######## mux4_rr_arbiter ########
### Signal wires on met1, mux4_rr_arbiter

Supply wires on this layer in grey.
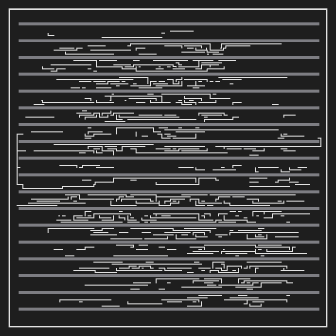
### Signal wires on met2, mux4_rr_arbiter

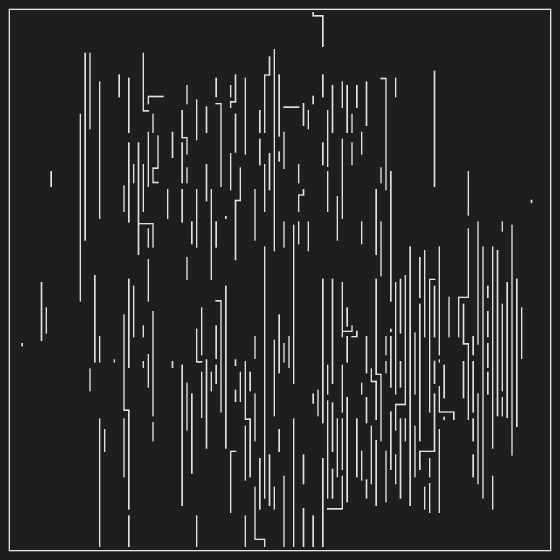
--- config.mk ---
export PLATFORM = sky130hd
export DESIGN_NAME = mux4_rr_arbiter
export DESIGN_NICKNAME = d
export VERILOG_FILES = /design/src/rtl/mux4_rr_arbiter.sv
export SDC_FILE = /design/constraint.sdc
export NUM_CORES = 1
export LEC_CHECK = 0
export ABC_AREA = 1
export CORE_UTILIZATION = 48
export CTS_BUF_LIST = sky130_fd_sc_hd__clkbuf_4 sky130_fd_sc_hd__clkbuf_8 sky130_fd_sc_hd__clkbuf_16
export CTS_CLUSTER_DIAMETER = 120
export DETAILED_ROUTE_END_ITERATION = 7
export PLACE_DENSITY = 0.71
export REMOVE_ABC_BUFFERS = 1
export SYNTH_ARGS = -nofsm -noshare
export SYNTH_HDL_FRONTEND = slang
export SYNTH_SLANG_ARGS = --single-unit
--- constraint.sdc ---
create_clock -name clk -period 1.99 [get_ports clk]
set_clock_uncertainty 0.2 [all_clocks]
set_input_delay 0.398 -clock clk [delete_from_list [all_inputs] [get_ports clk]]
set_output_delay 0.398 -clock clk [all_outputs]
set_load 0.02 [all_outputs]
--- src/rtl/mux4_rr_arbiter.sv ---
// Round-robin arbiter for four requesters sharing one 4:1 mux datapath.
// Registered one-hot grant and mux select, with an optional hold timeout.
module mux4_rr_arbiter #(
  parameter int unsigned MAX_HOLD = 8,
  parameter int unsigned CNT_W    = 8
) (
  input  logic       clk,
  input  logic       rst_n,
  input  logic       en,
  input  logic [3:0] req,
  output logic [3:0] gnt,
  output logic [1:0] sel,
  output logic       busy,
  output logic       preempt
);

  typedef enum logic [0:0] {StIdle, StGrant} state_e;

  localparam logic [CNT_W-1:0] HoldLast = CNT_W'(MAX_HOLD == 0 ? 0 : MAX_HOLD - 1);

  state_e           state_q;
  logic [1:0]       last_q;
  logic [CNT_W-1:0] hold_cnt_q;
  logic [3:0]       gnt_q;
  logic [1:0]       sel_q;
  logic             busy_q;
  logic             preempt_q;

  logic [3:0] cand;
  logic       win_found;
  logic [1:0] win_idx;
  logic       owner_req;
  logic       timeout;
  logic       do_grant;
  logic       do_preempt;
  logic       go_idle;

  // The current owner is masked out, so a timeout always hands over to someone else.
  always_comb begin
    cand      = req & ~gnt_q;
    owner_req = req[sel_q];
    timeout   = (MAX_HOLD != 0) && (hold_cnt_q == HoldLast);
    win_found = 1'b0;
    win_idx   = last_q;
    for (int i = 1; i <= 4; i++) begin
      if (!win_found && cand[last_q + 2'(i)]) begin
        win_found = 1'b1;
        win_idx   = last_q + 2'(i);
      end
    end
  end

  always_comb begin
    do_grant   = 1'b0;
    do_preempt = 1'b0;
    go_idle    = 1'b0;
    case (state_q)
      StIdle: do_grant = en && win_found;
      StGrant: begin
        if (!owner_req) begin
          do_grant = en && win_found;
          go_idle  = !(en && win_found);
        end else if (timeout) begin
          do_grant   = en && win_found;
          do_preempt = en && win_found;
        end
      end
      default: go_idle = 1'b1;
    endcase
  end

  always_ff @(posedge clk or negedge rst_n) begin
    if (!rst_n) begin
      state_q    <= StIdle;
      last_q     <= 2'd3;
      hold_cnt_q <= '0;
      gnt_q      <= 4'b0000;
      sel_q      <= 2'd0;
      busy_q     <= 1'b0;
      preempt_q  <= 1'b0;
    end else begin
      preempt_q <= do_preempt;
      if (do_grant) begin
        state_q    <= StGrant;
        gnt_q      <= 4'b0001 << win_idx;
        sel_q      <= win_idx;
        busy_q     <= 1'b1;
        last_q     <= win_idx;
        hold_cnt_q <= '0;
      end else if (go_idle) begin
        // sel is left alone so the mux select does not move while idle.
        state_q    <= StIdle;
        gnt_q      <= 4'b0000;
        busy_q     <= 1'b0;
        hold_cnt_q <= '0;
      end else if (state_q == StGrant) begin
        hold_cnt_q <= timeout ? '0 : hold_cnt_q + 1'b1;
      end
    end
  end

  assign gnt     = gnt_q;
  assign sel     = sel_q;
  assign busy    = busy_q;
  assign preempt = preempt_q;

endmodule

==> flow_metrics.py <==
# Flow results
metrics = {
    "cells_and_area": {
        "sh_comb_area": 0.461,
        "lay_top_count": "nand2_1",
        "layout-drive-gt1-share": 0.273,
        "dominant-cell-class": "multi-input combinational cells",
        "buffers_excl_clock": 21,
        "logic_area_um2": 697,
        "ff_count": 18,
        "nFillCells": 186,
        "buf_share": 0.129,
        "flop_area_um2": 453,
    },
    "critical_path": {
        "r2r.worst_path.cells": 13,
        "end_kind": "flop",
        "crit_path_cell_trace": "inv_8 > nand2_2 > nand2_4 > nand3_4 > nand2_4 > nand2_4 > nand2_1 > nand2_1 > nand2_1 > nand2_1 > nand2_2 > nand2_2 > o21ai_2",
        "crit_start": "last_q[0]",
        "crit_path_end": "sel[1]",
        "cp.required_ns": 1.98,
        "cp_num_buf_inv": 1,
        "r2r-end": "sel[1]",
        "r2r_slack_ns": -0.005,
        "crit_type": "flop to flop",
    },
    "power_and_ir_drop": {
        "power.switching_uw": 1250,
        "ir_drop_v": 0.00115,
        "maxPowerGroup": "combinational logic",
        "clock_power_share": 0.093,
        "p_leak_uw": 0.000735,
        "p_clk_uw": 225,
        "seq_power_share": 0.250,
        "combPwrFrac": 0.658,
    },
    "grt": {
        "grt-busiest-layer": "met1",
        "gr-usage-all-layers": 0.208,
        "gr-usage-met3": 0.0357,
        "grt_pass1_wl_um": 4060,
        "grt_max_degree": 19,
        "gr-total-overflow": 0,
    },
    "drt": {
        "wl_met1_um": 1300,
        "dr.pass1.iters": 4,
        "route.detailed.drc": 0,
        "drtAntennaViolNets": 0,
        "dr_wl_met3_um": 121,
        "drt_iter0_markers": 41,
    },
    "outcome": {
        "outcome": "complete, but fails checks",
        "violations": "setup timing",
    },
    "final_timing": {
        "holdWs_ns": 0.222,
        "rsz0062_at_grt": "yes",
        "fin_ws_ns": -0.00531,
        "setup_violations": 1,
        "relSlewSlack": 0.788,
        "worst_slew_pin_slew_ns": 0.316,
        "fin_setup_tns_ns": -0.00531,
    },
    "placement": {
        "place_congestion": 0.913,
        "place_area_um2": 1360,
    },
    "synthesis": {
        "synth_warnings": 0,
        "ys_seq_share": 0.390,
        "topCellsByArea": "dfrtp_1, nand2_1, nand3_1",
        "logic_family": "simple AND/OR/NAND/NOR gates",
        "mux_area_frac": 0.00861,
        "top_cell_area_share": 0.344,
        "ys.flops": 18,
    },
    "cts": {
        "clock_sinks": 18,
        "clk_path_buf_depth": 2,
        "cts_tree": "yes",
        "postCtsSetupRepairBufs": 0,
    },
    "die": {
        "chip_area_um2": 2620,
        "fp.dieW_um": 51.2,
    },
}
Notes on 'Signal wires on met1' of mux4_rr_arbiter above:
The wires run mostly horizontal. The layer carries 1300 um of wire. The layer holds 49% of the routed length. 171 nets have wire on it.

Notes on 'Signal wires on met2' of mux4_rr_arbiter above:
The layer carries 1220 um of wire. The layer holds 46% of the routed length. The wires run mostly vertical. 152 nets have wire on it. The longest straight run is 24.5 um.
met2 Use GR: 0.298
Total Routed Length: 2650 um
via count: 1078

==> cell usage after synthesis <==
cell type,n
inv_4,1
nand4_4,1
nand2_1,44
dfstp_2,2
nand3b_1,1
inv_1,18
buf_6,1
o22ai_1,4
nand3_4,1
nor3_1,3
mux2i_1,1
nand4_1,2
nor2_1,3
inv_2,2
dfrtp_1,16
nand3_1,26
inv_8,1
nand2_4,3
xor2_1,4
o21ai_0,2
o21ai_1,4
o21ai_2,1
nand2_2,8
ha_1,1
nand3_2,2
==> state kept, by name (all words and copies together) (netlist names) <==
register / cells
busy: 1
gnt: 4
hold_cnt_q: 8
last_q: 2
preempt: 1
sel: 2

######## acc_offload_dispatcher ########
### Signal wires on met1, acc_offload_dispatcher

Supply wires on this layer in grey.
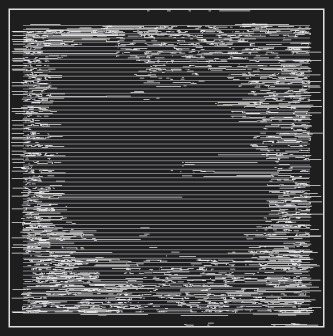
### Signal wires on met2, acc_offload_dispatcher

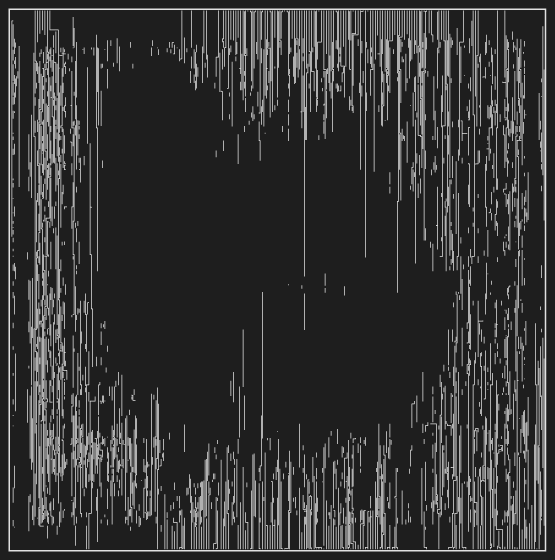
[config.mk]
export PLATFORM = sky130hd
export DESIGN_NAME = acc_offload_dispatcher
export DESIGN_NICKNAME = d
export VERILOG_FILES = /design/src/rtl/acc_pkg.sv /design/src/rtl/acc_rr_arb.sv /design/src/rtl/acc_offload_dispatcher.sv
export SDC_FILE = /design/constraint.sdc
export NUM_CORES = 1
export LEC_CHECK = 0
export ABC_AREA = 1
export CAP_MARGIN = 0
export CORE_AREA = 8 8 193 195
export DETAILED_ROUTE_END_ITERATION = 10
export DIE_AREA = 0 0 201 203
export DONT_BUFFER_PORTS = 1
export PLACE_DENSITY = 0.5
export SLEW_MARGIN = 15
export SYNTH_ARGS = -nofsm -noshare
export SYNTH_HDL_FRONTEND = slang
export SYNTH_SLANG_ARGS = --single-unit
[constraint.sdc]
create_clock -name clk_i -period 5.15 [get_ports clk_i]
set_input_delay 1.545 -clock clk_i [delete_from_list [all_inputs] [get_ports clk_i]]
set_output_delay 1.545 -clock clk_i [all_outputs]
set_load 0.01 [all_outputs]
[src/rtl/acc_pkg.sv]
// Shared types for the accelerator offload path: predecoder handshake,
// accelerator request/response payloads and dispatcher FSM states.
package acc_pkg;

  localparam int unsigned AccDataWidth = 32;

  typedef struct packed {
    logic [31:0] instr;
  } prd_req_t;

  typedef struct packed {
    logic       p_accept;
    logic [1:0] p_writeback;
  } prd_rsp_t;

  // rs[0] is rs1 and occupies the least significant operand slot
  typedef struct packed {
    logic [31:0]                  instr;
    logic [2:0][AccDataWidth-1:0] rs;
    logic [4:0]                   rd;
  } acc_req_t;

  typedef struct packed {
    logic [AccDataWidth-1:0] data;
    logic [4:0]              rd;
  } acc_rsp_t;

  typedef enum logic {
    DISP_IDLE,
    DISP_ISSUE
  } disp_state_e;

  function automatic int unsigned idxWidth(input int unsigned n);
    return (n > 1) ? $clog2(n) : 1;
  endfunction

endpackage

[src/rtl/acc_rr_arb.sv]
// Round-robin arbiter: priority starts at the pointer and wraps; the pointer
// moves past the winner only when the caller consumes the grant.
module acc_rr_arb
  import acc_pkg::*;
#(
  parameter int unsigned NumAcc = 4
) (
  input  logic              i_clk,
  input  logic              i_rst_n,
  input  logic [NumAcc-1:0] i_req,
  input  logic              i_advance,
  output logic [NumAcc-1:0] o_grant,
  output logic              o_valid
);

  localparam int unsigned PtrW = idxWidth(NumAcc);

  logic [PtrW-1:0] r_ptr;
  logic [PtrW-1:0] w_winner;
  logic [PtrW-1:0] w_idx;
  logic [PtrW:0]   w_sum;
  logic [PtrW-1:0] w_ptrNext;

  always_comb begin
    o_grant  = '0;
    o_valid  = 1'b0;
    w_winner = r_ptr;
    w_sum    = '0;
    w_idx    = '0;
    for (int off = 0; off < NumAcc; off++) begin
      w_sum = {1'b0, r_ptr} + (PtrW+1)'(off);
      if (w_sum >= (PtrW+1)'(NumAcc)) begin
        w_sum = w_sum - (PtrW+1)'(NumAcc);
      end
      w_idx = w_sum[PtrW-1:0];
      if (!o_valid && i_req[w_idx]) begin
        o_valid        = 1'b1;
        o_grant[w_idx] = 1'b1;
        w_winner       = w_idx;
      end
    end
  end

  assign w_ptrNext = (w_winner == PtrW'(NumAcc - 1)) ? '0 : w_winner + 1'b1;

  always_ff @(posedge i_clk or negedge i_rst_n) begin
    if (!i_rst_n) begin
      r_ptr <= '0;
    end else if (i_advance && o_valid) begin
      r_ptr <= w_ptrNext;
    end
  end

endmodule

[src/rtl/acc_offload_dispatcher.sv]
// Offload dispatcher: issues core requests to the lowest accepting accelerator
// and merges accelerator writebacks into one core response port.
module acc_offload_dispatcher
  import acc_pkg::*;
#(
  parameter int unsigned NumAcc         = 4,
  parameter int unsigned MaxOutstanding = 4,
  parameter int unsigned DataWidth      = AccDataWidth
) (
  input  logic                   clk_i,
  input  logic                   rst_ni,
  input  logic                   core_q_valid_i,
  output logic                   core_q_ready_o,
  input  logic [31:0]            core_q_instr_i,
  input  logic [3*DataWidth-1:0] core_q_rs_i,
  input  logic [4:0]             core_q_rd_i,
  output logic                   core_k_accept_o,
  output logic                   core_k_wb_o,
  output prd_req_t               prd_req_o,
  input  prd_rsp_t [NumAcc-1:0]  prd_rsp_i,
  output logic [NumAcc-1:0]      acc_q_valid_o,
  input  logic [NumAcc-1:0]      acc_q_ready_i,
  output acc_req_t               acc_q_o,
  input  logic [NumAcc-1:0]      acc_p_valid_i,
  output logic [NumAcc-1:0]      acc_p_ready_o,
  input  acc_rsp_t [NumAcc-1:0]  acc_p_i,
  output logic                   core_p_valid_o,
  input  logic                   core_p_ready_i,
  output acc_rsp_t               core_p_o
);

  localparam int unsigned TgtW = idxWidth(NumAcc);
  localparam int unsigned CntW = $clog2(MaxOutstanding + 1);

  disp_state_e     r_state;
  disp_state_e     w_nextState;
  logic [TgtW-1:0] r_target;
  acc_req_t        r_req;
  logic [CntW-1:0] r_count;
  logic            r_rspValid;
  acc_rsp_t        r_rsp;

  logic            w_anyAccept;
  logic            w_anyAcceptWb;
  logic            w_lowestWb;
  logic [TgtW-1:0] w_lowest;
  logic            w_atLimit;
  logic            w_qReady;
  logic            w_acceptFire;
  logic            w_inc;
  logic            w_dec;
  logic            w_load;
  logic [NumAcc-1:0] w_grant;
  logic            w_grantValid;
  acc_rsp_t        w_rspSel;

  assign prd_req_o.instr = core_q_instr_i;

  // Descending scan so the last hit is the lowest accepting index.
  always_comb begin
    w_anyAccept   = 1'b0;
    w_anyAcceptWb = 1'b0;
    w_lowestWb    = 1'b0;
    w_lowest      = '0;
    for (int i = NumAcc - 1; i >= 0; i--) begin
      if (prd_rsp_i[i].p_accept) begin
        w_anyAccept = 1'b1;
        w_lowest    = TgtW'(i);
        w_lowestWb  = |prd_rsp_i[i].p_writeback;
        if (|prd_rsp_i[i].p_writeback) begin
          w_anyAcceptWb = 1'b1;
        end
      end
    end
  end

  assign w_atLimit    = (r_count == CntW'(MaxOutstanding));
  assign w_qReady     = rst_ni && (r_state == DISP_IDLE) && !(w_anyAcceptWb && w_atLimit);
  assign w_acceptFire = core_q_valid_i && w_qReady && w_anyAccept;

  always_comb begin
    w_nextState     = r_state;
    core_q_ready_o  = 1'b0;
    core_k_accept_o = 1'b0;
    core_k_wb_o     = 1'b0;
    acc_q_valid_o   = '0;
    unique case (r_state)
      DISP_IDLE: begin
        core_q_ready_o  = w_qReady;
        core_k_accept_o = w_anyAccept;
        core_k_wb_o     = w_anyAccept && w_lowestWb;
        if (w_acceptFire) begin
          w_nextState = DISP_ISSUE;
        end
      end
      DISP_ISSUE: begin
        acc_q_valid_o[r_target] = 1'b1;
        if (acc_q_ready_i[r_target]) begin
          w_nextState = DISP_IDLE;
        end
      end
      default: w_nextState = DISP_IDLE;
    endcase
  end

  always_ff @(posedge clk_i or negedge rst_ni) begin
    if (!rst_ni) begin
      r_state  <= DISP_IDLE;
      r_target <= '0;
      r_req    <= '0;
    end else begin
      r_state <= w_nextState;
      if (w_acceptFire) begin
        r_target    <= w_lowest;
        r_req.instr <= core_q_instr_i;
        r_req.rs    <= core_q_rs_i;
        r_req.rd    <= core_q_rd_i;
      end
    end
  end

  assign acc_q_o = r_req;

  assign w_inc = w_acceptFire && w_lowestWb;
  assign w_dec = r_rspValid && core_p_ready_i;

  always_ff @(posedge clk_i or negedge rst_ni) begin
    if (!rst_ni) begin
      r_count <= '0;
    end else begin
      unique case ({w_inc, w_dec})
        2'b10:   r_count <= r_count + 1'b1;
        2'b01:   r_count <= r_count - 1'b1;
        default: r_count <= r_count;
      endcase
    end
  end

  // The output register refills whenever it is empty or being drained this cycle.
  assign w_load = !r_rspValid || core_p_ready_i;

  acc_rr_arb #(
    .NumAcc (NumAcc)
  ) u_rspArb (
    .i_clk     (clk_i),
    .i_rst_n   (rst_ni),
    .i_req     (acc_p_valid_i),
    .i_advance (w_load),
    .o_grant   (w_grant),
    .o_valid   (w_grantValid)
  );

  assign acc_p_ready_o = (rst_ni && w_load) ? w_grant : '0;

  always_comb begin
    w_rspSel = '0;
    for (int i = 0; i < NumAcc; i++) begin
      if (w_grant[i]) begin
        w_rspSel = acc_p_i[i];
      end
    end
  end

  always_ff @(posedge clk_i or negedge rst_ni) begin
    if (!rst_ni) begin
      r_rspValid <= 1'b0;
      r_rsp      <= '0;
    end else if (w_load) begin
      r_rspValid <= w_grantValid;
      if (w_grantValid) begin
        r_rsp <= w_rspSel;
      end
    end
  end

  assign core_p_valid_o = r_rspValid;
  assign core_p_o       = r_rsp;

  a_noUnderflow: assert property (@(posedge clk_i) disable iff (!rst_ni)
    w_dec |-> (r_count != '0));

endmodule

==> flow_metrics.py <==
# Flow results
metrics = {
    "cells_and_area": {
        "layout-area-overhead-vs-synth_pct": 6.00,
        "inverters": 23,
        "clock_area_frac": 0.0602,
        "seq_area_frac": 0.453,
        "most-common-layout-cells": "nand2_1, dfrtp_1, a21oi_1, nor2_1, a21oi_2",
        "nMultiInputCombCells": 863,
        "nClkBuffers": 18,
    },
    "final_timing": {
        "min_period_ns": 4.23,
        "fin_setup_tns_ns": 0,
    },
    "critical_path": {
        "crit_path_cell_trace": "inv_1 > ha_1 > inv_1 > nand3_1 > nand2_1 > nand2_4 > nor2_8 > nand3_2 > a21oi_1",
        "max_stage_delay_ns": 0.55,
        "r2r.worst_path.cells": 13,
        "r2r-start": "u_rspArb.r_ptr[1]",
    },
    "job": {
        "cap_violations": 0,
        "warning_count": 32,
    },
    "synthesis": {
        "compound_area_frac": 0.119,
        "yosys_cells": 1164,
        "ys_chip_area_um2": 9340,
        "netlist_area_um2": 9340,
        "top_cell_area_share": 0.480,
    },
    "drt": {
        "wl_per_cell_um": 21.6,
        "drtAntennaViolNets": 0,
    },
    "cts": {
        "clock.latency.late_pin_ns": 0.43,
    },
    "die": {
        "fp.dieW_um": 201,
        "coreArea_um2": 34100,
    },
    "outcome": {
        "outcome": "complete, no violations",
    },
    "power_and_ir_drop": {
        "powerDensity_nw_per_um2": 818,
    },
}
About 'Signal wires on met1' of acc_offload_dispatcher:
The layer holds 37% of the routed length. The longest straight run is 79.6 um. 1238 nets have wire on it. The wires run mostly horizontal.
GR Util met1: 0.173
Total Routed Length: 33900 um
via count: 7445

About 'Signal wires on met2' of acc_offload_dispatcher:
The wires run mostly vertical. 1081 nets have wire on it. The layer holds 48% of the routed length. The longest straight run is 99.9 um.
met2 Use GR: 0.258

through the flow:
step | instance area [um^2] | instances | setup slack, ns | power (uW)
after floorplan | 9340 | 1164 | 0.894 | 6120
after global placement | 9290 | 1531 | 1.01 | 6790
after detailed placement | 9290 | 1531 | 1.00 | 6850
after CTS | 9880 | 1563 | 0.921 | 8210
after global routing | 9900 | 1568 | 0.717 | 8820
final | 9900 | 1568 | 0.918 | 8090
power by group:
part	switching [uW]	leakage, uW	internal [uW]
clock network	648	0.000289	666
registers	971	0.00219	2110
logic	2440	0.00230	1250

######## alu_cmd_sequencer_flat ########
### Clock routing, alu_cmd_sequencer_flat

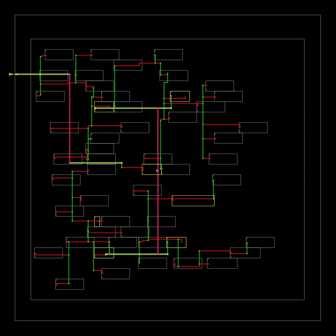
==> config.mk <==
export PLATFORM = sky130hd
export DESIGN_NAME = alu_cmd_sequencer_flat
export DESIGN_NICKNAME = d
export VERILOG_FILES = /design/src/rtl/alu_cmd_sequencer_if.sv /design/src/rtl/alu_cmd_sequencer.sv /design/src/flat_wrapper.sv
export SDC_FILE = /design/constraint.sdc
export NUM_CORES = 1
export LEC_CHECK = 0
export ABC_AREA = 1
export CORE_MARGIN = 4
export CORE_UTILIZATION = 40
export DETAILED_ROUTE_END_ITERATION = 7
export GPL_ROUTABILITY_DRIVEN = 0
export PLACE_DENSITY = 0.72
export SYNTH_ARGS = -nofsm -noshare
export SYNTH_HDL_FRONTEND = slang
export SYNTH_SLANG_ARGS = --single-unit
export TNS_END_PERCENT = 50
==> constraint.sdc <==
create_clock -name clk -period 1.36 [get_ports clk]
set_input_delay 0.272 -clock clk [delete_from_list [all_inputs] [get_ports clk]]
set_output_delay 0.272 -clock clk [all_outputs]
set_load 0.02 [all_outputs]
==> src/rtl/alu_cmd_sequencer_if.sv <==
// rtl/alu_cmd_sequencer_if.sv - pin-side and ALU-side bus of the ALU command sequencer
// master drives pins and the ALU result; slave is the sequencer itself.
interface alu_cmd_sequencer_if #(
  parameter int DATA_W = 8
);
  logic              ena;
  logic [DATA_W-1:0] ui_in;
  logic [7:0]        uio_in;
  logic [DATA_W-1:0] uo_out;
  logic [7:0]        uio_out;
  logic [7:0]        uio_oe;
  logic [DATA_W-1:0] alu_a;
  logic [DATA_W-1:0] alu_b;
  logic [1:0]        alu_s;
  logic [DATA_W-1:0] alu_result;

  modport master (
    output ena, ui_in, uio_in, alu_result,
    input  uo_out, uio_out, uio_oe, alu_a, alu_b, alu_s
  );

  modport slave (
    input  ena, ui_in, uio_in, alu_result,
    output uo_out, uio_out, uio_oe, alu_a, alu_b, alu_s
  );
endinterface

==> src/rtl/alu_cmd_sequencer.sv <==
// rtl/alu_cmd_sequencer.sv - serial operand/opcode loader and repeat sequencer for alu_8bits
// ALU_SEQ_REPEAT_EN enables the repeat count and result feedback into operand A.
module alu_cmd_sequencer #(
  parameter int DATA_W = 8,
  parameter int CNT_W  = 4
) (
  input logic                clk,
  input logic                rst_n,
  alu_cmd_sequencer_if.slave bus
);
  typedef enum logic [1:0] {ST_IDLE, ST_EXEC, ST_DONE} state_t;

  state_t            r_state, w_state_nxt;
  logic [DATA_W-1:0] r_data;
  logic              r_wr, r_wr_prev, r_ack, r_ack_prev;
  logic [1:0]        r_sel;
  logic [DATA_W-1:0] r_a, r_b, r_result;
  logic [1:0]        r_s;
  logic [CNT_W-1:0]  r_cnt;
  logic              r_err;

  logic [DATA_W-1:0] w_a_nxt, w_b_nxt, w_result_nxt;
  logic [1:0]        w_s_nxt;
  logic [CNT_W-1:0]  w_cnt_nxt;
  logic              w_err_nxt;
  logic              w_wr_rise, w_ack_rise, w_busy, w_valid;
  logic              w_unused;

  assign w_wr_rise  = r_wr & ~r_wr_prev;
  assign w_ack_rise = r_ack & ~r_ack_prev;
  assign w_busy     = (r_state == ST_EXEC);
  assign w_valid    = (r_state == ST_DONE);
  assign w_unused   = &{1'b0, bus.uio_in[7:4]};

  always_ff @(posedge clk) begin
    if (!rst_n) begin
      r_state    <= ST_IDLE;
      r_data     <= '0;
      r_wr       <= 1'b0;
      r_wr_prev  <= 1'b0;
      r_ack      <= 1'b0;
      r_ack_prev <= 1'b0;
      r_sel      <= '0;
      r_a        <= '0;
      r_b        <= '0;
      r_s        <= '0;
      r_cnt      <= '0;
      r_result   <= '0;
      r_err      <= 1'b0;
    end else if (bus.ena) begin
      r_state    <= w_state_nxt;
      r_data     <= bus.ui_in;
      r_wr       <= bus.uio_in[0];
      r_wr_prev  <= r_wr;
      r_ack      <= bus.uio_in[3];
      r_ack_prev <= r_ack;
      r_sel      <= bus.uio_in[2:1];
      r_a        <= w_a_nxt;
      r_b        <= w_b_nxt;
      r_s        <= w_s_nxt;
      r_cnt      <= w_cnt_nxt;
      r_result   <= w_result_nxt;
      r_err      <= w_err_nxt;
    end
  end

  always_comb begin
    w_state_nxt  = r_state;
    w_a_nxt      = r_a;
    w_b_nxt      = r_b;
    w_s_nxt      = r_s;
    w_cnt_nxt    = r_cnt;
    w_result_nxt = r_result;
    w_err_nxt    = r_err;
    case (r_state)
      ST_IDLE: begin
        if (w_wr_rise) begin
          case (r_sel)
            2'b00: w_a_nxt = r_data;
            2'b01: w_b_nxt = r_data;
            2'b10: begin
              w_s_nxt     = r_data[1:0];
`ifdef ALU_SEQ_REPEAT_EN
              w_cnt_nxt   = r_data[3 +: CNT_W];
`else
              w_cnt_nxt   = '0;
`endif
              w_state_nxt = ST_EXEC;
            end
            default: ;
          endcase
        end
      end
      ST_EXEC: begin
        w_result_nxt = bus.alu_result;
        if (w_wr_rise) w_err_nxt = 1'b1;
        if (r_cnt == '0) begin
          w_state_nxt = ST_DONE;
        end else begin
`ifdef ALU_SEQ_REPEAT_EN
          w_a_nxt   = bus.alu_result;
`endif
          w_cnt_nxt = r_cnt - CNT_W'(1);
        end
      end
      ST_DONE: begin
        if (w_wr_rise) w_err_nxt = 1'b1;
        // Ack wins over a coincident stray write: the host is closing the transaction.
        if (w_ack_rise) begin
          w_err_nxt   = 1'b0;
          w_state_nxt = ST_IDLE;
        end
      end
      default: w_state_nxt = ST_IDLE;
    endcase
  end

  assign bus.uo_out  = r_result;
  assign bus.uio_out = {1'b0, r_err, w_valid, w_busy, 4'b0000};
  assign bus.uio_oe  = 8'hF0;
  assign bus.alu_a   = r_a;
  assign bus.alu_b   = r_b;
  assign bus.alu_s   = r_s;
endmodule

==> src/flat_wrapper.sv <==
// flat-port wrapper written by rule: the top's interface ports become plain ports
module alu_cmd_sequencer_flat 
#(
  parameter int DATA_W = 8,
  parameter int CNT_W  = 4
)
  (clk, rst_n, bus_ena, bus_ui_in, bus_uio_in, bus_alu_result, bus_uo_out, bus_uio_out, bus_uio_oe, bus_alu_a, bus_alu_b, bus_alu_s);
  alu_cmd_sequencer_if #(.DATA_W(DATA_W)) bus_i ();
  input logic clk;
  input logic rst_n;
  input wire logic [$bits(bus_i.ena)-1:0] bus_ena;
  input wire logic [$bits(bus_i.ui_in)-1:0] bus_ui_in;
  input wire logic [$bits(bus_i.uio_in)-1:0] bus_uio_in;
  input wire logic [$bits(bus_i.alu_result)-1:0] bus_alu_result;
  output wire logic [$bits(bus_i.uo_out)-1:0] bus_uo_out;
  output wire logic [$bits(bus_i.uio_out)-1:0] bus_uio_out;
  output wire logic [$bits(bus_i.uio_oe)-1:0] bus_uio_oe;
  output wire logic [$bits(bus_i.alu_a)-1:0] bus_alu_a;
  output wire logic [$bits(bus_i.alu_b)-1:0] bus_alu_b;
  output wire logic [$bits(bus_i.alu_s)-1:0] bus_alu_s;
  assign bus_i.ena = bus_ena;
  assign bus_i.ui_in = bus_ui_in;
  assign bus_i.uio_in = bus_uio_in;
  assign bus_i.alu_result = bus_alu_result;
  assign bus_uo_out = bus_i.uo_out;
  assign bus_uio_out = bus_i.uio_out;
  assign bus_uio_oe = bus_i.uio_oe;
  assign bus_alu_a = bus_i.alu_a;
  assign bus_alu_b = bus_i.alu_b;
  assign bus_alu_s = bus_i.alu_s;
  alu_cmd_sequencer #(.DATA_W(DATA_W), .CNT_W(CNT_W)) u_core (.clk(clk), .rst_n(rst_n), .bus(bus_i));
endmodule
==> flow_metrics.py <==
# Flow results
metrics = {
    "grt": {
        "antenna_found_initial": 0,
        "gr-usage-all-layers": 0.146,
        "gr-total-overflow": 0,
    },
    "placement": {
        "io_buffers": 51,
    },
    "cts": {
        "clk_path_buf_depth": 2,
        "cts_tree": "yes",
        "clk_pin_slew_ns": 0.08,
        "post_cts_resized": 42,
        "cts_hold_buf": 0,
        "htree_levels": 2,
    },
    "critical_path": {
        "slowest_stage": "dfxtp_2",
        "r2r_slack_ns": -0.03,
        "end_kind": "flop",
        "cp.required_ns": 1.60,
        "crit_start": "u_core.r_state[1]",
        "startpoint_type": "flop",
        "r2r-start": "u_core.r_state[1]",
    },
    "synthesis": {
        "top_cell_area_share": 0.457,
        "ys_chip_area_um2": 2060,
        "mux_area_frac": 0,
        "ys.flop_type": "dfxtp_1",
        "ys_seq_share": 0.457,
        "compound_area_frac": 0.119,
        "ys.flops": 47,
        "most_common_cell": "nor2_1",
        "synth_cell_types": 27,
        "ys_top_cells_by_count": "nor2_1, dfxtp_1, nand2_1, o21ai_0, buf_4",
        "yosys_cells": 276,
        "netlist_instances": 276,
    },
    "worst_hold_path": {
        "hold_path.class": "flop to flop",
    },
    "outcome": {
        "violations": "setup timing",
        "outcome": "complete, but fails checks",
    },
    "final_timing": {
        "fin_ws_ns": -0.0314,
        "holdWs_ns": 0.460,
        "clock-skew-final_ns": 0.00712,
        "slew_violations": 0,
        "fmax_mhz": 719,
        "setup_violations": 9,
    },
    "drt": {
        "wl_met1_um": 2090,
        "drtAntennaViolNets": 0,
        "wl_met2_um": 2230,
        "route.detailed.drc": 0,
    },
    "die": {
        "ios": 69,
        "fp_util": 0.424,
        "fp.dieW_um": 79.7,
    },
    "power_and_ir_drop": {
        "clock_power_share": 0.346,
        "power.switching_uw": 721,
        "finalPower_uw": 2860,
        "powerDensity_nw_per_um2": 1000,
        "combPwrFrac": 0.142,
        "p_clk_uw": 990,
        "seq_power_share": 0.512,
    },
    "cells_and_area": {
        "antenna_cells": 0,
        "most-common-layout-cells": "nor2_1, dfxtp_1, nand2_1, o21ai_0, dlygate4sd2_1",
        "utilization": 0.589,
        "finalNetCount": 370,
    },
    "job": {
        "cap_violations": 0,
    },
}
About 'Clock routing' of alu_cmd_sequencer_flat:
number of CTS-inserted buffers: 5
registers: 47
CTS sink count: 47
clock buffer count: 6
Skew-Pair Late Insertion Delay: 0.30 ns

layout make-up:
| cell class | instances | area [um^2] |
|---|---|---|
| Clock buffer | 6 | 72.6 |
| Multi-Input combinational cell | 197 | 1030 |
| Inverter | 20 | 80.1 |
| Timing Repair Buffer | 67 | 621 |
| Sequential cell | 47 | 943 |
| Clock inverter | 1 | 30.0 |
| Fill cell | 459 | 1990 |
| Tap cell | 67 | 83.8 |
layer usage:
metal	vias to the layer above	GRT usage
li1	975	-
met1	860	0.184
met2	58	0.242
met3	9	0.0350
met4	0	0.0515
met5	-	0

######## prescaled_counter ########
### Signal wires on met1, prescaled_counter

Supply wires on this layer in grey.
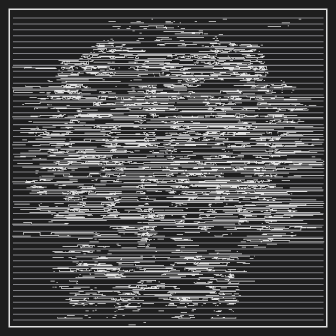
<file path="config.mk">
export PLATFORM = sky130hd
export DESIGN_NAME = prescaled_counter
export DESIGN_NICKNAME = d
export VERILOG_FILES = /design/src/rtl/prescaled_counter_pkg.sv /design/src/rtl/prescaled_counter_prescaler_tick.sv /design/src/rtl/prescaled_counter.sv
export SDC_FILE = /design/constraint.sdc
export NUM_CORES = 1
export LEC_CHECK = 0
export CORE_UTILIZATION = 30
export DETAILED_ROUTE_END_ITERATION = 16
export HOLD_SLACK_MARGIN = 0.08
export PLACE_DENSITY_LB_ADDON = 0.12
export SLEW_MARGIN = 40
export SYNTH_ARGS = -nofsm -noshare
export SYNTH_HDL_FRONTEND = slang
export SYNTH_HIERARCHICAL = 1
export SYNTH_SLANG_ARGS = --single-unit
</file>
<file path="constraint.sdc">
create_clock -name clk -period 4.9 [get_ports clk]
set_clock_uncertainty 0.15 [all_clocks]
set_input_delay 0.49 -clock clk [delete_from_list [all_inputs] [get_ports clk]]
set_output_delay 0.49 -clock clk [all_outputs]
set_load 0.02 [all_outputs]
</file>
<file path="src/rtl/prescaled_counter_pkg.sv">
// Shared types and default widths for the prescaled counter and its prescaler.
package prescaled_counter_pkg;

  localparam int DEFAULT_COUNTER_WIDTH  = 24;
  localparam int DEFAULT_PRESCALE_WIDTH = 16;

  typedef enum logic [1:0] {
    IDLE = 2'd0,
    RUN  = 2'd1,
    DONE = 2'd2
  } state_t;

endpackage

</file>
<file path="src/rtl/prescaled_counter_prescaler_tick.sv">
// Runtime-programmable prescaler: hit fires every prescale_limit+1 cycles while run is high.
module prescaler_tick
  import prescaled_counter_pkg::*;
#(
  parameter int PRESCALE_WIDTH = DEFAULT_PRESCALE_WIDTH
) (
  input  logic                      clk,
  input  logic                      rst,
  input  logic                      clear,
  input  logic                      run,
  input  logic [PRESCALE_WIDTH-1:0] prescale_limit,
  output logic                      hit
);

  logic [PRESCALE_WIDTH-1:0] prescaler;

  // >= rather than == so a limit lowered below the running value still hits promptly.
  assign hit = run && !clear && (prescaler >= prescale_limit);

  // NOTE: sequential state uses non-blocking assignments so every register samples pre-edge values.
  always_ff @(posedge clk or posedge rst) begin
    if (rst) begin
      prescaler <= '0;
    end else if (clear || !run || hit) begin
      prescaler <= '0;
    end else begin
      prescaler <= prescaler + PRESCALE_WIDTH'(1);
    end
  end

endmodule

</file>
<file path="src/rtl/prescaled_counter.sv">
// Prescaled up/down timer with top value, load, one-shot/auto-reload and compare match.
// Optional PWM output enabled by defining PRESCALED_COUNTER_PWM_EN.
module prescaled_counter
  import prescaled_counter_pkg::*;
#(
  parameter int COUNTER_WIDTH  = DEFAULT_COUNTER_WIDTH,
  parameter int PRESCALE_WIDTH = DEFAULT_PRESCALE_WIDTH
) (
  input  logic                      clk,
  input  logic                      rst,
  input  logic                      en,
  input  logic                      one_shot,
  input  logic                      up_down,
  input  logic [PRESCALE_WIDTH-1:0] prescale_limit,
  input  logic [COUNTER_WIDTH-1:0]  top,
  input  logic                      load,
  input  logic [COUNTER_WIDTH-1:0]  load_value,
  input  logic [COUNTER_WIDTH-1:0]  compare,
  output logic [COUNTER_WIDTH-1:0]  count,
  output logic                      tick,
  output logic                      wrap,
  output logic                      done,
  output logic                      cmp_match
`ifdef PRESCALED_COUNTER_PWM_EN
  ,
  output logic                      pwm_out
`endif
);

  state_t                     state, state_next;
  logic [COUNTER_WIDTH-1:0]   count_next;
  logic                       tick_next, wrap_next;
  logic                       run, hit, terminal;

  assign run = (state == RUN) && en;

  prescaler_tick #(.PRESCALE_WIDTH(PRESCALE_WIDTH)) u_prescaler (
    .clk            (clk),
    .rst            (rst),
    .clear          (load),
    .run            (run),
    .prescale_limit (prescale_limit),
    .hit            (hit)
  );

  // Up terminal uses >= so a loaded value above top ends at the next step.
  assign terminal = up_down ? (count >= top) : (count == '0);

  // NOTE: every signal gets a default first so this block cannot infer latches.
  always_comb begin
    state_next = state;
    count_next = count;
    tick_next  = 1'b0;
    wrap_next  = 1'b0;
    if (load) begin
      state_next = IDLE;
      count_next = load_value;
    end else begin
      case (state)
        IDLE: if (en) state_next = RUN;
        RUN: begin
          if (!en) begin
            state_next = IDLE;
          end else if (hit) begin
            tick_next = 1'b1;
            if (terminal) begin
              wrap_next = 1'b1;
              if (one_shot) state_next = DONE;
              else          count_next = up_down ? '0 : top;
            end else begin
              count_next = up_down ? count + COUNTER_WIDTH'(1) : count - COUNTER_WIDTH'(1);
            end
          end
        end
        DONE: if (!en) state_next = IDLE;
        default: state_next = IDLE;
      endcase
    end
  end

  always_ff @(posedge clk or posedge rst) begin
    if (rst) begin
      state     <= IDLE;
      count     <= '0;
      tick      <= 1'b0;
      wrap      <= 1'b0;
      done      <= 1'b0;
      cmp_match <= 1'b0;
    end else begin
      state     <= state_next;
      count     <= count_next;
      tick      <= tick_next;
      wrap      <= wrap_next;
      done      <= (state_next == DONE);
      cmp_match <= (count_next == compare);
    end
  end

`ifdef PRESCALED_COUNTER_PWM_EN
  always_ff @(posedge clk or posedge rst) begin
    if (rst) pwm_out <= 1'b0;
    else     pwm_out <= (state_next != IDLE) && (count_next < compare);
  end
`endif

endmodule

</file>
==> flow_metrics.py <==
# Flow results
metrics = {
    "critical_path": {
        "r2r.worst_path.cells": 16,
        "crit_path_end": "cmp_match",
    },
    "placement": {
        "dp_hpwl_um": 17900,
    },
    "cells_and_area": {
        "seq_area_frac": 0.146,
        "most-common-layout-cells": "clkdlybuf4s50_1, nand2_1, ha_1, inv_1, a21oi_1",
        "ff_count": 46,
        "finalNetCount": 1039,
        "antenna_cells": 0,
        "buf_share": 0.185,
    },
    "outcome": {
        "outcome": "complete, no violations",
    },
    "grt": {
        "met1_usage": 0.317,
        "gr-usage-met3": 0.0255,
    },
    "worst_hold_path": {
        "hold_path.class": "flop to flop",
        "hold_path.startpoint": "state[1]",
    },
    "cts": {
        "clk_path_buf_depth": 2,
        "clock.latency.late_pin_ns": 0.31,
    },
    "synthesis": {
        "ys.flops": 46,
        "netlist_instances": 759,
    },
    "power_and_ir_drop": {
        "powerDensity_nw_per_um2": 197,
    },
}
About 'Signal wires on met1' of prescaled_counter:
944 nets have wire on it. The layer carries 11000 um of wire.

-- registers in the layout, indices dropped and copies added (netlist names) --
| name | cells |
|---|---|
| cmp_match | 1 |
| state | 2 |
| count | 24 |
| wrap | 1 |
| done | 1 |
| tick | 1 |
| u_prescaler/prescaler | 16 |
-- power by group --
part | internal (uW) | total (uW) | switching, uW
registers | 398 | 436 | 38.0
clock network | 186 | 361 | 175
logic | 337 | 752 | 416
-- logic make-up after synthesis --
logic type / synth area share
flops: 0.187
buf+inv: 0.0694
compound gates: 0.257
xor+xnor: 0.0941
simple gates: 0.244
mux: 0.0165
fa+ha+maj: 0.132

######## uart_tx_arbiter ########
$ cat src/rtl/uart_tx_arbiter.sv
// uart_tx_arbiter
//
// Lets NUM_REQ byte producers share one UART byte transmitter. Ownership is
// granted round-robin, one whole message at a time. A requester keeps the
// transmitter from its first accepted byte until it delivers a byte flagged
// last, or until it stalls for more than IDLE_MAX cycles. A one-byte holding
// register sits in front of the transmitter, so requester data only has to
// be valid in the cycle it is accepted.
//
// Handshake rule, used on both sides: a byte moves on a rising CLK edge
// exactly when valid and ready are both high in the cycle before that edge.
// Once a producer raises valid, it keeps valid and data stable until the
// byte is taken. Ready may depend combinationally on the consumer.
//
// Ports
//   CLK, RSTN    clock; asynchronous active-low reset
//   req_data     byte i sits at [8i+7:8i]
//   req_valid    requester i offers a byte
//   req_last     the offered byte ends requester i's message
//   req_ready    byte i is accepted this cycle when req_valid[i] is high
//   tx_data      holding register contents, to the transmitter's in
//   tx_valid     holding register full, to the transmitter's valid
//   tx_ready     from the transmitter's ready
//   grant        one-hot current owner, 0 when unowned
//   busy         a lock is held or the holding register is full
//   o_dbg_state  FSM state (0 = IDLE, 1 = LOCKED)
module uart_tx_arbiter #(
    parameter int                    NUM_REQ    = 2,
    parameter int                    IDLE_WIDTH = 12,
    parameter logic [IDLE_WIDTH-1:0] IDLE_MAX   = 12'd4095
) (
    input  logic                   CLK,
    input  logic                   RSTN,
    input  logic [8*NUM_REQ-1:0]   req_data,
    input  logic [NUM_REQ-1:0]     req_valid,
    input  logic [NUM_REQ-1:0]     req_last,
    output logic [NUM_REQ-1:0]     req_ready,
    output logic [7:0]             tx_data,
    output logic                   tx_valid,
    input  logic                   tx_ready,
    output logic [NUM_REQ-1:0]     grant,
    output logic                   busy,
    output logic                   o_dbg_state
);

    localparam int OW = (NUM_REQ > 1) ? $clog2(NUM_REQ) : 1;

    typedef enum logic {
        S_IDLE   = 1'b0,
        S_LOCKED = 1'b1
    } state_t;

    state_t                r_state;
    logic [OW-1:0]         r_owner;
    logic [OW-1:0]         r_rr_last;
    logic [IDLE_WIDTH-1:0] r_idle_cnt;
    logic [7:0]            r_hold_data;
    logic                  r_hold_full;

    logic                  w_locked;
    logic                  w_can_take;
    logic                  w_accept;
    logic                  w_any;
    logic [OW-1:0]         w_pick;
    logic [OW-1:0]         w_idx;
    logic                  w_found;
    logic                  w_owner_valid;
    logic                  w_owner_last;
    logic [7:0]            w_owner_data;

    assign w_locked   = (r_state == S_LOCKED);
    // The holding register can take a byte if it is empty or is draining now.
    assign w_can_take = !r_hold_full || tx_ready;
    assign w_accept   = w_locked && w_owner_valid && w_can_take;
    assign w_any      = |req_valid;

    // Cyclic search starting one past the last released owner; the first
    // hit wins, so the search wraps from NUM_REQ-1 back to 0.
    always_comb begin
        w_pick  = r_rr_last;
        w_idx   = r_rr_last;
        w_found = 1'b0;
        for (int j = 0; j < NUM_REQ; j++) begin
            w_idx = (w_idx == OW'(NUM_REQ - 1)) ? '0 : w_idx + 1'b1;
            if (req_valid[w_idx] && !w_found) begin
                w_pick  = w_idx;
                w_found = 1'b1;
            end
        end
    end

    // Owner-side multiplexers, plus grant and ready decode.
    always_comb begin
        w_owner_valid = 1'b0;
        w_owner_last  = 1'b0;
        w_owner_data  = 8'h00;
        grant         = '0;
        req_ready     = '0;
        for (int i = 0; i < NUM_REQ; i++) begin
            if (r_owner == OW'(i)) begin
                w_owner_valid = req_valid[i];
                w_owner_last  = req_last[i];
                w_owner_data  = req_data[8*i +: 8];
            end
            grant[i]     = w_locked && (r_owner == OW'(i));
            req_ready[i] = grant[i] && w_can_take;
        end
    end

    always_ff @(posedge CLK or negedge RSTN) begin
        if (!RSTN) begin
            r_state     <= S_IDLE;
            r_owner     <= '0;
            r_rr_last   <= OW'(NUM_REQ - 1);
            r_idle_cnt  <= '0;
            r_hold_data <= 8'h00;
            r_hold_full <= 1'b0;
        end else begin
            // Holding register: an accept always wins over a drain, which
            // leaves the register full with the new byte.
            if (w_accept) begin
                r_hold_data <= w_owner_data;
                r_hold_full <= 1'b1;
            end else if (r_hold_full && tx_ready) begin
                r_hold_full <= 1'b0;
            end

            case (r_state)
                S_IDLE: begin
                    // Arbitration may proceed while the previous message's
                    // last byte is still held; w_can_take protects it.
                    if (w_any) begin
                        r_owner    <= w_pick;
                        r_idle_cnt <= '0;
                        r_state    <= S_LOCKED;
                    end
                end
                S_LOCKED: begin
                    if (w_accept) begin
                        r_idle_cnt <= '0;
                        if (w_owner_last) begin
                            r_state   <= S_IDLE;
                            r_rr_last <= r_owner;
                        end
                    end else if (!w_owner_valid) begin
                        // Abandoned message: drop the lock; a held byte is
                        // still sent.
                        if (r_idle_cnt == IDLE_MAX) begin
                            r_state    <= S_IDLE;
                            r_rr_last  <= r_owner;
                            r_idle_cnt <= '0;
                        end else begin
                            r_idle_cnt <= r_idle_cnt + 1'b1;
                        end
                    end
                end
                default: r_state <= S_IDLE;
            endcase
        end
    end

    assign tx_valid    = r_hold_full;
    assign tx_data     = r_hold_data;
    assign busy        = w_locked || r_hold_full;
    assign o_dbg_state = w_locked;

endmodule
$ cat config.mk
export PLATFORM = sky130hd
export DESIGN_NAME = uart_tx_arbiter
export DESIGN_NICKNAME = d
export VERILOG_FILES = /design/src/rtl/uart_tx_arbiter.sv
export SDC_FILE = /design/constraint.sdc
export NUM_CORES = 1
export LEC_CHECK = 0
export CAP_MARGIN = 20
export CORE_MARGIN = 5
export CORE_UTILIZATION = 44
export CTS_BUF_LIST = sky130_fd_sc_hd__clkbuf_8
export DETAILED_ROUTE_END_ITERATION = 12
export PLACE_DENSITY_LB_ADDON = 0.05
export SKIP_CTS_REPAIR_TIMING = 1
export SLEW_MARGIN = 20
export SYNTH_ARGS = -nofsm -noshare
export SYNTH_HDL_FRONTEND = slang
export SYNTH_SLANG_ARGS = --single-unit
$ cat constraint.sdc
create_clock -name CLK -period 1.64 [get_ports CLK]
set_input_delay 0.41 -clock CLK [delete_from_list [all_inputs] [get_ports CLK]]
set_output_delay 0.41 -clock CLK [all_outputs]
set_load 0.02 [all_outputs]
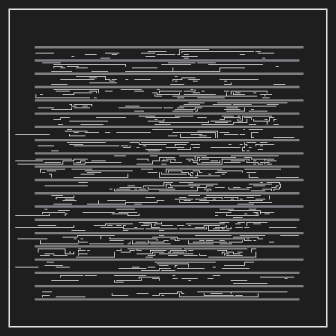
*Signal wires on met1, uart_tx_arbiter*
Supply wires on this layer in grey.
The longest straight run is 19.8 um. The wires run mostly horizontal. 218 nets have wire on it.
via count: 1470
GR Util met1: 0.227
Total Routed Length: 4330 um

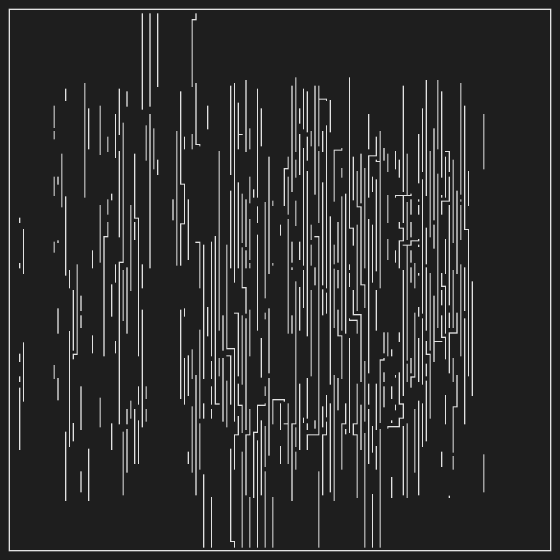
*Signal wires on met2, uart_tx_arbiter*
The layer carries 2260 um of wire. 212 nets have wire on it. The wires run mostly vertical. The layer holds 52% of the routed length.
met2 Use GR: 0.342

==> flow_metrics.py <==
# Flow results
metrics = {
    "outcome": {
        "outcome": "complete, but fails checks",
        "violations": "setup timing",
    },
    "power_and_ir_drop": {
        "sequentialPower_uw": 913,
        "p_leak_uw": 0.00109,
        "powerComb_uw": 1990,
        "finalPower_uw": 3430,
        "powerDensity_nw_per_um2": 1510,
        "seq_power_share": 0.266,
        "switching_share": 0.387,
    },
    "critical_path": {
        "arrival_ns": 1.97,
        "critPathTopFamily": "simple AND/OR/NAND/NOR gates",
        "max_stage_delay_ns": 0.52,
        "r2r.worst_path.cells": 4,
    },
    "drt": {
        "route.detailed.drc": 0,
        "drt_iter0_markers": 164,
        "vias_per_cell": 6.02,
        "dr_wl_met3_um": 270,
    },
    "synthesis": {
        "synth-async-reset-ratio": 1.00,
        "synth.largest_area_cell": "dfrtp_1",
        "logic_family": "simple AND/OR/NAND/NOR gates",
    },
    "placement": {
        "place_congestion": 0.875,
    },
    "final_timing": {
        "holdWs_ns": 0.483,
        "min_period_ns": 1.76,
        "setup_violations": 6,
        "fin_ws_ns": -0.123,
    },
    "cells_and_area": {
        "finalNetCount": 238,
        "stdcell_count": 244,
        "ff_count": 24,
        "buf_share": 0.314,
    },
    "cts": {
        "clk_path_buf_depth": 2,
        "clock.latency.late_pin_ns": 0.27,
        "htree_levels": 1,
    },
    "worst_hold_path": {
        "hold_path.class": "input port to asynchronous set/reset pin",
    },
    "grt": {
        "grt_pass1_wl_um": 6300,
    },
    "job": {
        "warning_count": 28,
    },
}
cell usage after synthesis, types with 2 or more instances:
library cell   n
dfrtp_1       23
nand2_1       16
o21ai_0       16
mux2i_1       10
nand3_1        8
a21oi_1        6
clkbuf_1       5
nor3_1         5
nor4_1         4
o31ai_1        4
or4_1          4
a31oi_1        3
inv_1          3
or2_2          3
mux2_2         2
nand4_1        2
nor2_1         2
flip-flops by register name, indices dropped and copies added (netlist names):
signal and count:
r_idle_cnt 12, tx_data 8, o_dbg_state 1, r_owner 1, r_rr_last 1, tx_valid 1

######## if_fetch_unit ########
### Signal wires on met1, if_fetch_unit

Supply wires on this layer in grey.
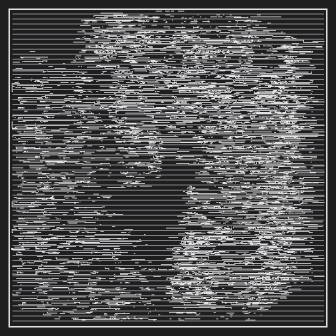
### Signal wires on met2, if_fetch_unit

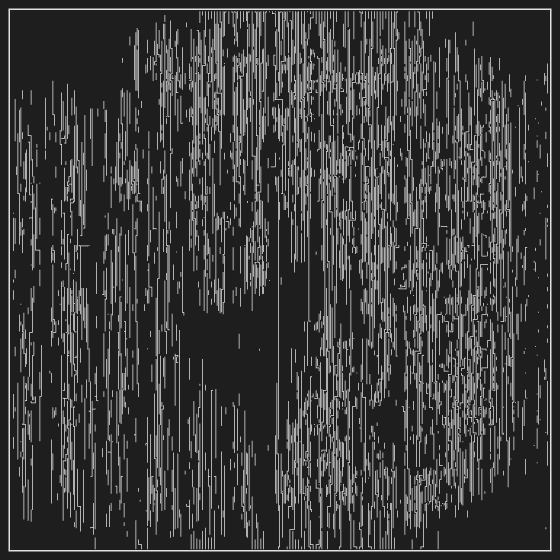
### Met3 routing, if_fetch_unit

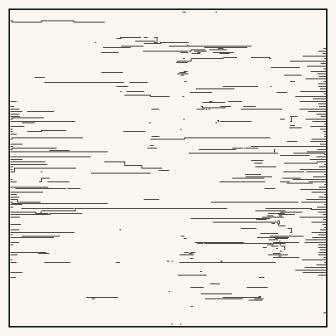
[src/rtl/rv_pkg.sv]
// Shared RV64 pipeline definitions: machine width, the canonical NOP and the
// major opcodes decode switches on.
package rv_pkg;

    localparam int          XLEN     = 64;
    localparam logic [31:0] NOP_INST = 32'h0000_0013;  // addi x0, x0, 0

    typedef enum logic [6:0] {
        OP_LOAD   = 7'b0000011,
        OP_IMM    = 7'b0010011,
        OP_AUIPC  = 7'b0010111,
        OP_IMM_32 = 7'b0011011,
        OP_STORE  = 7'b0100011,
        OP_REG    = 7'b0110011,
        OP_LUI    = 7'b0110111,
        OP_REG_32 = 7'b0111011,
        OP_BRANCH = 7'b1100011,
        OP_JALR   = 7'b1100111,
        OP_JAL    = 7'b1101111,
        OP_SYSTEM = 7'b1110011
    } opcode_e;

endpackage

[src/rtl/if_fifo.sv]
// Prefetch buffer between instruction memory and decode: synchronous FIFO
// with a clear that wins over push and pop.
module if_fifo #(
    parameter int DEPTH = 4,
    parameter int WIDTH = 32
) (
    input  logic                         clk,
    input  logic                         rst,
    input  logic                         push,
    input  logic                         pop,
    input  logic                         clear,
    input  logic [WIDTH-1:0]             wdata,
    output logic [WIDTH-1:0]             head,
    output logic [$clog2(DEPTH+1)-1:0]   count
);
    localparam int AW = $clog2(DEPTH);
    localparam int CW = $clog2(DEPTH+1);

    logic [WIDTH-1:0] mem [DEPTH];
    logic [AW-1:0]    rd_ptr;
    logic [AW-1:0]    wr_ptr;

    // NOTE: state registers use <= so every flop samples pre-edge values; = here would create order-dependent simulation.
    always_ff @(posedge clk or posedge rst) begin
        if (rst) begin
            rd_ptr <= '0;
            wr_ptr <= '0;
            count  <= '0;
        end else if (clear) begin
            rd_ptr <= '0;
            wr_ptr <= '0;
            count  <= '0;
        end else begin
            if (push) wr_ptr <= wr_ptr + 1'b1;
            if (pop)  rd_ptr <= rd_ptr + 1'b1;
            count <= count + CW'(push) - CW'(pop);
        end
    end

    // NOTE: the storage array is deliberately not reset; count gates every read, so stale contents are never visible.
    always_ff @(posedge clk) begin
        if (push && !clear) mem[wr_ptr] <= wdata;
    end

    assign head = mem[rd_ptr];

endmodule

[src/rtl/if_fetch_unit.sv]
// In-order fetch stage: credit-limited word requests to imem, prefetch FIFO
// toward decode, and squashing of responses from an abandoned path on flush.
module if_fetch_unit
    import rv_pkg::*;
#(
    parameter int                   XLEN     = rv_pkg::XLEN,
    parameter int                   DEPTH    = 4,
    parameter logic [XLEN-1:0]      RESET_PC = '0
) (
    input  logic                    clk,
    input  logic                    rst,
    output logic                    imem_req,
    output logic [XLEN-1:0]         imem_addr,
    input  logic                    imem_ready,
    input  logic                    imem_rvalid,
    input  logic [31:0]             imem_rdata,
    input  logic                    flush,
    input  logic [XLEN-1:0]         redirect_pc,
    input  logic                    id_stall,
    output logic [31:0]             inst,
    output logic [XLEN-1:0]         inst_pc,
    output logic                    inst_valid
);
    localparam int CW = $clog2(DEPTH+1);

    logic [XLEN-1:0] fetch_pc;
    logic [XLEN-1:0] out_pc;
    logic [XLEN-1:0] redirect_aligned;
    logic [CW-1:0]   inflight;
    logic [CW-1:0]   inflight_next;
    logic [CW-1:0]   discard;
    logic [CW-1:0]   flush_discard;
    logic [CW-1:0]   fifo_count;
    logic [CW:0]     credit_used;
    logic [CW:0]     stale_total;
    logic [31:0]     fifo_head;
    logic            accept;
    logic            resp;
    logic            push;
    logic            pop;

    // Every issued request holds a FIFO slot until it is consumed, so a push never meets a full FIFO.
    assign credit_used      = {1'b0, inflight} + {1'b0, fifo_count};
    assign imem_req         = !rst && !flush && (credit_used < (CW+1)'(DEPTH));
    assign imem_addr        = fetch_pc;
    assign accept           = imem_req && imem_ready;
    assign resp             = imem_rvalid && (inflight != '0);
    assign push             = resp && (discard == '0) && !flush;
    assign inst_valid       = (fifo_count != '0);
    assign pop              = inst_valid && !id_stall && !flush;
    assign inst             = inst_valid ? fifo_head : NOP_INST;
    assign inst_pc          = out_pc;
    assign redirect_aligned = {redirect_pc[XLEN-1:2], 2'b00};
    assign inflight_next    = inflight + CW'(accept) - CW'(resp);

    // NOTE: every always_comb output gets a default before any condition, so no path can infer a latch.
    always_comb begin
        stale_total   = {1'b0, inflight} + {1'b0, discard} - {{CW{1'b0}}, resp};
        flush_discard = stale_total[CW-1:0];
        // Stale responses can never outnumber the requests still outstanding.
        if (stale_total > {1'b0, inflight_next}) flush_discard = inflight_next;
    end

    always_ff @(posedge clk or posedge rst) begin
        if (rst) begin
            fetch_pc <= RESET_PC;
            out_pc   <= RESET_PC;
            inflight <= '0;
            discard  <= '0;
        end else begin
            inflight <= inflight_next;
            if (flush) begin
                fetch_pc <= redirect_aligned;
                out_pc   <= redirect_aligned;
                discard  <= flush_discard;
            end else begin
                if (accept) fetch_pc <= fetch_pc + XLEN'(4);
                if (pop)    out_pc   <= out_pc + XLEN'(4);
                if (resp && (discard != '0)) discard <= discard - 1'b1;
            end
        end
    end

    if_fifo #(
        .DEPTH (DEPTH),
        .WIDTH (32)
    ) u_fifo (
        .clk   (clk),
        .rst   (rst),
        .push  (push),
        .pop   (pop),
        .clear (flush),
        .wdata (imem_rdata),
        .head  (fifo_head),
        .count (fifo_count)
    );

endmodule

[config.mk]
export PLATFORM = sky130hd
export DESIGN_NAME = if_fetch_unit
export DESIGN_NICKNAME = d
export VERILOG_FILES = /design/src/rtl/rv_pkg.sv /design/src/rtl/if_fifo.sv /design/src/rtl/if_fetch_unit.sv
export SDC_FILE = /design/constraint.sdc
export NUM_CORES = 1
export LEC_CHECK = 0
export CORE_UTILIZATION = 48
export DETAILED_ROUTE_END_ITERATION = 12
export PLACE_DENSITY = 0.74
export SYNTH_ARGS = -nofsm -noshare
export SYNTH_HDL_FRONTEND = slang
export SYNTH_HIERARCHICAL = 1
export SYNTH_SLANG_ARGS = --single-unit
[constraint.sdc]
create_clock -name clk -period 4.5 [get_ports clk]
set_clock_uncertainty 0.05 [all_clocks]
set_input_delay 0.9 -clock clk [delete_from_list [all_inputs] [get_ports clk]]
set_output_delay 0.9 -clock clk [all_outputs]
set_load 0.05 [all_outputs]
==> flow_metrics.py <==
# Flow results
metrics = {
    "power_and_ir_drop": {
        "sequentialPower_uw": 2980,
        "switching_share": 0.376,
        "p_leak_uw": 0.00623,
        "seq_power_share": 0.361,
        "ir_drop_v": 0.000535,
    },
    "final_timing": {
        "min_period_ns": 4.24,
        "setup_violations": 0,
        "hold_viol": 0,
        "relSlewSlack": 0.244,
        "period_used_share": 0.943,
    },
    "die": {
        "row_count": 61,
        "dieHeight_um": 171,
        "fp.dieW_um": 171,
        "chip_area_um2": 29200,
    },
    "critical_path": {
        "critical_path_peak_fanout": 34,
        "r2r-start": "inflight[2]",
        "r2r.worst_path.cells": 15,
        "arrival_ns": 3.29,
    },
    "cells_and_area": {
        "nMultiInputCombCells": 842,
        "largest_register_ffs": 128,
        "finalNetCount": 1589,
        "most-common-layout-cells": "clkdlybuf4s50_1, dfrtp_1, edfxtp_1, nor2_1, nand2_1",
    },
    "grt": {
        "grt-busiest-layer": "met2",
        "antenna_found_initial": 0,
        "grt_pass1_vias": 10600,
        "gr-total-overflow": 0,
    },
    "synthesis": {
        "synth-async-reset-ratio": 0.517,
        "avgSynthCellArea_um2": 11.3,
        "ys_seq_share": 0.532,
    },
    "worst_hold_path": {
        "min_path_cells": 1,
        "hold_end": "imem_addr[11]",
    },
    "placement": {
        "place_congestion": 0.922,
    },
    "cts": {
        "cts_buffers": 28,
        "htree_levels": 1,
        "post_cts_resized": 0,
        "cts_hold_buf": 0,
        "clock_sinks": 265,
    },
    "outcome": {
        "outcome": "complete, no violations",
    },
    "drt": {
        "wl_met1_um": 15900,
        "route.detailed.drc": 0,
    },
    "job": {
        "cap_violations": 0,
    },
}
## Picture notes: 'Signal wires on met1' of if_fetch_unit
The longest straight run is 43.2 um. 1405 nets have wire on it.
via count: 11200
GR Util met1: 0.351
Total Routed Length: 38500 um

## Picture notes: 'Signal wires on met2' of if_fetch_unit
The layer holds 48% of the routed length. The wires run mostly vertical. The longest straight run is 83.1 um. The layer carries 18300 um of wire.

## Picture notes: 'Met3 routing' of if_fetch_unit
253 nets have wire on it. The wires run mostly horizontal. The longest straight run is 82.1 um. The layer holds 8.4% of the routed length.

## cell families after synthesis
| kind of cell | after synthesis | share of synthesized area |
|---|---|---|
| flops | 265 | 0.532 |
| simple gates | 516 | 0.210 |
| mux | 48 | 0.0669 |
| other cells | 1 | 0.000274 |
| compound gates | 196 | 0.0962 |
| buf+inv | 105 | 0.0352 |
| xor+xnor | 52 | 0.0343 |
| fa+ha+maj | 26 | 0.0254 |
## worst max-delay path, cell delays in order (launching register included)
cell	delay, ns
dfrtp_1	0.43
nor3_1	0.50
inv_1	0.67
and2_1	0.40
clkdlybuf4s50_1	0.73

######## timer_sched_flat ########
### Signal wires on met1, timer_sched_flat

Supply wires on this layer in grey.
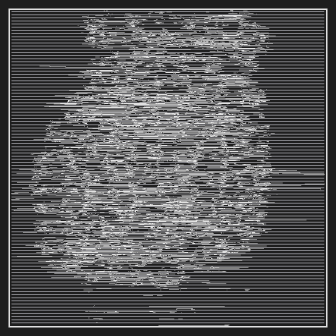
### Signal wires on met2, timer_sched_flat

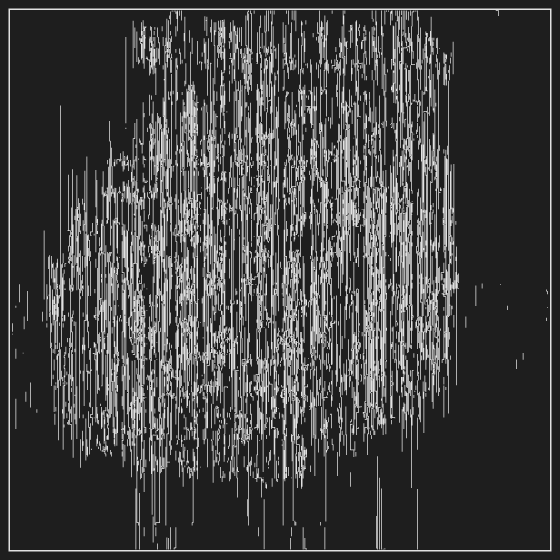
### Met3 routing, timer_sched_flat

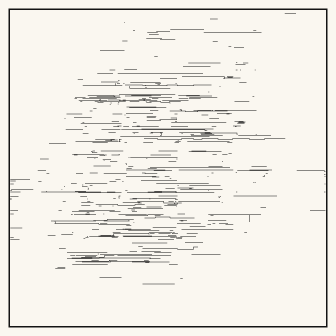
$ cat src/rtl/timer_sched_if.sv
// timer_sched_if: MMIO slot bus plus event port and interrupt of timer_sched.
// master drives the slot and the consumer ready; slave is the scheduler side.
interface timer_sched_if;
    logic        cs;
    logic        read;
    logic        write;
    logic [4:0]  addr;
    logic [31:0] wr_data;
    logic [31:0] rd_data;
    logic        evt_valid;
    logic [1:0]  evt_id;
    logic        evt_ready;
    logic        irq;

    modport master (
        output cs, read, write, addr, wr_data, evt_ready,
        input  rd_data, evt_valid, evt_id, irq
    );

    modport slave (
        input  cs, read, write, addr, wr_data, evt_ready,
        output rd_data, evt_valid, evt_id, irq
    );
endinterface

$ cat src/rtl/timer_sched.sv
// timer_sched: four alarm channels, shared prescaler, round-robin event port.
// Define TIMER_SCHED_OVERRUN_EN to track per-channel overrun in STATUS[7:4].
module timer_sched #(
    parameter int W  = 32,
    parameter int PW = 16
) (
    input  logic         clk,
    input  logic         reset,
    timer_sched_if.slave bus
);
    localparam int NCH = 4;

    logic [W-1:0]   period_q [NCH];
    logic [W-1:0]   period_d [NCH];
    logic [W-1:0]   count_q  [NCH];
    logic [W-1:0]   count_d  [NCH];
    logic [NCH-1:0] en_q, en_d;
    logic [NCH-1:0] per_q, per_d;
    logic [NCH-1:0] expired_q, expired_d;
    logic [NCH-1:0] pend_q, pend_d;
    logic [3:0]     mask_q, mask_d;
    logic [PW-1:0]  presc_q, presc_d;
    logic [PW-1:0]  p_q, p_d;
    logic           evt_valid_q, evt_valid_d;
    logic [1:0]     evt_id_q, evt_id_d;
    logic [1:0]     last_q, last_d;
    logic           irq_q, irq_d;

    logic           tick;
    logic           wr_en;
    logic           hs;
    logic [1:0]     ch;
    logic [NCH-1:0] expire;
    logic [1:0]     pick;
    logic           pick_ok;
    logic [1:0]     idx;
    logic [31:0]    rd;

    assign wr_en = bus.cs && bus.write;
    assign ch    = bus.addr[3:2];
    assign tick  = (p_q == presc_q);
    assign hs    = evt_valid_q && bus.evt_ready;

    always_comb begin
        p_d     = tick ? '0 : p_q + PW'(1);
        presc_d = presc_q;
        mask_d  = mask_q;
        if (wr_en && bus.addr == 5'h12) begin
            presc_d = bus.wr_data[PW-1:0];
            p_d     = '0;
        end
        if (wr_en && bus.addr == 5'h11)
            mask_d = bus.wr_data[3:0];

        expire = '0;
        for (int c = 0; c < NCH; c++) begin
            period_d[c] = period_q[c];
            count_d[c]  = count_q[c];
            en_d[c]     = en_q[c];
            per_d[c]    = per_q[c];
            if (tick && en_q[c] && count_q[c] != '0) begin
                count_d[c] = count_q[c] - W'(1);
                if (count_q[c] == W'(1)) begin
                    expire[c] = 1'b1;
                    if (per_q[c])
                        count_d[c] = period_q[c];
                    else
                        en_d[c] = 1'b0;
                end
            end
            // A CTRL write overrides the channel's own expiry update.
            if (wr_en && !bus.addr[4] && ch == c[1:0]) begin
                if (bus.addr[1:0] == 2'b00)
                    period_d[c] = bus.wr_data[W-1:0];
                if (bus.addr[1:0] == 2'b01) begin
                    en_d[c]  = bus.wr_data[0];
                    per_d[c] = bus.wr_data[1];
                    if (bus.wr_data[2])
                        count_d[c] = period_q[c];
                end
            end
        end
    end

    always_comb begin
        expired_d = expired_q;
        if (wr_en && bus.addr == 5'h10)
            expired_d = expired_d & ~bus.wr_data[3:0];
        expired_d = expired_d | expire;

        pend_d = pend_q;
        if (hs)
            pend_d[evt_id_q] = 1'b0;
        pend_d = pend_d | expire;
    end

    // Walk from farthest to nearest so the channel after last_grant wins.
    always_comb begin
        pick    = '0;
        pick_ok = 1'b0;
        idx     = '0;
        for (int k = NCH; k >= 1; k--) begin
            idx = last_q + k[1:0];
            if (pend_q[idx]) begin
                pick    = idx;
                pick_ok = 1'b1;
            end
        end

        evt_valid_d = evt_valid_q;
        evt_id_d    = evt_id_q;
        last_d      = last_q;
        if (hs) begin
            evt_valid_d = 1'b0;
        end else if (!evt_valid_q && pick_ok) begin
            evt_valid_d = 1'b1;
            evt_id_d    = pick;
            last_d      = pick;
        end

        irq_d = |(expired_q & mask_q);
    end

`ifdef TIMER_SCHED_OVERRUN_EN
    logic [NCH-1:0] overrun_q, overrun_d;

    always_comb begin
        overrun_d = overrun_q;
        if (wr_en && bus.addr == 5'h10)
            overrun_d = overrun_d & ~bus.wr_data[7:4];
        overrun_d = overrun_d | (expire & pend_q);
    end

    always_ff @(posedge clk) begin
        if (reset)
            overrun_q <= '0;
        else
            overrun_q <= overrun_d;
    end
`else
    logic [NCH-1:0] overrun_q;
    assign overrun_q = '0;
`endif

    always_comb begin
        rd = '0;
        if (!bus.addr[4]) begin
            unique case (bus.addr[1:0])
                2'b00:   rd = 32'(period_q[ch]);
                2'b01:   rd = {30'd0, per_q[ch], en_q[ch]};
                2'b10:   rd = 32'(count_q[ch]);
                default: rd = '0;
            endcase
        end else begin
            unique case (bus.addr[3:0])
                4'h0:    rd = {24'd0, overrun_q, expired_q};
                4'h1:    rd = {28'd0, mask_q};
                4'h2:    rd = 32'(presc_q);
                default: rd = '0;
            endcase
        end
    end

    always_ff @(posedge clk) begin
        if (reset) begin
            for (int c = 0; c < NCH; c++) begin
                period_q[c] <= '0;
                count_q[c]  <= '0;
            end
            en_q        <= '0;
            per_q       <= '0;
            expired_q   <= '0;
            pend_q      <= '0;
            mask_q      <= '0;
            presc_q     <= '0;
            p_q         <= '0;
            evt_valid_q <= 1'b0;
            evt_id_q    <= '0;
            last_q      <= 2'd3;
            irq_q       <= 1'b0;
        end else begin
            for (int c = 0; c < NCH; c++) begin
                period_q[c] <= period_d[c];
                count_q[c]  <= count_d[c];
            end
            en_q        <= en_d;
            per_q       <= per_d;
            expired_q   <= expired_d;
            pend_q      <= pend_d;
            mask_q      <= mask_d;
            presc_q     <= presc_d;
            p_q         <= p_d;
            evt_valid_q <= evt_valid_d;
            evt_id_q    <= evt_id_d;
            last_q      <= last_d;
            irq_q       <= irq_d;
        end
    end

    assign bus.rd_data   = rd;
    assign bus.evt_valid = evt_valid_q;
    assign bus.evt_id    = evt_id_q;
    assign bus.irq       = irq_q;
endmodule

$ cat src/flat_wrapper.sv
// flat-port wrapper written by rule: the top's interface ports become plain ports
module timer_sched_flat 
#(
    parameter int W  = 32,
    parameter int PW = 16
)
  (clk, reset, bus_cs, bus_read, bus_write, bus_addr, bus_wr_data, bus_evt_ready, bus_rd_data, bus_evt_valid, bus_evt_id, bus_irq);
  timer_sched_if bus_i ();
  input  logic clk;
  input  logic reset;
  input wire logic [$bits(bus_i.cs)-1:0] bus_cs;
  input wire logic [$bits(bus_i.read)-1:0] bus_read;
  input wire logic [$bits(bus_i.write)-1:0] bus_write;
  input wire logic [$bits(bus_i.addr)-1:0] bus_addr;
  input wire logic [$bits(bus_i.wr_data)-1:0] bus_wr_data;
  input wire logic [$bits(bus_i.evt_ready)-1:0] bus_evt_ready;
  output wire logic [$bits(bus_i.rd_data)-1:0] bus_rd_data;
  output wire logic [$bits(bus_i.evt_valid)-1:0] bus_evt_valid;
  output wire logic [$bits(bus_i.evt_id)-1:0] bus_evt_id;
  output wire logic [$bits(bus_i.irq)-1:0] bus_irq;
  assign bus_i.cs = bus_cs;
  assign bus_i.read = bus_read;
  assign bus_i.write = bus_write;
  assign bus_i.addr = bus_addr;
  assign bus_i.wr_data = bus_wr_data;
  assign bus_i.evt_ready = bus_evt_ready;
  assign bus_rd_data = bus_i.rd_data;
  assign bus_evt_valid = bus_i.evt_valid;
  assign bus_evt_id = bus_i.evt_id;
  assign bus_irq = bus_i.irq;
  timer_sched #(.W(W), .PW(PW)) u_core (.clk(clk), .reset(reset), .bus(bus_i));
endmodule
$ cat config.mk
export PLATFORM = sky130hd
export DESIGN_NAME = timer_sched_flat
export DESIGN_NICKNAME = d
export VERILOG_FILES = /design/src/rtl/timer_sched_if.sv /design/src/rtl/timer_sched.sv /design/src/flat_wrapper.sv
export SDC_FILE = /design/constraint.sdc
export NUM_CORES = 1
export LEC_CHECK = 0
export CORE_UTILIZATION = 24
export DETAILED_ROUTE_END_ITERATION = 8
export PLACE_DENSITY = 0.47
export SYNTH_ARGS = -nofsm -noshare
export SYNTH_HDL_FRONTEND = slang
export SYNTH_SLANG_ARGS = --single-unit
$ cat constraint.sdc
create_clock -name clk -period 8.85 [get_ports clk]
set_input_delay 1.77 -clock clk [delete_from_list [all_inputs] [get_ports clk]]
set_output_delay 1.77 -clock clk [all_outputs]
set_load 0.05 [all_outputs]
==> flow_metrics.py <==
# Flow results
metrics = {
    "die": {
        "coreArea_um2": 72800,
    },
    "power_and_ir_drop": {
        "p_clk_uw": 1700,
        "powerComb_uw": 218,
    },
    "critical_path": {
        "cp.required_ns": 7.08,
        "path_common_cell": "clkdlybuf4s50_1",
        "max_stage_delay_ns": 0.88,
        "startpoint_type": "input port",
        "arrival_ns": 5.13,
        "cp_num_buf_inv": 2,
        "critPathTopFamily": "buffers and inverters",
    },
    "cells_and_area": {
        "flop_area_um2": 6290,
        "finalNetCount": 2336,
    },
    "outcome": {
        "outcome": "complete, no violations",
    },
    "grt": {
        "gr-usage-all-layers": 0.207,
        "gr-usage-met3": 0.0354,
    },
    "drt": {
        "vias_per_cell": 5.56,
    },
    "final_timing": {
        "slew_violations": 0,
    },
    "synthesis": {
        "mux_area_frac": 0.108,
        "fp_nets": 2333,
        "logic_family": "simple AND/OR/NAND/NOR gates",
        "simple_gate_share": 0.259,
        "top_cell_area_share": 0.356,
    },
    "cts": {
        "clk_pin_slew_ns": 0.05,
        "clk_path_buf_depth": 3,
    },
}
About 'Signal wires on met1' of timer_sched_flat:
The layer carries 33.7 mm of wire. 2200 nets have wire on it. The layer holds 42% of the routed length. The longest straight run is 81.0 um.

About 'Signal wires on met2' of timer_sched_flat:
The layer carries 36.9 mm of wire. The wires run mostly vertical. 1799 nets have wire on it.

About 'Met3 routing' of timer_sched_flat:
240 nets have wire on it. The wires run mostly horizontal.

through the flow:
step	instance area, um^2	power, uW	instances
final	20800	3340	3269
after global routing	20800	3450	3269
after CTS	20800	3370	3269
after detailed placement	19500	1670	3198
after global placement	19500	1670	3198
after floorplan	17700	1580	2278
flip-flops by register name, indices dropped and copies added, names as in the netlist, 2 cells and up:
register           cells
u_core.expired_q       4
u_core.last_q          2
u_core.bus.evt_id      2
u_core.en_q            4
u_core.count_q       128
u_core.presc_q        16
u_core.p_q            16
u_core.pend_q          4
u_core.period_q      128
u_core.per_q           4
u_core.mask_q          4

######## cat_throw_anim_ctrl ########
===== src/rtl/players_pkg.sv =====
// Shared player-side types: throw animation states and sprite frame codes.
// Latency: n/a (types and a pure decode function only).
// Backpressure: n/a.
//
// Contents:
//   anim_state_t  - throw animation FSM states
//   FRAME_*       - frame-select codes, also decoded by image_rom_cat
//   frame_of()    - state to frame-select decode
package players_pkg;

  typedef enum logic [1:0] {
    IDLE    = 2'd0,
    WIND    = 2'd1,
    RELEASE = 2'd2,
    RECOVER = 2'd3
  } anim_state_t;

  localparam logic [1:0] FRAME_IDLE   = 2'b00;
  localparam logic [1:0] FRAME_THROW1 = 2'b01;
  localparam logic [1:0] FRAME_THROW2 = 2'b10;

  // Wind-up and recovery share the throw1 pose; only release shows throw2.
  function automatic logic [1:0] frame_of(anim_state_t st);
    logic [1:0] f;
    f = FRAME_IDLE;
    case (st)
      WIND:    f = FRAME_THROW1;
      RELEASE: f = FRAME_THROW2;
      RECOVER: f = FRAME_THROW1;
      default: f = FRAME_IDLE;
    endcase
    return f;
  endfunction

endpackage


===== src/rtl/anim_hold_counter.sv =====
// Hold timer for one animation pose, counting frame ticks since the pose began.
// Latency: expire is combinational on the tick that completes the hold.
// Backpressure: none; clear has priority over tick.
//
// Ports:
//   clk, rst  - clock, synchronous active-high reset
//   clear     - restart the hold (asserted on every state entry)
//   tick      - count one frame
//   limit     - number of ticks the hold lasts (>= 1)
//   expire    - high when this tick is the limit-th one
module anim_hold_counter #(
  parameter int CNT_W = 6
) (
  input  logic             clk,
  input  logic             rst,
  input  logic             clear,
  input  logic             tick,
  input  logic [CNT_W-1:0] limit,
  output logic             expire
);

  logic [CNT_W-1:0] cnt_q;
  logic [CNT_W-1:0] cnt_d;

  // Exit on the tick that would take the count to limit, so the count
  // itself never reaches limit and cannot wrap.
  assign expire = tick && (cnt_q == (limit - CNT_W'(1)));

  always_comb begin
    cnt_d = cnt_q;
    if (clear) begin
      cnt_d = '0;
    end else if (tick) begin
      cnt_d = cnt_q + CNT_W'(1);
    end
  end

  always_ff @(posedge clk) begin
    if (rst) begin
      cnt_q <= '0;
    end else begin
      cnt_q <= cnt_d;
    end
  end

endmodule


===== src/rtl/cat_throw_anim_ctrl.sv =====
// Cat player throw animation sequencer driving the sprite ROM frame select.
// Latency: frame_sel/busy follow a start request by one cycle; pulses are registered.
// Backpressure: none; requests while busy are dropped, or queued one deep with CAT_ANIM_QUEUE_EN.
//
// Optional feature macro: CAT_ANIM_QUEUE_EN (one-deep pending throw request).
// Ports:
//   clk, rst       - clock, synchronous active-high reset
//   frame_tick     - one pulse per video frame
//   turn_active    - cat player may start a throw
//   throw_req      - one-cycle throw request
//   abort          - cancel animation immediately, no pulses
//   frame_sel      - sprite ROM frame select (00 idle, 01 throw1, 10 throw2)
//   busy           - animation in progress
//   release_pulse  - one cycle after WIND->RELEASE, spawns the projectile
//   done_pulse     - one cycle after RECOVER exit
module cat_throw_anim_ctrl
  import players_pkg::*;
#(
  parameter int WIND_FRAMES    = 8,
  parameter int RELEASE_FRAMES = 6,
  parameter int RECOVER_FRAMES = 4,
  parameter int CNT_W          = 6
) (
  input  logic       clk,
  input  logic       rst,
  input  logic       frame_tick,
  input  logic       turn_active,
  input  logic       throw_req,
  input  logic       abort,
  output logic [1:0] frame_sel,
  output logic       busy,
  output logic       release_pulse,
  output logic       done_pulse
);

  localparam logic [CNT_W-1:0] WIND_LIM    = CNT_W'(WIND_FRAMES);
  localparam logic [CNT_W-1:0] RELEASE_LIM = CNT_W'(RELEASE_FRAMES);
  localparam logic [CNT_W-1:0] RECOVER_LIM = CNT_W'(RECOVER_FRAMES);

  anim_state_t      state_q, state_d;
  logic             release_q, release_d;
  logic             done_q, done_d;
  logic [CNT_W-1:0] hold_limit;
  logic             hold_clear;
  logic             hold_tick;
  logic             hold_expire;

`ifdef CAT_ANIM_QUEUE_EN
  logic             pending_q, pending_d;
`endif

  always_comb begin
    hold_limit = WIND_LIM;
    case (state_q)
      WIND:    hold_limit = WIND_LIM;
      RELEASE: hold_limit = RELEASE_LIM;
      RECOVER: hold_limit = RECOVER_LIM;
      default: hold_limit = WIND_LIM;
    endcase
  end

  // Any state change (including RECOVER->WIND chaining) restarts the hold.
  assign hold_clear = abort || (state_d != state_q);
  assign hold_tick  = frame_tick && (state_q != IDLE);

  anim_hold_counter #(
    .CNT_W (CNT_W)
  ) u_hold (
    .clk    (clk),
    .rst    (rst),
    .clear  (hold_clear),
    .tick   (hold_tick),
    .limit  (hold_limit),
    .expire (hold_expire)
  );

  always_comb begin
    state_d   = state_q;
    release_d = 1'b0;
    done_d    = 1'b0;
`ifdef CAT_ANIM_QUEUE_EN
    pending_d = pending_q;
`endif
    if (abort) begin
      state_d = IDLE;
`ifdef CAT_ANIM_QUEUE_EN
      pending_d = 1'b0;
`endif
    end else begin
`ifdef CAT_ANIM_QUEUE_EN
      // A request that lands on the RECOVER exit cycle is consumed by the
      // exit below, which clears pending unconditionally.
      if ((state_q != IDLE) && throw_req) begin
        pending_d = 1'b1;
      end
`endif
      case (state_q)
        IDLE: begin
          if (throw_req && turn_active) begin
            state_d = WIND;
          end
        end
        WIND: begin
          if (hold_expire) begin
            state_d   = RELEASE;
            release_d = 1'b1;
          end
        end
        RELEASE: begin
          if (hold_expire) begin
            state_d = RECOVER;
          end
        end
        RECOVER: begin
          if (hold_expire) begin
            state_d = IDLE;
            done_d  = 1'b1;
`ifdef CAT_ANIM_QUEUE_EN
            if (pending_q && turn_active) begin
              state_d = WIND;
            end
            pending_d = 1'b0;
`endif
          end
        end
        default: state_d = IDLE;
      endcase
    end
  end

  always_ff @(posedge clk) begin
    if (rst) begin
      state_q   <= IDLE;
      release_q <= 1'b0;
      done_q    <= 1'b0;
    end else begin
      state_q   <= state_d;
      release_q <= release_d;
      done_q    <= done_d;
    end
  end

`ifdef CAT_ANIM_QUEUE_EN
  always_ff @(posedge clk) begin
    if (rst) begin
      pending_q <= 1'b0;
    end else begin
      pending_q <= pending_d;
    end
  end
`endif

  assign frame_sel     = frame_of(state_q);
  assign busy          = (state_q != IDLE);
  assign release_pulse = release_q;
  assign done_pulse    = done_q;

endmodule


===== config.mk =====
export PLATFORM = sky130hd
export DESIGN_NAME = cat_throw_anim_ctrl
export DESIGN_NICKNAME = d
export VERILOG_FILES = /design/src/rtl/players_pkg.sv /design/src/rtl/anim_hold_counter.sv /design/src/rtl/cat_throw_anim_ctrl.sv
export SDC_FILE = /design/constraint.sdc
export NUM_CORES = 1
export LEC_CHECK = 0
export CORE_AREA = 8 8 45 47
export CTS_BUF_LIST = sky130_fd_sc_hd__clkbuf_4 sky130_fd_sc_hd__clkbuf_8
export CTS_CLUSTER_SIZE = 30
export DETAILED_ROUTE_END_ITERATION = 10
export DIE_AREA = 0 0 53 55
export DONT_BUFFER_PORTS = 1
export GPL_ROUTABILITY_DRIVEN = 0
export SLEW_MARGIN = 40
export SYNTH_ARGS = -nofsm -noshare
export SYNTH_HDL_FRONTEND = slang
export SYNTH_HIERARCHICAL = 1
export SYNTH_SLANG_ARGS = --single-unit

===== constraint.sdc =====
create_clock -name clk -period 2.9 [get_ports clk]
set_clock_uncertainty 0.15 [all_clocks]
set_input_delay 0.58 -clock clk [delete_from_list [all_inputs] [get_ports clk]]
set_output_delay 0.58 -clock clk [all_outputs]
set_load 0.02 [all_outputs]

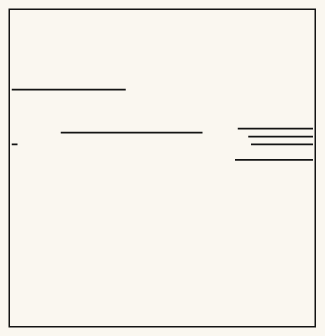
*Met3 routing, cat_throw_anim_ctrl*
The layer carries 92.2 um of wire. 7 nets have wire on it. The layer holds 7.8% of the routed length. The wires run mostly horizontal.
Total Routed Length: 1180 um
via count: 467
GR Util met3: 0.0535

-- final timing paths --
check / from / end / slack [ns]
worst max-delay path: state_q[1] / u_hold/cnt_q[5] / 0.48
worst min-delay path: rst / state_q[1] / 0.22
worst max register to register: state_q[1] / u_hold/cnt_q[5] / 0.48
worst min register to register: u_hold/cnt_q[5] / u_hold/cnt_q[5] / 0.36
-- cell type report --
| class | instances | share of cell area |
|---|---|---|
| flip-flops and latches | 10 | 0.287 |
| repair buffers | 4 | 0.0431 |
| multi-input cells | 58 | 0.573 |
| well taps | 16 | 0.0287 |
| inverters | 3 | 0.0162 |
| clock buffers | 4 | 0.0521 |
==> flow_metrics.py <==
# Flow results
metrics = {
    "outcome": {
        "outcome": "complete, no violations",
    },
    "grt": {
        "grt_pass1_wl_um": 2120,
    },
    "cells_and_area": {
        "top_register": "u_hold/cnt_q",
        "flop_area_um2": 200,
        "antenna_cells": 0,
        "fin_area_um2": 697,
        "finalNetCount": 88,
    },
    "synthesis": {
        "logic_family": "simple AND/OR/NAND/NOR gates",
        "compound_area_frac": 0.113,
        "synthXorXnorAreaFrac": 0.183,
        "synth_cell_types": 32,
        "top_cell_area_share": 0.322,
        "ys_seq_share": 0.322,
        "mux_area_frac": 0.0161,
        "most_common_cell": "dfxtp_1",
    },
    "power_and_ir_drop": {
        "clock_power_share": 0.444,
        "p_int_uw": 224,
        "combPwrFrac": 0.074,
        "sequentialPower_uw": 138,
        "finalPower_uw": 286,
        "power.switching_uw": 62.5,
    },
    "job": {
        "warning_count": 26,
        "cap_violations": 0,
    },
    "critical_path": {
        "crit_cells": 9,
        "arrival_ns": 2.48,
        "crit_type": "flop to flop",
        "end_kind": "flop",
    },
    "drt": {
        "route.detailed.drc": 0,
        "vias_per_cell": 4.92,
        "wl_met2_um": 542,
    },
    "final_timing": {
        "setup_violations": 0,
        "fin_setup_tns_ns": 0,
    },
    "die": {
        "chip_area_um2": 2920,
        "dieHeight_um": 55,
    },
    "placement": {
        "pre_cts_ws_ns": 0.466,
    },
    "cts": {
        "clk_pin_slew_ns": 0.07,
        "cts_buffers": 3,
        "clock.latency.late_pin_ns": 0.27,
    },
}

######## led_row_phy_flat ########
### Signal wires on met1, led_row_phy_flat

Supply wires on this layer in grey.
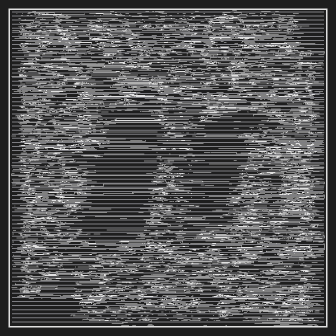
## src/rtl/led_pkg.sv

```systemverilog
// Shared constants and types for the HUB75 row serialiser.
package led_pkg;
  localparam int PLANE_R      = 0;
  localparam int PLANE_G      = 1;
  localparam int PLANE_B      = 2;
  localparam int NUM_PLANES   = 3;
  localparam int DEF_NUM_COLS = 64;
  localparam int DEF_NUM_ROWS = 32;

  typedef logic [NUM_PLANES-1:0][DEF_NUM_COLS-1:0] row_planes_t;

  typedef enum logic [1:0] {IDLE, SHIFT, DONE} phy_state_t;
endpackage

```

## src/rtl/led_row_phy_if.sv

```systemverilog
// Controller-to-PHY bundle: start handshake, row-pair data and panel-side serial pins.
interface led_row_phy_if
  import led_pkg::*;
#(
  parameter int NUM_COLS = DEF_NUM_COLS
);
  logic                                 enable_in;
  logic [NUM_PLANES-1:0][NUM_COLS-1:0]  col_top_in;
  logic [NUM_PLANES-1:0][NUM_COLS-1:0]  col_bot_in;
  logic                                 ready_out;
  logic                                 done_out;
  logic [NUM_PLANES-1:0]                rgb_top_out;
  logic [NUM_PLANES-1:0]                rgb_bot_out;
  logic                                 bit_clk_out;

  modport master (
    output enable_in, col_top_in, col_bot_in,
    input  ready_out, done_out, rgb_top_out, rgb_bot_out, bit_clk_out
  );

  modport slave (
    input  enable_in, col_top_in, col_bot_in,
    output ready_out, done_out, rgb_top_out, rgb_bot_out, bit_clk_out
  );
endinterface

```

## src/rtl/led_bclk_gen.sv

```systemverilog
// Registered bit-clock divider: low HALF_DIV cycles, high HALF_DIV cycles,
// with an advance strobe on the last cycle of each high phase.
module led_bclk_gen #(
  parameter int HALF_DIV = 2
) (
  input  logic clk,
  input  logic rst_n,
  input  logic en,
  output logic bit_clk,
  output logic adv
);
  localparam int PW = $clog2(HALF_DIV) + 1;

  logic [PW-1:0] phase;
  logic          phase_end;

  assign phase_end = (phase == PW'(HALF_DIV - 1));
  assign adv       = en & bit_clk & phase_end;

  always_ff @(posedge clk or negedge rst_n) begin
    if (!rst_n) begin
      phase   <= '0;
      bit_clk <= 1'b0;
    end else if (!en) begin
      phase   <= '0;
      bit_clk <= 1'b0;
    end else if (phase_end) begin
      phase   <= '0;
      bit_clk <= ~bit_clk;
    end else begin
      phase   <= phase + 1'b1;
    end
  end
endmodule

```

## src/rtl/led_row_phy.sv

```systemverilog
// HUB75 row-pair serialiser: captures top/bottom RGB planes and shifts them
// out MSB column first on six data lines alongside a divided bit clock.
module led_row_phy
  import led_pkg::*;
#(
  parameter int NUM_COLS     = DEF_NUM_COLS,
  parameter int WRITE_FREQ   = 25_000_000,
  parameter int SYS_CLK_FREQ = 100_000_000
) (
  input logic         clk_in,
  input logic         n_reset_in,
  led_row_phy_if.slave bus
);
  localparam int HALF_DIV = SYS_CLK_FREQ / (2 * WRITE_FREQ);
  localparam int CW       = $clog2(NUM_COLS) + 1;

  generate
    if (HALF_DIV < 1 || NUM_COLS < 1) begin : g_bad_cfg
      $error("led_row_phy: HALF_DIV and NUM_COLS must both be >= 1");
    end
  endgenerate

  phy_state_t                          state, nxt;
  logic [NUM_PLANES-1:0][NUM_COLS-1:0] top_sr, bot_sr;
  logic [CW-1:0]                       col_cnt;
  logic                                shifting, adv, last_col;

  assign shifting = (state == SHIFT);
  assign last_col = (col_cnt == CW'(NUM_COLS - 1));

  led_bclk_gen #(.HALF_DIV(HALF_DIV)) u_bclk (
    .clk     (clk_in),
    .rst_n   (n_reset_in),
    .en      (shifting),
    .bit_clk (bus.bit_clk_out),
    .adv     (adv)
  );

  always_ff @(posedge clk_in or negedge n_reset_in) begin
    if (!n_reset_in) state <= IDLE;
    else             state <= nxt;
  end

  always_comb begin
    nxt             = state;
    bus.ready_out   = 1'b1;
    bus.done_out    = 1'b0;
    bus.rgb_top_out = '0;
    bus.rgb_bot_out = '0;
    case (state)
      IDLE:  if (bus.enable_in) nxt = SHIFT;
      SHIFT: begin
        bus.ready_out = 1'b0;
        for (int p = 0; p < NUM_PLANES; p++) begin
          bus.rgb_top_out[p] = top_sr[p][NUM_COLS-1];
          bus.rgb_bot_out[p] = bot_sr[p][NUM_COLS-1];
        end
        if (adv && last_col) nxt = DONE;
      end
      DONE: begin
        bus.done_out = 1'b1;
        nxt          = IDLE;
      end
      default: nxt = IDLE;
    endcase
  end

  // Column N-1 always sits at the MSB; each advance strobe moves the next one up.
  always_ff @(posedge clk_in or negedge n_reset_in) begin
    if (!n_reset_in) begin
      top_sr  <= '0;
      bot_sr  <= '0;
      col_cnt <= '0;
    end else if (state == IDLE && bus.enable_in) begin
      top_sr  <= bus.col_top_in;
      bot_sr  <= bus.col_bot_in;
      col_cnt <= '0;
    end else if (shifting && adv) begin
      for (int p = 0; p < NUM_PLANES; p++) begin
        top_sr[p] <= top_sr[p] << 1;
        bot_sr[p] <= bot_sr[p] << 1;
      end
      col_cnt <= col_cnt + 1'b1;
    end
  end
endmodule

```

## src/flat_wrapper.sv

```systemverilog
// flat-port wrapper written by rule: the top's interface ports become plain ports
module led_row_phy_flat import led_pkg::*;
#(
  parameter int NUM_COLS     = DEF_NUM_COLS,
  parameter int WRITE_FREQ   = 25_000_000,
  parameter int SYS_CLK_FREQ = 100_000_000
)
  (clk_in, n_reset_in, bus_enable_in, bus_col_top_in, bus_col_bot_in, bus_ready_out, bus_done_out, bus_rgb_top_out, bus_rgb_bot_out, bus_bit_clk_out);
  led_row_phy_if #(.NUM_COLS(NUM_COLS)) bus_i ();
  input logic clk_in;
  input logic n_reset_in;
  input wire logic [$bits(bus_i.enable_in)-1:0] bus_enable_in;
  input wire logic [$bits(bus_i.col_top_in)-1:0] bus_col_top_in;
  input wire logic [$bits(bus_i.col_bot_in)-1:0] bus_col_bot_in;
  output wire logic [$bits(bus_i.ready_out)-1:0] bus_ready_out;
  output wire logic [$bits(bus_i.done_out)-1:0] bus_done_out;
  output wire logic [$bits(bus_i.rgb_top_out)-1:0] bus_rgb_top_out;
  output wire logic [$bits(bus_i.rgb_bot_out)-1:0] bus_rgb_bot_out;
  output wire logic [$bits(bus_i.bit_clk_out)-1:0] bus_bit_clk_out;
  assign bus_i.enable_in = bus_enable_in;
  assign bus_i.col_top_in = bus_col_top_in;
  assign bus_i.col_bot_in = bus_col_bot_in;
  assign bus_ready_out = bus_i.ready_out;
  assign bus_done_out = bus_i.done_out;
  assign bus_rgb_top_out = bus_i.rgb_top_out;
  assign bus_rgb_bot_out = bus_i.rgb_bot_out;
  assign bus_bit_clk_out = bus_i.bit_clk_out;
  led_row_phy #(.NUM_COLS(NUM_COLS), .WRITE_FREQ(WRITE_FREQ), .SYS_CLK_FREQ(SYS_CLK_FREQ)) u_core (.clk_in(clk_in), .n_reset_in(n_reset_in), .bus(bus_i));
endmodule
```

## config.mk

```make
export PLATFORM = sky130hd
export DESIGN_NAME = led_row_phy_flat
export DESIGN_NICKNAME = d
export VERILOG_FILES = /design/src/rtl/led_pkg.sv /design/src/rtl/led_row_phy_if.sv /design/src/rtl/led_bclk_gen.sv /design/src/rtl/led_row_phy.sv /design/src/flat_wrapper.sv
export SDC_FILE = /design/constraint.sdc
export NUM_CORES = 1
export LEC_CHECK = 0
export CAP_MARGIN = 25
export CORE_UTILIZATION = 40
export CTS_CLUSTER_SIZE = 12
export DETAILED_ROUTE_END_ITERATION = 8
export PLACE_DENSITY = 0.66
export SYNTH_ARGS = -nofsm -noshare
export SYNTH_HDL_FRONTEND = slang
export SYNTH_SLANG_ARGS = --single-unit
```

## constraint.sdc

```tcl
create_clock -name clk_in -period 1.54 [get_ports clk_in]
set_input_delay 0.231 -clock clk_in [delete_from_list [all_inputs] [get_ports clk_in]]
set_output_delay 0.231 -clock clk_in [all_outputs]
set_load 0.005 [all_outputs]
```

==> flow_metrics.py <==
# Flow results
metrics = {
    "outcome": {
        "outcome": "complete, but fails checks",
        "violations": "setup timing",
    },
    "placement": {
        "dp_hpwl_um": 33000,
    },
    "grt": {
        "gr-usage-all-layers": 0.243,
        "grt_max_degree": 91,
        "antenna_found_initial": 9,
    },
    "final_timing": {
        "worst_slew_pin_slew_ns": 0.508,
        "setup_violations": 397,
        "relSlewSlack": 0.661,
        "period_used_share": 1.26,
        "fin_setup_tns_ns": -105.32,
        "clock-skew-final_ns": 0.0114,
        "fin_ws_ns": -0.400,
    },
    "drt": {
        "vias_per_cell": 6.16,
        "dr.pass1.iters": 5,
    },
    "critical_path": {
        "max_stage_delay_ns": 0.42,
        "arrival_ns": 2.39,
        "startpoint_type": "flop",
        "r2r_slack_ns": -0.40,
    },
    "power_and_ir_drop": {
        "switching_share": 0.228,
        "powerDensity_nw_per_um2": 898,
        "p_leak_uw": 0.0132,
        "maxPowerGroup": "sequential cells",
    },
    "synthesis": {
        "topCellsByArea": "dfrtp_1, a221o_1, and3_1",
        "netlist_instances": 1475,
        "synthXorXnorAreaFrac": 0.000503,
        "synth.largest_area_cell": "dfrtp_1",
        "logic_family": "AND-OR/OR-AND gates",
    },
    "cells_and_area": {
        "nFillCells": 3233,
        "layout-area-overhead-vs-synth_pct": 58.0,
        "finalNetCount": 2352,
    },
}
About 'Signal wires on met1' of led_row_phy_flat:
2158 nets have wire on it. The layer holds 43% of the routed length. The layer carries 27.8 mm of wire.
Total Routed Length: 65000 um
via count: 15900
GR Util met1: 0.331

==> placed cells by master (no fill, tap or decap), types with 3 or more instances in the layout <==
cell type          n
buf_12            51
buf_8             16
a221o_1          340
dfrtp_1          394
clkbuf_8          13
a21oi_1           13
and3_1           340
nor2_4             3
a31oi_1           11
clkinv_2           6
nand2_1           10
clkbuf_16        100
buf_6             37
and2_4             6
a21oi_2           27
nand2_2            5
bufbuf_16          4
a31oi_4           27
buf_16            25
buf_4             46
nand3_1            3
diode_2            7
nor2_1            36
o21ai_1            5
o21ai_0           39
clkdlybuf4s50_1  385
clkbuf_1           6

######## pc_seq_unit ########
### config.mk
export PLATFORM = sky130hd
export DESIGN_NAME = pc_seq_unit
export DESIGN_NICKNAME = d
export VERILOG_FILES = /design/src/rtl/pc_seq_unit.sv
export SDC_FILE = /design/constraint.sdc
export NUM_CORES = 1
export LEC_CHECK = 0
export CORE_ASPECT_RATIO = 0.75
export CORE_MARGIN = 4
export CORE_UTILIZATION = 46
export DETAILED_ROUTE_END_ITERATION = 16
export PLACE_DENSITY_LB_ADDON = 0.2
export SYNTH_ARGS = -nofsm -noshare
export SYNTH_HDL_FRONTEND = slang
export SYNTH_SLANG_ARGS = --single-unit
### constraint.sdc
create_clock -name clk -period 5.04 [get_ports clk]
set_input_delay 1.008 -clock clk [delete_from_list [all_inputs] [get_ports clk]]
set_output_delay 1.008 -clock clk [all_outputs]
set_load 0.1 [all_outputs]
### src/rtl/pc_seq_unit.sv
// pc_seq_unit: fetch-path program counter with jump, call/return stack,
// halt and saturate-or-wrap at the top of the address space.
module pc_seq_unit #(
  parameter int         ADDR_W       = 5,
  parameter int         STACK_DEPTH  = 4,
  parameter logic [1:0] UPDATE_PHASE = 2'b11,
  parameter bit         WRAP_EN      = 1'b0
) (
  input  logic                               clk,
  input  logic                               reset,
  input  logic [1:0]                         Timing_Signal,
  input  logic                               halt,
  input  logic                               jump_en,
  input  logic [ADDR_W-1:0]                  jump_addr,
  input  logic                               call_en,
  input  logic                               ret_en,
  output logic [ADDR_W-1:0]                  PC_out,
  output logic                               at_end,
  output logic [$clog2(STACK_DEPTH+1)-1:0]   stack_depth,
  output logic                               stack_overflow,
  output logic                               stack_underflow
);

  localparam int            SW   = $clog2(STACK_DEPTH + 1);
  localparam logic [SW-1:0] FULL = SW'(STACK_DEPTH);

  logic [ADDR_W-1:0] r_pc;
  logic [ADDR_W-1:0] r_stack [STACK_DEPTH];
  logic [SW-1:0]     r_depth;
  logic              r_ovf;
  logic              r_unf;

  logic              w_upd;
  logic              w_full;
  logic              w_empty;
  logic              w_at_end;
  logic [ADDR_W-1:0] w_pc_inc;
  logic [SW-1:0]     w_top_idx;
  logic [ADDR_W-1:0] w_top;
  logic [ADDR_W-1:0] w_pc_nxt;
  logic [SW-1:0]     w_depth_nxt;
  logic              w_push;
  logic              w_set_ovf;
  logic              w_set_unf;

  assign w_upd     = (Timing_Signal == UPDATE_PHASE) && !halt && !reset;
  assign w_full    = (r_depth == FULL);
  assign w_empty   = (r_depth == '0);
  assign w_at_end  = &r_pc;
  // Return address wraps to 0 at the top regardless of WRAP_EN.
  assign w_pc_inc  = r_pc + ADDR_W'(1);
  assign w_top_idx = r_depth - SW'(1);
  assign w_top     = r_stack[w_top_idx];

  // Next-state selection: ret > call > jump > increment.
  always_comb begin
    w_pc_nxt    = r_pc;
    w_depth_nxt = r_depth;
    w_push      = 1'b0;
    w_set_ovf   = 1'b0;
    w_set_unf   = 1'b0;
    if (w_upd) begin
      if (ret_en) begin
        if (w_empty) begin
          w_set_unf = 1'b1;
        end else begin
          w_pc_nxt    = w_top;
          w_depth_nxt = r_depth - SW'(1);
        end
      end else if (call_en) begin
        if (w_full) begin
          w_set_ovf = 1'b1;
        end else begin
          w_push      = 1'b1;
          w_pc_nxt    = jump_addr;
          w_depth_nxt = r_depth + SW'(1);
        end
      end else if (jump_en) begin
        w_pc_nxt = jump_addr;
      end else if (!w_at_end) begin
        w_pc_nxt = w_pc_inc;
      end else if (WRAP_EN) begin
        w_pc_nxt = '0;
      end
    end
  end

  // PC, depth and sticky error flags.
  always_ff @(posedge clk) begin
    if (reset) begin
      r_pc    <= '0;
      r_depth <= '0;
      r_ovf   <= 1'b0;
      r_unf   <= 1'b0;
    end else begin
      r_pc    <= w_pc_nxt;
      r_depth <= w_depth_nxt;
      if (w_set_ovf) r_ovf <= 1'b1;
      if (w_set_unf) r_unf <= 1'b1;
    end
  end

  // Return stack storage; contents need no reset.
  always_ff @(posedge clk) begin
    if (w_push) r_stack[r_depth] <= w_pc_inc;
  end

  assign PC_out          = r_pc;
  assign at_end          = w_at_end;
  assign stack_depth     = r_depth;
  assign stack_overflow  = r_ovf;
  assign stack_underflow = r_unf;

endmodule

==> flow_metrics.py <==
# Flow results
metrics = {
    "critical_path": {
        "crit_type": "flop to primary output",
        "cp.required_ns": 4.03,
        "crit_path_cell_trace": "ha_1 > and3_1 > ha_1 > clkdlybuf4s50_1",
        "crit_cells": 4,
        "r2r-start": "stack_depth[0]",
        "r2r.worst_path.cells": 6,
        "crit_path_end": "at_end",
        "slowest_stage": "clkdlybuf4s50_1",
    },
    "final_timing": {
        "min_period_ns": 3.47,
        "hold_viol": 0,
        "clock-skew-final_ns": 0.00340,
        "setup_violations": 0,
        "worst_slew_pin_slew_ns": 0.988,
        "period_used_share": 0.688,
        "fin_setup_tns_ns": 0,
    },
    "synthesis": {
        "top_cell_area_share": 0.405,
        "synth.largest_area_cell": "edfxtp_1",
        "ys.flop_type": "edfxtp_1",
        "avgSynthCellArea_um2": 12.4,
        "fa_ha_area_frac": 0.0591,
        "ys.flops": 30,
        "yosys_cells": 119,
        "compound_area_frac": 0.135,
        "synth_warnings": 0,
    },
    "drt": {
        "vias_per_cell": 5.59,
        "route.detailed.drc": 0,
    },
    "cts": {
        "cts_buffers": 5,
        "clk_pin_slew_ns": 0.06,
    },
    "grt": {
        "gr-total-overflow": 0,
        "gr-usage-met3": 0.0493,
        "antenna_found_initial": 0,
        "met1_usage": 0.230,
    },
    "cells_and_area": {
        "buf_share": 0.127,
        "flop_area_um2": 801,
        "antenna_cells": 0,
        "finalNetCount": 164,
        "most-common-layout-cells": "clkdlybuf4s50_1, edfxtp_1, dfxtp_1, a21oi_1",
        "clock_area_frac": 0.0441,
        "sh_comb_area": 0.354,
        "layout-area-overhead-vs-synth_pct": 22.6,
        "logic_area_um2": 643,
        "inverters": 4,
    },
    "power_and_ir_drop": {
        "finalPower_uw": 499,
        "maxPowerGroup": "sequential cells",
        "sequentialPower_uw": 265,
        "combPwrFrac": 0.107,
    },
    "placement": {
        "dp_hpwl_um": 2400,
        "place_inst": 175,
    },
    "worst_hold_path": {
        "min_path_cells": 2,
    },
    "die": {
        "taps": 38,
        "chip_area_um2": 4200,
    },
    "outcome": {
        "outcome": "complete, no violations",
    },
    "job": {
        "cap_violations": 0,
        "warning_count": 30,
    },
}
flip-flops by register name, indices dropped and copies added (netlist names):
signal,cells
r_stack,20
stack_depth,3
stack_overflow,1
PC_out,5
stack_underflow,1
per-stage QoR:
step           instance area (um^2)  utilization  setup slack [ns]  hold WS, ns
4_1_cts                        1820        0.601              1.59        0.476
6_report                       1820        0.601              1.57        0.471
3_3_place_gp                   1740        0.575              1.95        0.451
5_1_grt                        1820        0.601              1.54        0.511
2_1_floorplan                  1480            -              1.75        0.706
3_5_place_dp                   1740        0.575              1.90        0.460
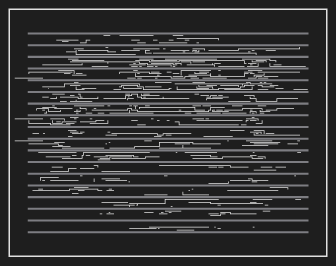
*Signal wires on met1, pc_seq_unit*
Supply wires on this layer in grey.
The layer holds 45% of the routed length. The wires run mostly horizontal. The layer carries 1430 um of wire.

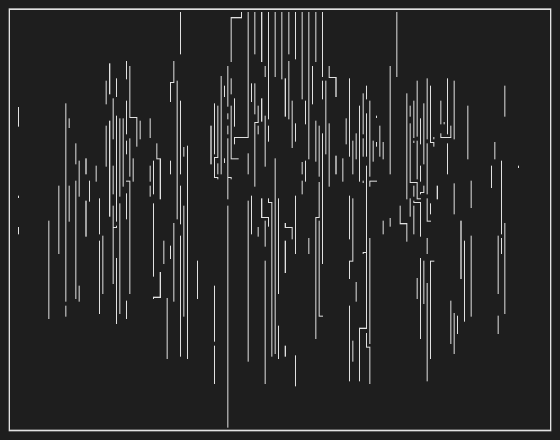
*Signal wires on met2, pc_seq_unit*
The wires run mostly vertical. 138 nets have wire on it. The longest straight run is 30.1 um. The layer holds 46% of the routed length. The layer carries 1460 um of wire.
met2 Use GR: 0.241
Total Routed Length: 3180 um
via count: 1023


######## stim_vector_gen ########
### Signal wires on met1, stim_vector_gen

Supply wires on this layer in grey.
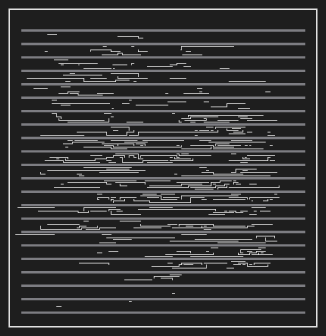
### Signal wires on met2, stim_vector_gen

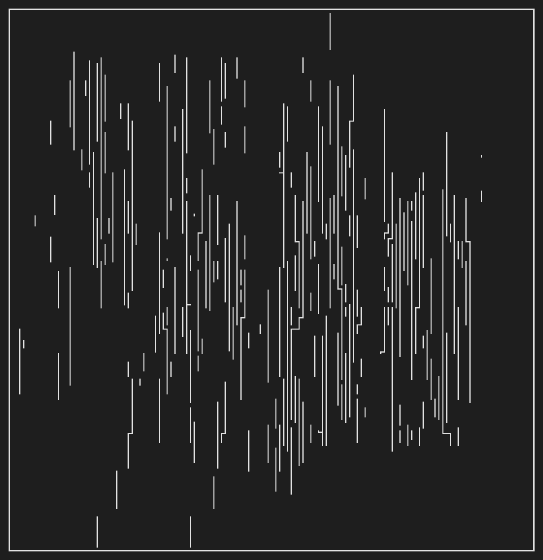
### Met3 routing, stim_vector_gen

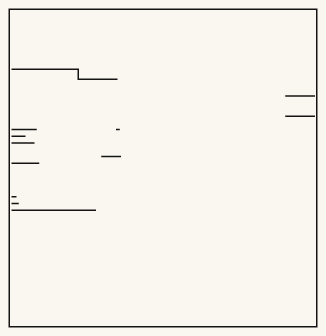
`src/rtl/stim_pkg.sv`:
```
// stim_pkg: shared types and helpers for the stimulus vector generator.
// Mode/state encodings plus LFSR tap and sequence-length tables.
package stim_pkg;

   typedef enum logic [1:0] {
      MODE_BIN  = 2'd0,
      MODE_GRAY = 2'd1,
      MODE_LFSR = 2'd2,
      MODE_WALK = 2'd3
   } mode_e;

   typedef enum logic [1:0] {
      ST_IDLE = 2'd0,
      ST_RUN  = 2'd1,
      ST_DONE = 2'd2
   } state_e;

   // Maximal-length tap masks, bit 0 = LSB of the register.
   function automatic logic [15:0] lfsr_taps(input int width);
      logic [15:0] t;
      case (width)
         2:       t = 16'h0003;
         3:       t = 16'h0006;
         4:       t = 16'h000C;
         5:       t = 16'h0014;
         6:       t = 16'h0030;
         7:       t = 16'h0060;
         8:       t = 16'h00B8;
         9:       t = 16'h0110;
         10:      t = 16'h0240;
         11:      t = 16'h0500;
         12:      t = 16'h0829;
         13:      t = 16'h100D;
         14:      t = 16'h2015;
         15:      t = 16'h6000;
         16:      t = 16'hD008;
         default: t = 16'h0000;
      endcase
      return t;
   endfunction

   // Number of vectors in one pass of a sequence.
   function automatic logic [16:0] seq_len(input mode_e m,
                                           input int width);
      logic [16:0] n;
      case (m)
         MODE_BIN:  n = 17'd1 << width;
         MODE_GRAY: n = 17'd1 << width;
         MODE_LFSR: n = (17'd1 << width) - 17'd1;
         default:   n = 17'(width);
      endcase
      return n;
   endfunction

endpackage

```
`src/rtl/stim_hold_timer.sv`:
```
// stim_hold_timer: counts HOLD cycles per vector.
// expire pulses on the last cycle of each hold window.
module stim_hold_timer #(
   parameter int HOLD = 5
) (
   input  logic clk,
   input  logic rst_n,
   input  logic clr,
   input  logic en,
   output logic expire
);

   localparam int CW = $clog2(HOLD + 1);
   localparam logic [CW-1:0] LAST = CW'(HOLD - 1);

   logic [CW-1:0] hcnt;

   assign expire = en && (hcnt == LAST);

   // Hold counter: restarts on clr, wraps at the end of each hold window.
   always_ff @(posedge clk or negedge rst_n) begin
      if (!rst_n) begin
         hcnt <= '0;
      end else if (clr) begin
         hcnt <= '0;
      end else if (en) begin
         if (expire) begin
            hcnt <= '0;
         end else begin
            hcnt <= hcnt + CW'(1);
         end
      end
   end

endmodule

```
`src/rtl/stim_vector_gen.sv`:
```
// stim_vector_gen: restartable clocked test-vector source.
// Binary, Gray, LFSR or walking-one sequences, each vector held HOLD cycles.
module stim_vector_gen
   import stim_pkg::*;
#(
   parameter int WIDTH = 3,
   parameter int HOLD  = 5
) (
   input  logic             clk,
   input  logic             rst_n,
   input  logic             start,
   input  logic             stop,
   input  logic [1:0]       mode,
   input  logic             loop,
   output logic [WIDTH-1:0] vec,
   output logic             vec_valid,
   output logic             busy,
   output logic             done
);

   localparam int IW = WIDTH + 1;
   localparam logic [WIDTH-1:0] TAPS = WIDTH'(lfsr_taps(WIDTH));

   state_e          state;
   mode_e           mode_r;
   logic [WIDTH:0]  idx;
   logic [WIDTH:0]  idx_nx;
   logic [WIDTH:0]  last_idx;
   logic [WIDTH-1:0] vec_nx;
   logic [WIDTH-1:0] first_v;
   logic            at_last;
   logic            fb;
   logic            expire;

   stim_hold_timer #(
      .HOLD (HOLD)
   ) u_timer (
      .clk    (clk),
      .rst_n  (rst_n),
      .clr    (state != ST_RUN),
      .en     (state == ST_RUN),
      .expire (expire)
   );

   assign last_idx = IW'(seq_len(mode_r, WIDTH) - 17'd1);
   assign at_last  = (idx == last_idx);

   // Next index/vector and the first vector of a freshly started sequence.
   always_comb begin
      idx_nx  = at_last ? '0 : idx + IW'(1);
      fb      = ^(vec & TAPS);
      vec_nx  = '0;
      first_v = '0;
      unique case (mode_e'(mode))
         MODE_LFSR, MODE_WALK: first_v = WIDTH'(1);
         default:              first_v = '0;
      endcase
      unique case (mode_r)
         MODE_BIN:  vec_nx = idx_nx[WIDTH-1:0];
         MODE_GRAY: vec_nx = idx_nx[WIDTH-1:0] ^ idx_nx[WIDTH:1];
         MODE_LFSR: vec_nx = at_last ? WIDTH'(1)
                                     : {vec[WIDTH-2:0], fb};
         MODE_WALK: vec_nx = WIDTH'(1) << idx_nx;
         default:   vec_nx = '0;
      endcase
   end

   // Sequencer FSM with registered outputs; stop dominates everything.
   always_ff @(posedge clk or negedge rst_n) begin
      if (!rst_n) begin
         state     <= ST_IDLE;
         mode_r    <= MODE_BIN;
         idx       <= '0;
         vec       <= '0;
         vec_valid <= 1'b0;
         busy      <= 1'b0;
         done      <= 1'b0;
      end else if (stop) begin
         state     <= ST_IDLE;
         idx       <= '0;
         vec       <= '0;
         vec_valid <= 1'b0;
         busy      <= 1'b0;
         done      <= 1'b0;
      end else begin
         unique case (state)
            ST_IDLE, ST_DONE: begin
               if (start) begin
                  state     <= ST_RUN;
                  mode_r    <= mode_e'(mode);
                  idx       <= '0;
                  vec       <= first_v;
                  vec_valid <= 1'b1;
                  busy      <= 1'b1;
                  done      <= 1'b0;
               end
            end
            ST_RUN: begin
               if (expire) begin
                  if (at_last && !loop) begin
                     state     <= ST_DONE;
                     vec_valid <= 1'b0;
                     busy      <= 1'b0;
                     done      <= 1'b1;
                  end else begin
                     idx <= idx_nx;
                     vec <= vec_nx;
                  end
               end
            end
            default: state <= ST_IDLE;
         endcase
      end
   end

endmodule

```
`config.mk`:
```
export PLATFORM = sky130hd
export DESIGN_NAME = stim_vector_gen
export DESIGN_NICKNAME = d
export VERILOG_FILES = /design/src/rtl/stim_pkg.sv /design/src/rtl/stim_hold_timer.sv /design/src/rtl/stim_vector_gen.sv
export SDC_FILE = /design/constraint.sdc
export NUM_CORES = 1
export LEC_CHECK = 0
export CELL_PAD_IN_SITES_DETAIL_PLACEMENT = 1
export CELL_PAD_IN_SITES_GLOBAL_PLACEMENT = 2
export CORE_AREA = 2 2 60 62
export CTS_CLUSTER_DIAMETER = 60
export DETAILED_ROUTE_END_ITERATION = 10
export DIE_AREA = 0 0 62 64
export PLACE_DENSITY = 0.74
export SLEW_MARGIN = 5
export SYNTH_ARGS = -nofsm -noshare
export SYNTH_HDL_FRONTEND = slang
export SYNTH_SLANG_ARGS = --single-unit
```
`constraint.sdc`:
```
create_clock -name clk -period 2.3 [get_ports clk]
set_clock_uncertainty 0.1 [all_clocks]
set_input_delay 0.345 -clock clk [delete_from_list [all_inputs] [get_ports clk]]
set_output_delay 0.345 -clock clk [all_outputs]
set_load 0.02 [all_outputs]
```
==> flow_metrics.py <==
# Flow results
metrics = {
    "job": {
        "warning_count": 27,
    },
    "cells_and_area": {
        "ff_count": 16,
        "dominant-cell-class": "multi-input combinational cells",
        "utilization": 0.400,
        "logic_area_um2": 639,
        "clock_area_frac": 0.0276,
    },
    "final_timing": {
        "holdWs_ns": 0.273,
    },
    "critical_path": {
        "cp.required_ns": 2.38,
    },
    "placement": {
        "pre_cts_ws_ns": 0.362,
    },
    "cts": {
        "clockRootBuffer": "clkbuf_4",
    },
    "drt": {
        "vias_per_cell": 5.34,
        "wl_met1_um": 1200,
    },
    "die": {
        "chip_area_um2": 3970,
    },
    "worst_hold_path": {
        "hold_path.class": "input port to asynchronous set/reset pin",
    },
    "outcome": {
        "outcome": "complete, no violations",
    },
}
Notes on 'Signal wires on met1' of stim_vector_gen above:
The longest straight run is 19.8 um. The layer carries 1200 um of wire. The wires run mostly horizontal.

Notes on 'Signal wires on met2' of stim_vector_gen above:
The layer holds 51% of the routed length. The wires run mostly vertical.

Notes on 'Met3 routing' of stim_vector_gen above:
11 nets have wire on it. The layer holds 2.8% of the routed length. The longest straight run is 16.8 um. The layer carries 74.2 um of wire. The wires run mostly horizontal.

==> critical path: cells and delay by family, from the launching register on <==
family | cells | cell delay [ns]
AOI/OAI and AO/OA | 4 | 0.66
xor gates and xnor gates | 1 | 0.21
adders and majority gates | 1 | 0.40
DFF | 1 | 0.40
==> final timing paths <==
path	startpoint	endpoint	slack, ns
worst min-delay path	rst_n	busy	0.27
max in group asynchronous	rst_n	u_timer.hcnt[1]	1.64
min in group clk	busy	busy	0.42
worst min register to register	busy	busy	0.42
worst max-delay path	idx[0]	vec[1]	0.43
worst max register to register	idx[0]	vec[1]	0.43

######## bcp_walker ########
File: src/rtl/bcp_walker.sv
// bcp_walker: walks a linked list of clause nodes, classifying each
// against the current assignment and emitting unit implications.
`ifndef CLQ_DEPTH
`define CLQ_DEPTH 16
`endif
`ifndef LIT_IDX_MAX
`define LIT_IDX_MAX 16
`endif

module bcp_walker #(
   parameter int DEPTH = `CLQ_DEPTH,
   parameter int NUM_LIT = `LIT_IDX_MAX,
   parameter int K = 3,
   localparam int PW = $clog2(DEPTH),
   localparam int LW = $clog2(NUM_LIT) + 1,
   localparam int NW = K * LW + PW + 1
) (
   input  logic               clk,
   input  logic               rst_n,
   input  logic [PW-1:0]      init_ptr,
   input  logic               init_ptr_valid,
   output logic [PW-1:0]      cnf_idx,
   input  logic [NW-1:0]      node_in,
   input  logic [NUM_LIT-1:0] asg_set,
   input  logic [NUM_LIT-1:0] asg_val,
   output logic [LW-1:0]      imp_lit,
   output logic               imp_valid,
   input  logic               imp_ready,
   output logic               busy,
   output logic               done,
   output logic               conflict,
   output logic               loop_err
);

   localparam int CW = PW + 1;
   localparam int IW = LW - 1;

   typedef enum logic [2:0] {
      S_IDLE,
      S_WALK,
      S_EMIT,
      S_CONFL,
      S_DONE,
      S_ERR
   } state_t;

   state_t state, state_n;

   logic [PW-1:0] ptr, ptr_n;
   logic [CW-1:0] cnt, cnt_n;
   logic [LW-1:0] lit_q, lit_n;
   logic [PW-1:0] sv_ptr, sv_ptr_n;
   logic          sv_null, sv_null_n;

   logic [K-1:0]  is_true;
   logic [K-1:0]  is_unas;
   logic [LW-1:0] unit_lit;
   logic [PW-1:0] nd_ptr;
   logic          nd_null;
   logic          cls_confl;
   logic          cls_unit;

   assign nd_null = node_in[0];
   assign nd_ptr  = node_in[PW:1];

   // Per-slot literal status; out-of-range magnitudes are ignored like empty slots
   for (genvar g = 0; g < K; g++) begin : g_lit
      logic [LW-1:0] lit;
      logic [LW-1:0] mag;
      logic [IW-1:0] idx;
      logic          ok;
      logic          set_b;
      logic          val_b;

      assign lit   = node_in[PW+1+g*LW +: LW];
      assign mag   = lit[LW-1] ? -lit : lit;
      assign ok    = (lit != '0) && (mag < LW'(NUM_LIT));
      assign idx   = mag[IW-1:0];
      assign set_b = asg_set[idx];
      assign val_b = asg_val[idx];

      assign is_true[g] = ok && set_b && (val_b == ~lit[LW-1]);
      assign is_unas[g] = ok && !set_b;
   end

   assign cls_confl = (is_true == '0) && (is_unas == '0);
   assign cls_unit  = (is_true == '0) && $onehot(is_unas);

   always_comb begin
      unit_lit = '0;
      for (int i = K - 1; i >= 0; i--) begin
         if (is_unas[i]) begin
            unit_lit = node_in[PW+1+i*LW +: LW];
         end
      end
   end

   always_comb begin
      state_n   = state;
      ptr_n     = ptr;
      cnt_n     = cnt;
      lit_n     = lit_q;
      sv_ptr_n  = sv_ptr;
      sv_null_n = sv_null;
      unique case (state)
         S_IDLE: begin
            if (init_ptr_valid) begin
               ptr_n   = init_ptr;
               cnt_n   = '0;
               state_n = S_WALK;
            end
         end
         S_WALK: begin
            // A full budget of visits means the list must be cyclic
            if (cnt == CW'(DEPTH)) begin
               state_n = S_ERR;
            end else begin
               cnt_n = cnt + CW'(1);
               if (cls_confl) begin
                  state_n = S_CONFL;
               end else if (cls_unit) begin
                  lit_n     = unit_lit;
                  sv_ptr_n  = nd_ptr;
                  sv_null_n = nd_null;
                  state_n   = S_EMIT;
               end else if (nd_null) begin
                  state_n = S_DONE;
               end else begin
                  ptr_n = nd_ptr;
               end
            end
         end
         S_EMIT: begin
            if (imp_ready) begin
               if (sv_null) begin
                  state_n = S_DONE;
               end else begin
                  ptr_n   = sv_ptr;
                  state_n = S_WALK;
               end
            end
         end
         S_CONFL, S_DONE, S_ERR: begin
            state_n = S_IDLE;
         end
         default: begin
            state_n = S_IDLE;
         end
      endcase
   end

   always_ff @(posedge clk or negedge rst_n) begin
      if (!rst_n) begin
         state   <= S_IDLE;
         ptr     <= '0;
         cnt     <= '0;
         lit_q   <= '0;
         sv_ptr  <= '0;
         sv_null <= 1'b0;
      end else begin
         state   <= state_n;
         ptr     <= ptr_n;
         cnt     <= cnt_n;
         lit_q   <= lit_n;
         sv_ptr  <= sv_ptr_n;
         sv_null <= sv_null_n;
      end
   end

   assign cnf_idx   = ptr;
   assign imp_lit   = lit_q;
   assign imp_valid = (state == S_EMIT);
   assign busy      = (state != S_IDLE);
   assign done      = (state == S_DONE);
   assign conflict  = (state == S_CONFL);
   assign loop_err  = (state == S_ERR);

endmodule

File: config.mk
export PLATFORM = sky130hd
export DESIGN_NAME = bcp_walker
export DESIGN_NICKNAME = d
export VERILOG_FILES = /design/src/rtl/bcp_walker.sv
export SDC_FILE = /design/constraint.sdc
export NUM_CORES = 1
export LEC_CHECK = 0
export CAP_MARGIN = 0
export CORE_UTILIZATION = 35
export CTS_CLUSTER_DIAMETER = 40
export CTS_CLUSTER_SIZE = 10
export DETAILED_ROUTE_END_ITERATION = 12
export PLACE_DENSITY_LB_ADDON = 0.3
export SYNTH_ARGS = -nofsm -noshare
export SYNTH_HDL_FRONTEND = slang
export SYNTH_SLANG_ARGS = --single-unit
File: constraint.sdc
create_clock -name clk -period 3.2 [get_ports clk]
set_input_delay 0.96 -clock clk [delete_from_list [all_inputs] [get_ports clk]]
set_output_delay 0.96 -clock clk [all_outputs]
set_load 0.05 [all_outputs]
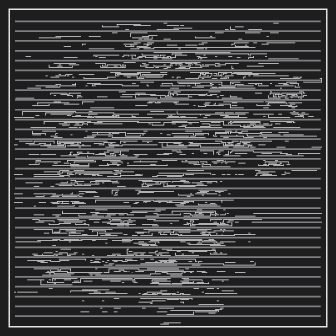
*Signal wires on met1, bcp_walker*
Supply wires on this layer in grey.
The wires run mostly horizontal. The longest straight run is 28.1 um. The layer holds 41% of the routed length. 461 nets have wire on it.

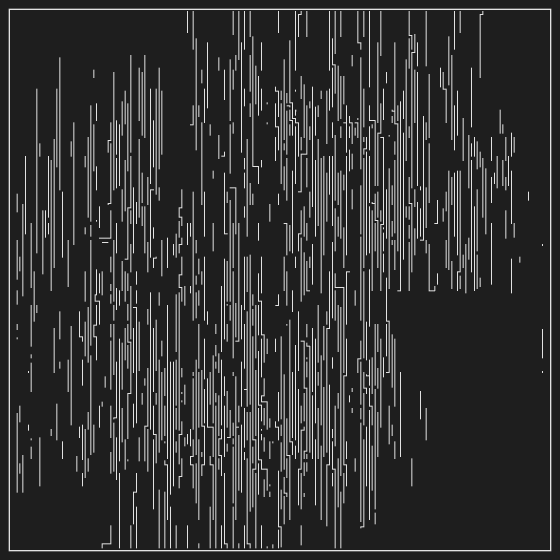
*Signal wires on met2, bcp_walker*
The wires run mostly vertical. 452 nets have wire on it. The longest straight run is 30.6 um. The layer carries 4710 um of wire.
Total Routed Length: 9060 um
met2 Use GR: 0.425
via count: 2948

==> flow_metrics.py <==
# Flow results
metrics = {
    "synthesis": {
        "ys_chip_area_um2": 2550,
        "simple_gate_share": 0.168,
        "synth_cell_types": 50,
        "topCellsByArea": "dfrtp_1, mux4_2, mux4_1",
        "synth-async-reset-ratio": 1.00,
        "synthXorXnorAreaFrac": 0.0367,
        "netlist_area_um2": 2550,
        "top_cell_area_share": 0.215,
        "ys.flop_type": "dfrtp_1",
        "ys.flops": 22,
        "fa_ha_area_frac": 0.0323,
    },
    "outcome": {
        "outcome": "complete, but fails checks",
        "violations": "setup timing",
    },
    "cells_and_area": {
        "buf_share": 0.351,
        "fin_area_um2": 4560,
        "nMultiInputCombCells": 222,
        "lay_top_count": "buf_4",
        "seq_area_frac": 0.121,
        "nClkBuffers": 4,
        "layout-area-overhead-vs-synth_pct": 78.3,
        "flop_area_um2": 551,
        "inverters": 16,
        "layout-drive-gt1-share": 0.440,
    },
    "worst_hold_path": {
        "hold_path.startpoint": "cnf_idx[2]",
        "hold_end": "cnf_idx[2]",
    },
    "final_timing": {
        "rsz0062_at_grt": "yes",
        "holdWs_ns": 0.522,
        "setup_violations": 17,
        "fin_ws_ns": -0.739,
    },
    "job": {
        "warning_count": 30,
    },
    "critical_path": {
        "startpoint_type": "input port",
        "crit_start": "node_in[15]",
        "critPathTopFamily": "multiplexers",
        "crit_cells": 13,
        "critical_path_peak_fanout": 5,
        "crit_type": "input port to flop",
        "r2r-end": "sv_ptr[1]",
    },
    "power_and_ir_drop": {
        "clock_power_share": 0.078,
        "powerComb_uw": 1840,
        "combPwrFrac": 0.719,
        "finalPower_uw": 2560,
        "p_leak_uw": 0.00202,
        "switching_share": 0.445,
        "p_clk_uw": 201,
    },
    "die": {
        "dieHeight_um": 87.4,
        "taps": 96,
        "ios": 74,
    },
    "drt": {
        "wl_per_cell_um": 16.9,
        "drt_iter0_markers": 157,
    },
    "cts": {
        "clock_sinks": 22,
        "clk_path_buf_depth": 2,
        "clock.latency.late_pin_ns": 0.27,
    },
    "placement": {
        "pre_cts_ws_ns": -1.56,
        "dp_hpwl_um": 6250,
    },
    "grt": {
        "grt_pass1_vias": 3002,
    },
}
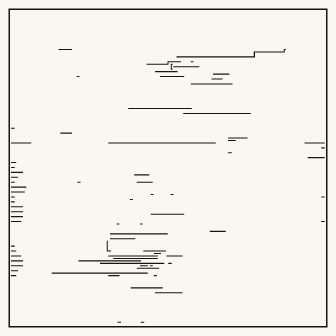
*Met3 routing, bcp_walker*
The longest straight run is 29.4 um. 61 nets have wire on it. The layer holds 4.4% of the routed length. The wires run mostly horizontal. The layer carries 394 um of wire.

==> sequential cells by signal (all words and copies together) (netlist names) <==
name and cells:
imp_lit 5, cnf_idx 4, cnt 5, state 3, sv_ptr 4, sv_null 1
==> per-layer routing <==
layer	track usage	share of wire	vias up
met5	0	0	-
met4	0.0671	0.024	0
met3	0.0474	0.043	24
met2	0.425	0.52	108
met1	0.302	0.41	1436
li1	-	-	1380


==> notes/layouts.md <==
Pictures saved along the way, in no particular order.

Met4 routing.
(a)
Bar = 50 um. Supply wires on this layer in grey. Cells faint in the background.
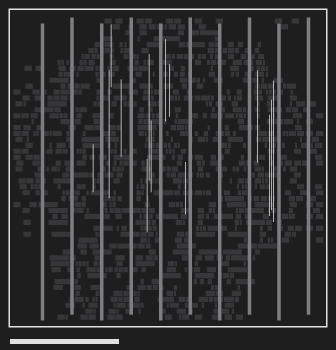
(b)
Bar = 50 um. Supply wires on this layer in grey. Cells faint in the background.
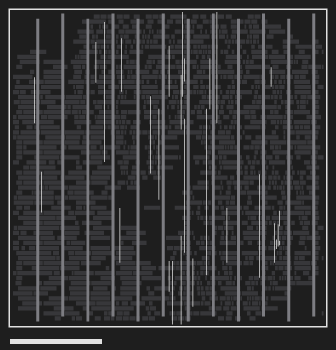
(c)
Bar = 100 um. Supply wires on this layer in grey. Cells faint in the background.
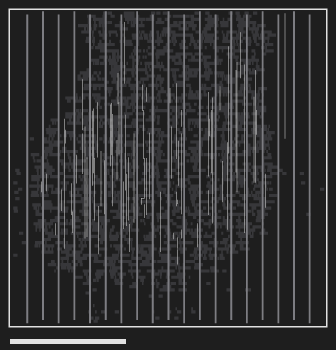
(d)
Bar = 20 um. Supply wires on this layer in grey. Cells faint in the background.
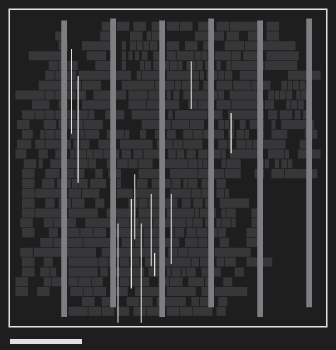
(e)
Bar = 50 um. Supply wires on this layer in grey. Cells faint in the background.
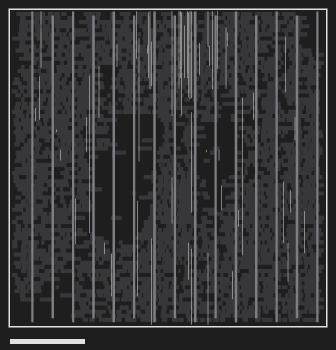
(f)
Bar = 50 um. Supply wires on this layer in grey. Cells faint in the background.
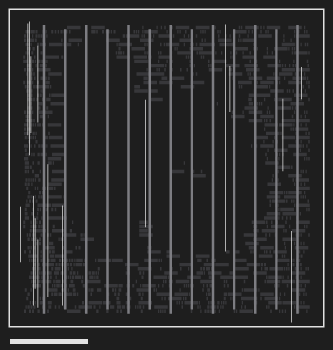
timer_sched_flat -> (c)
bcp_walker -> (d)
led_row_phy_flat -> (e)
if_fetch_unit -> (b)
prescaled_counter -> (a)
acc_offload_dispatcher -> (f)


==> notes/layouts.md <==
Pictures saved along the way, in no particular order.

Signal wires on met2.
picture 1
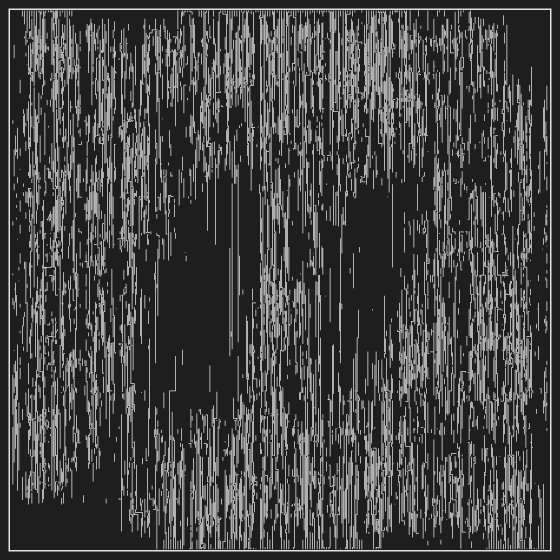
picture 2
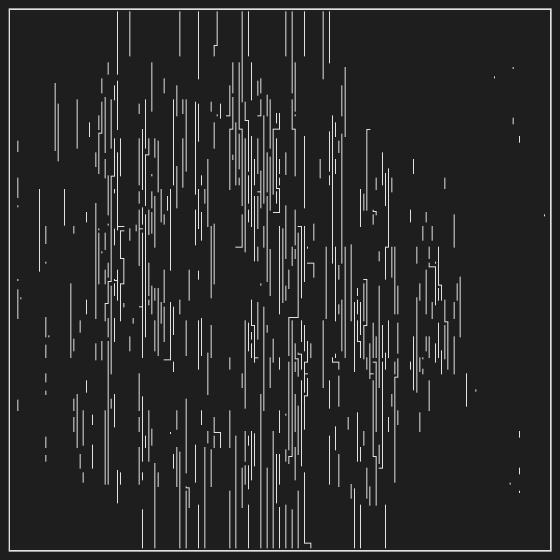
picture 3
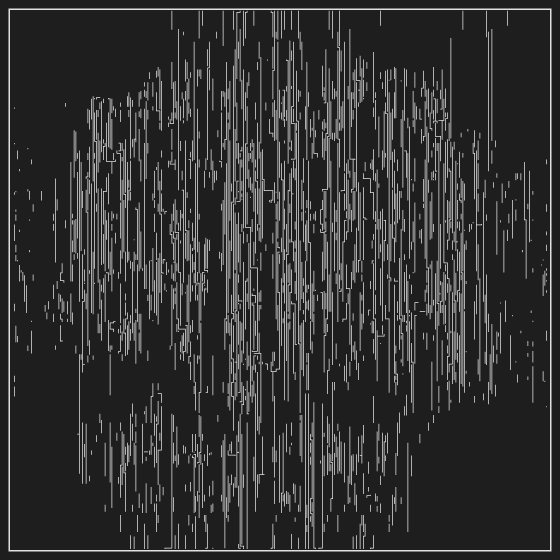
picture 4
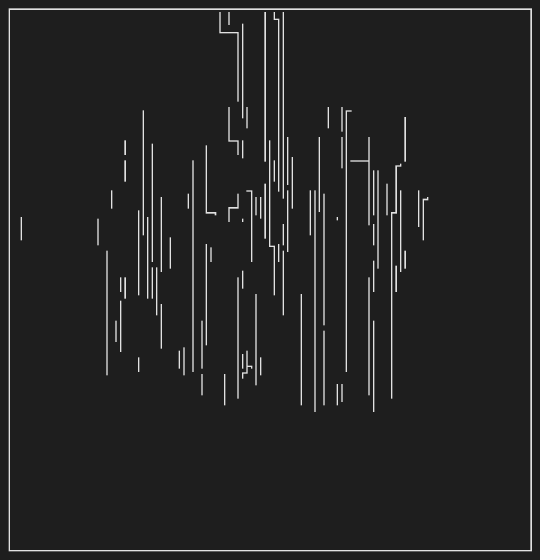
picture 1 -> led_row_phy_flat
picture 2 -> alu_cmd_sequencer_flat
picture 3 -> prescaled_counter
picture 4 -> cat_throw_anim_ctrl

Power is estimated from default activity; no workload was simulated.
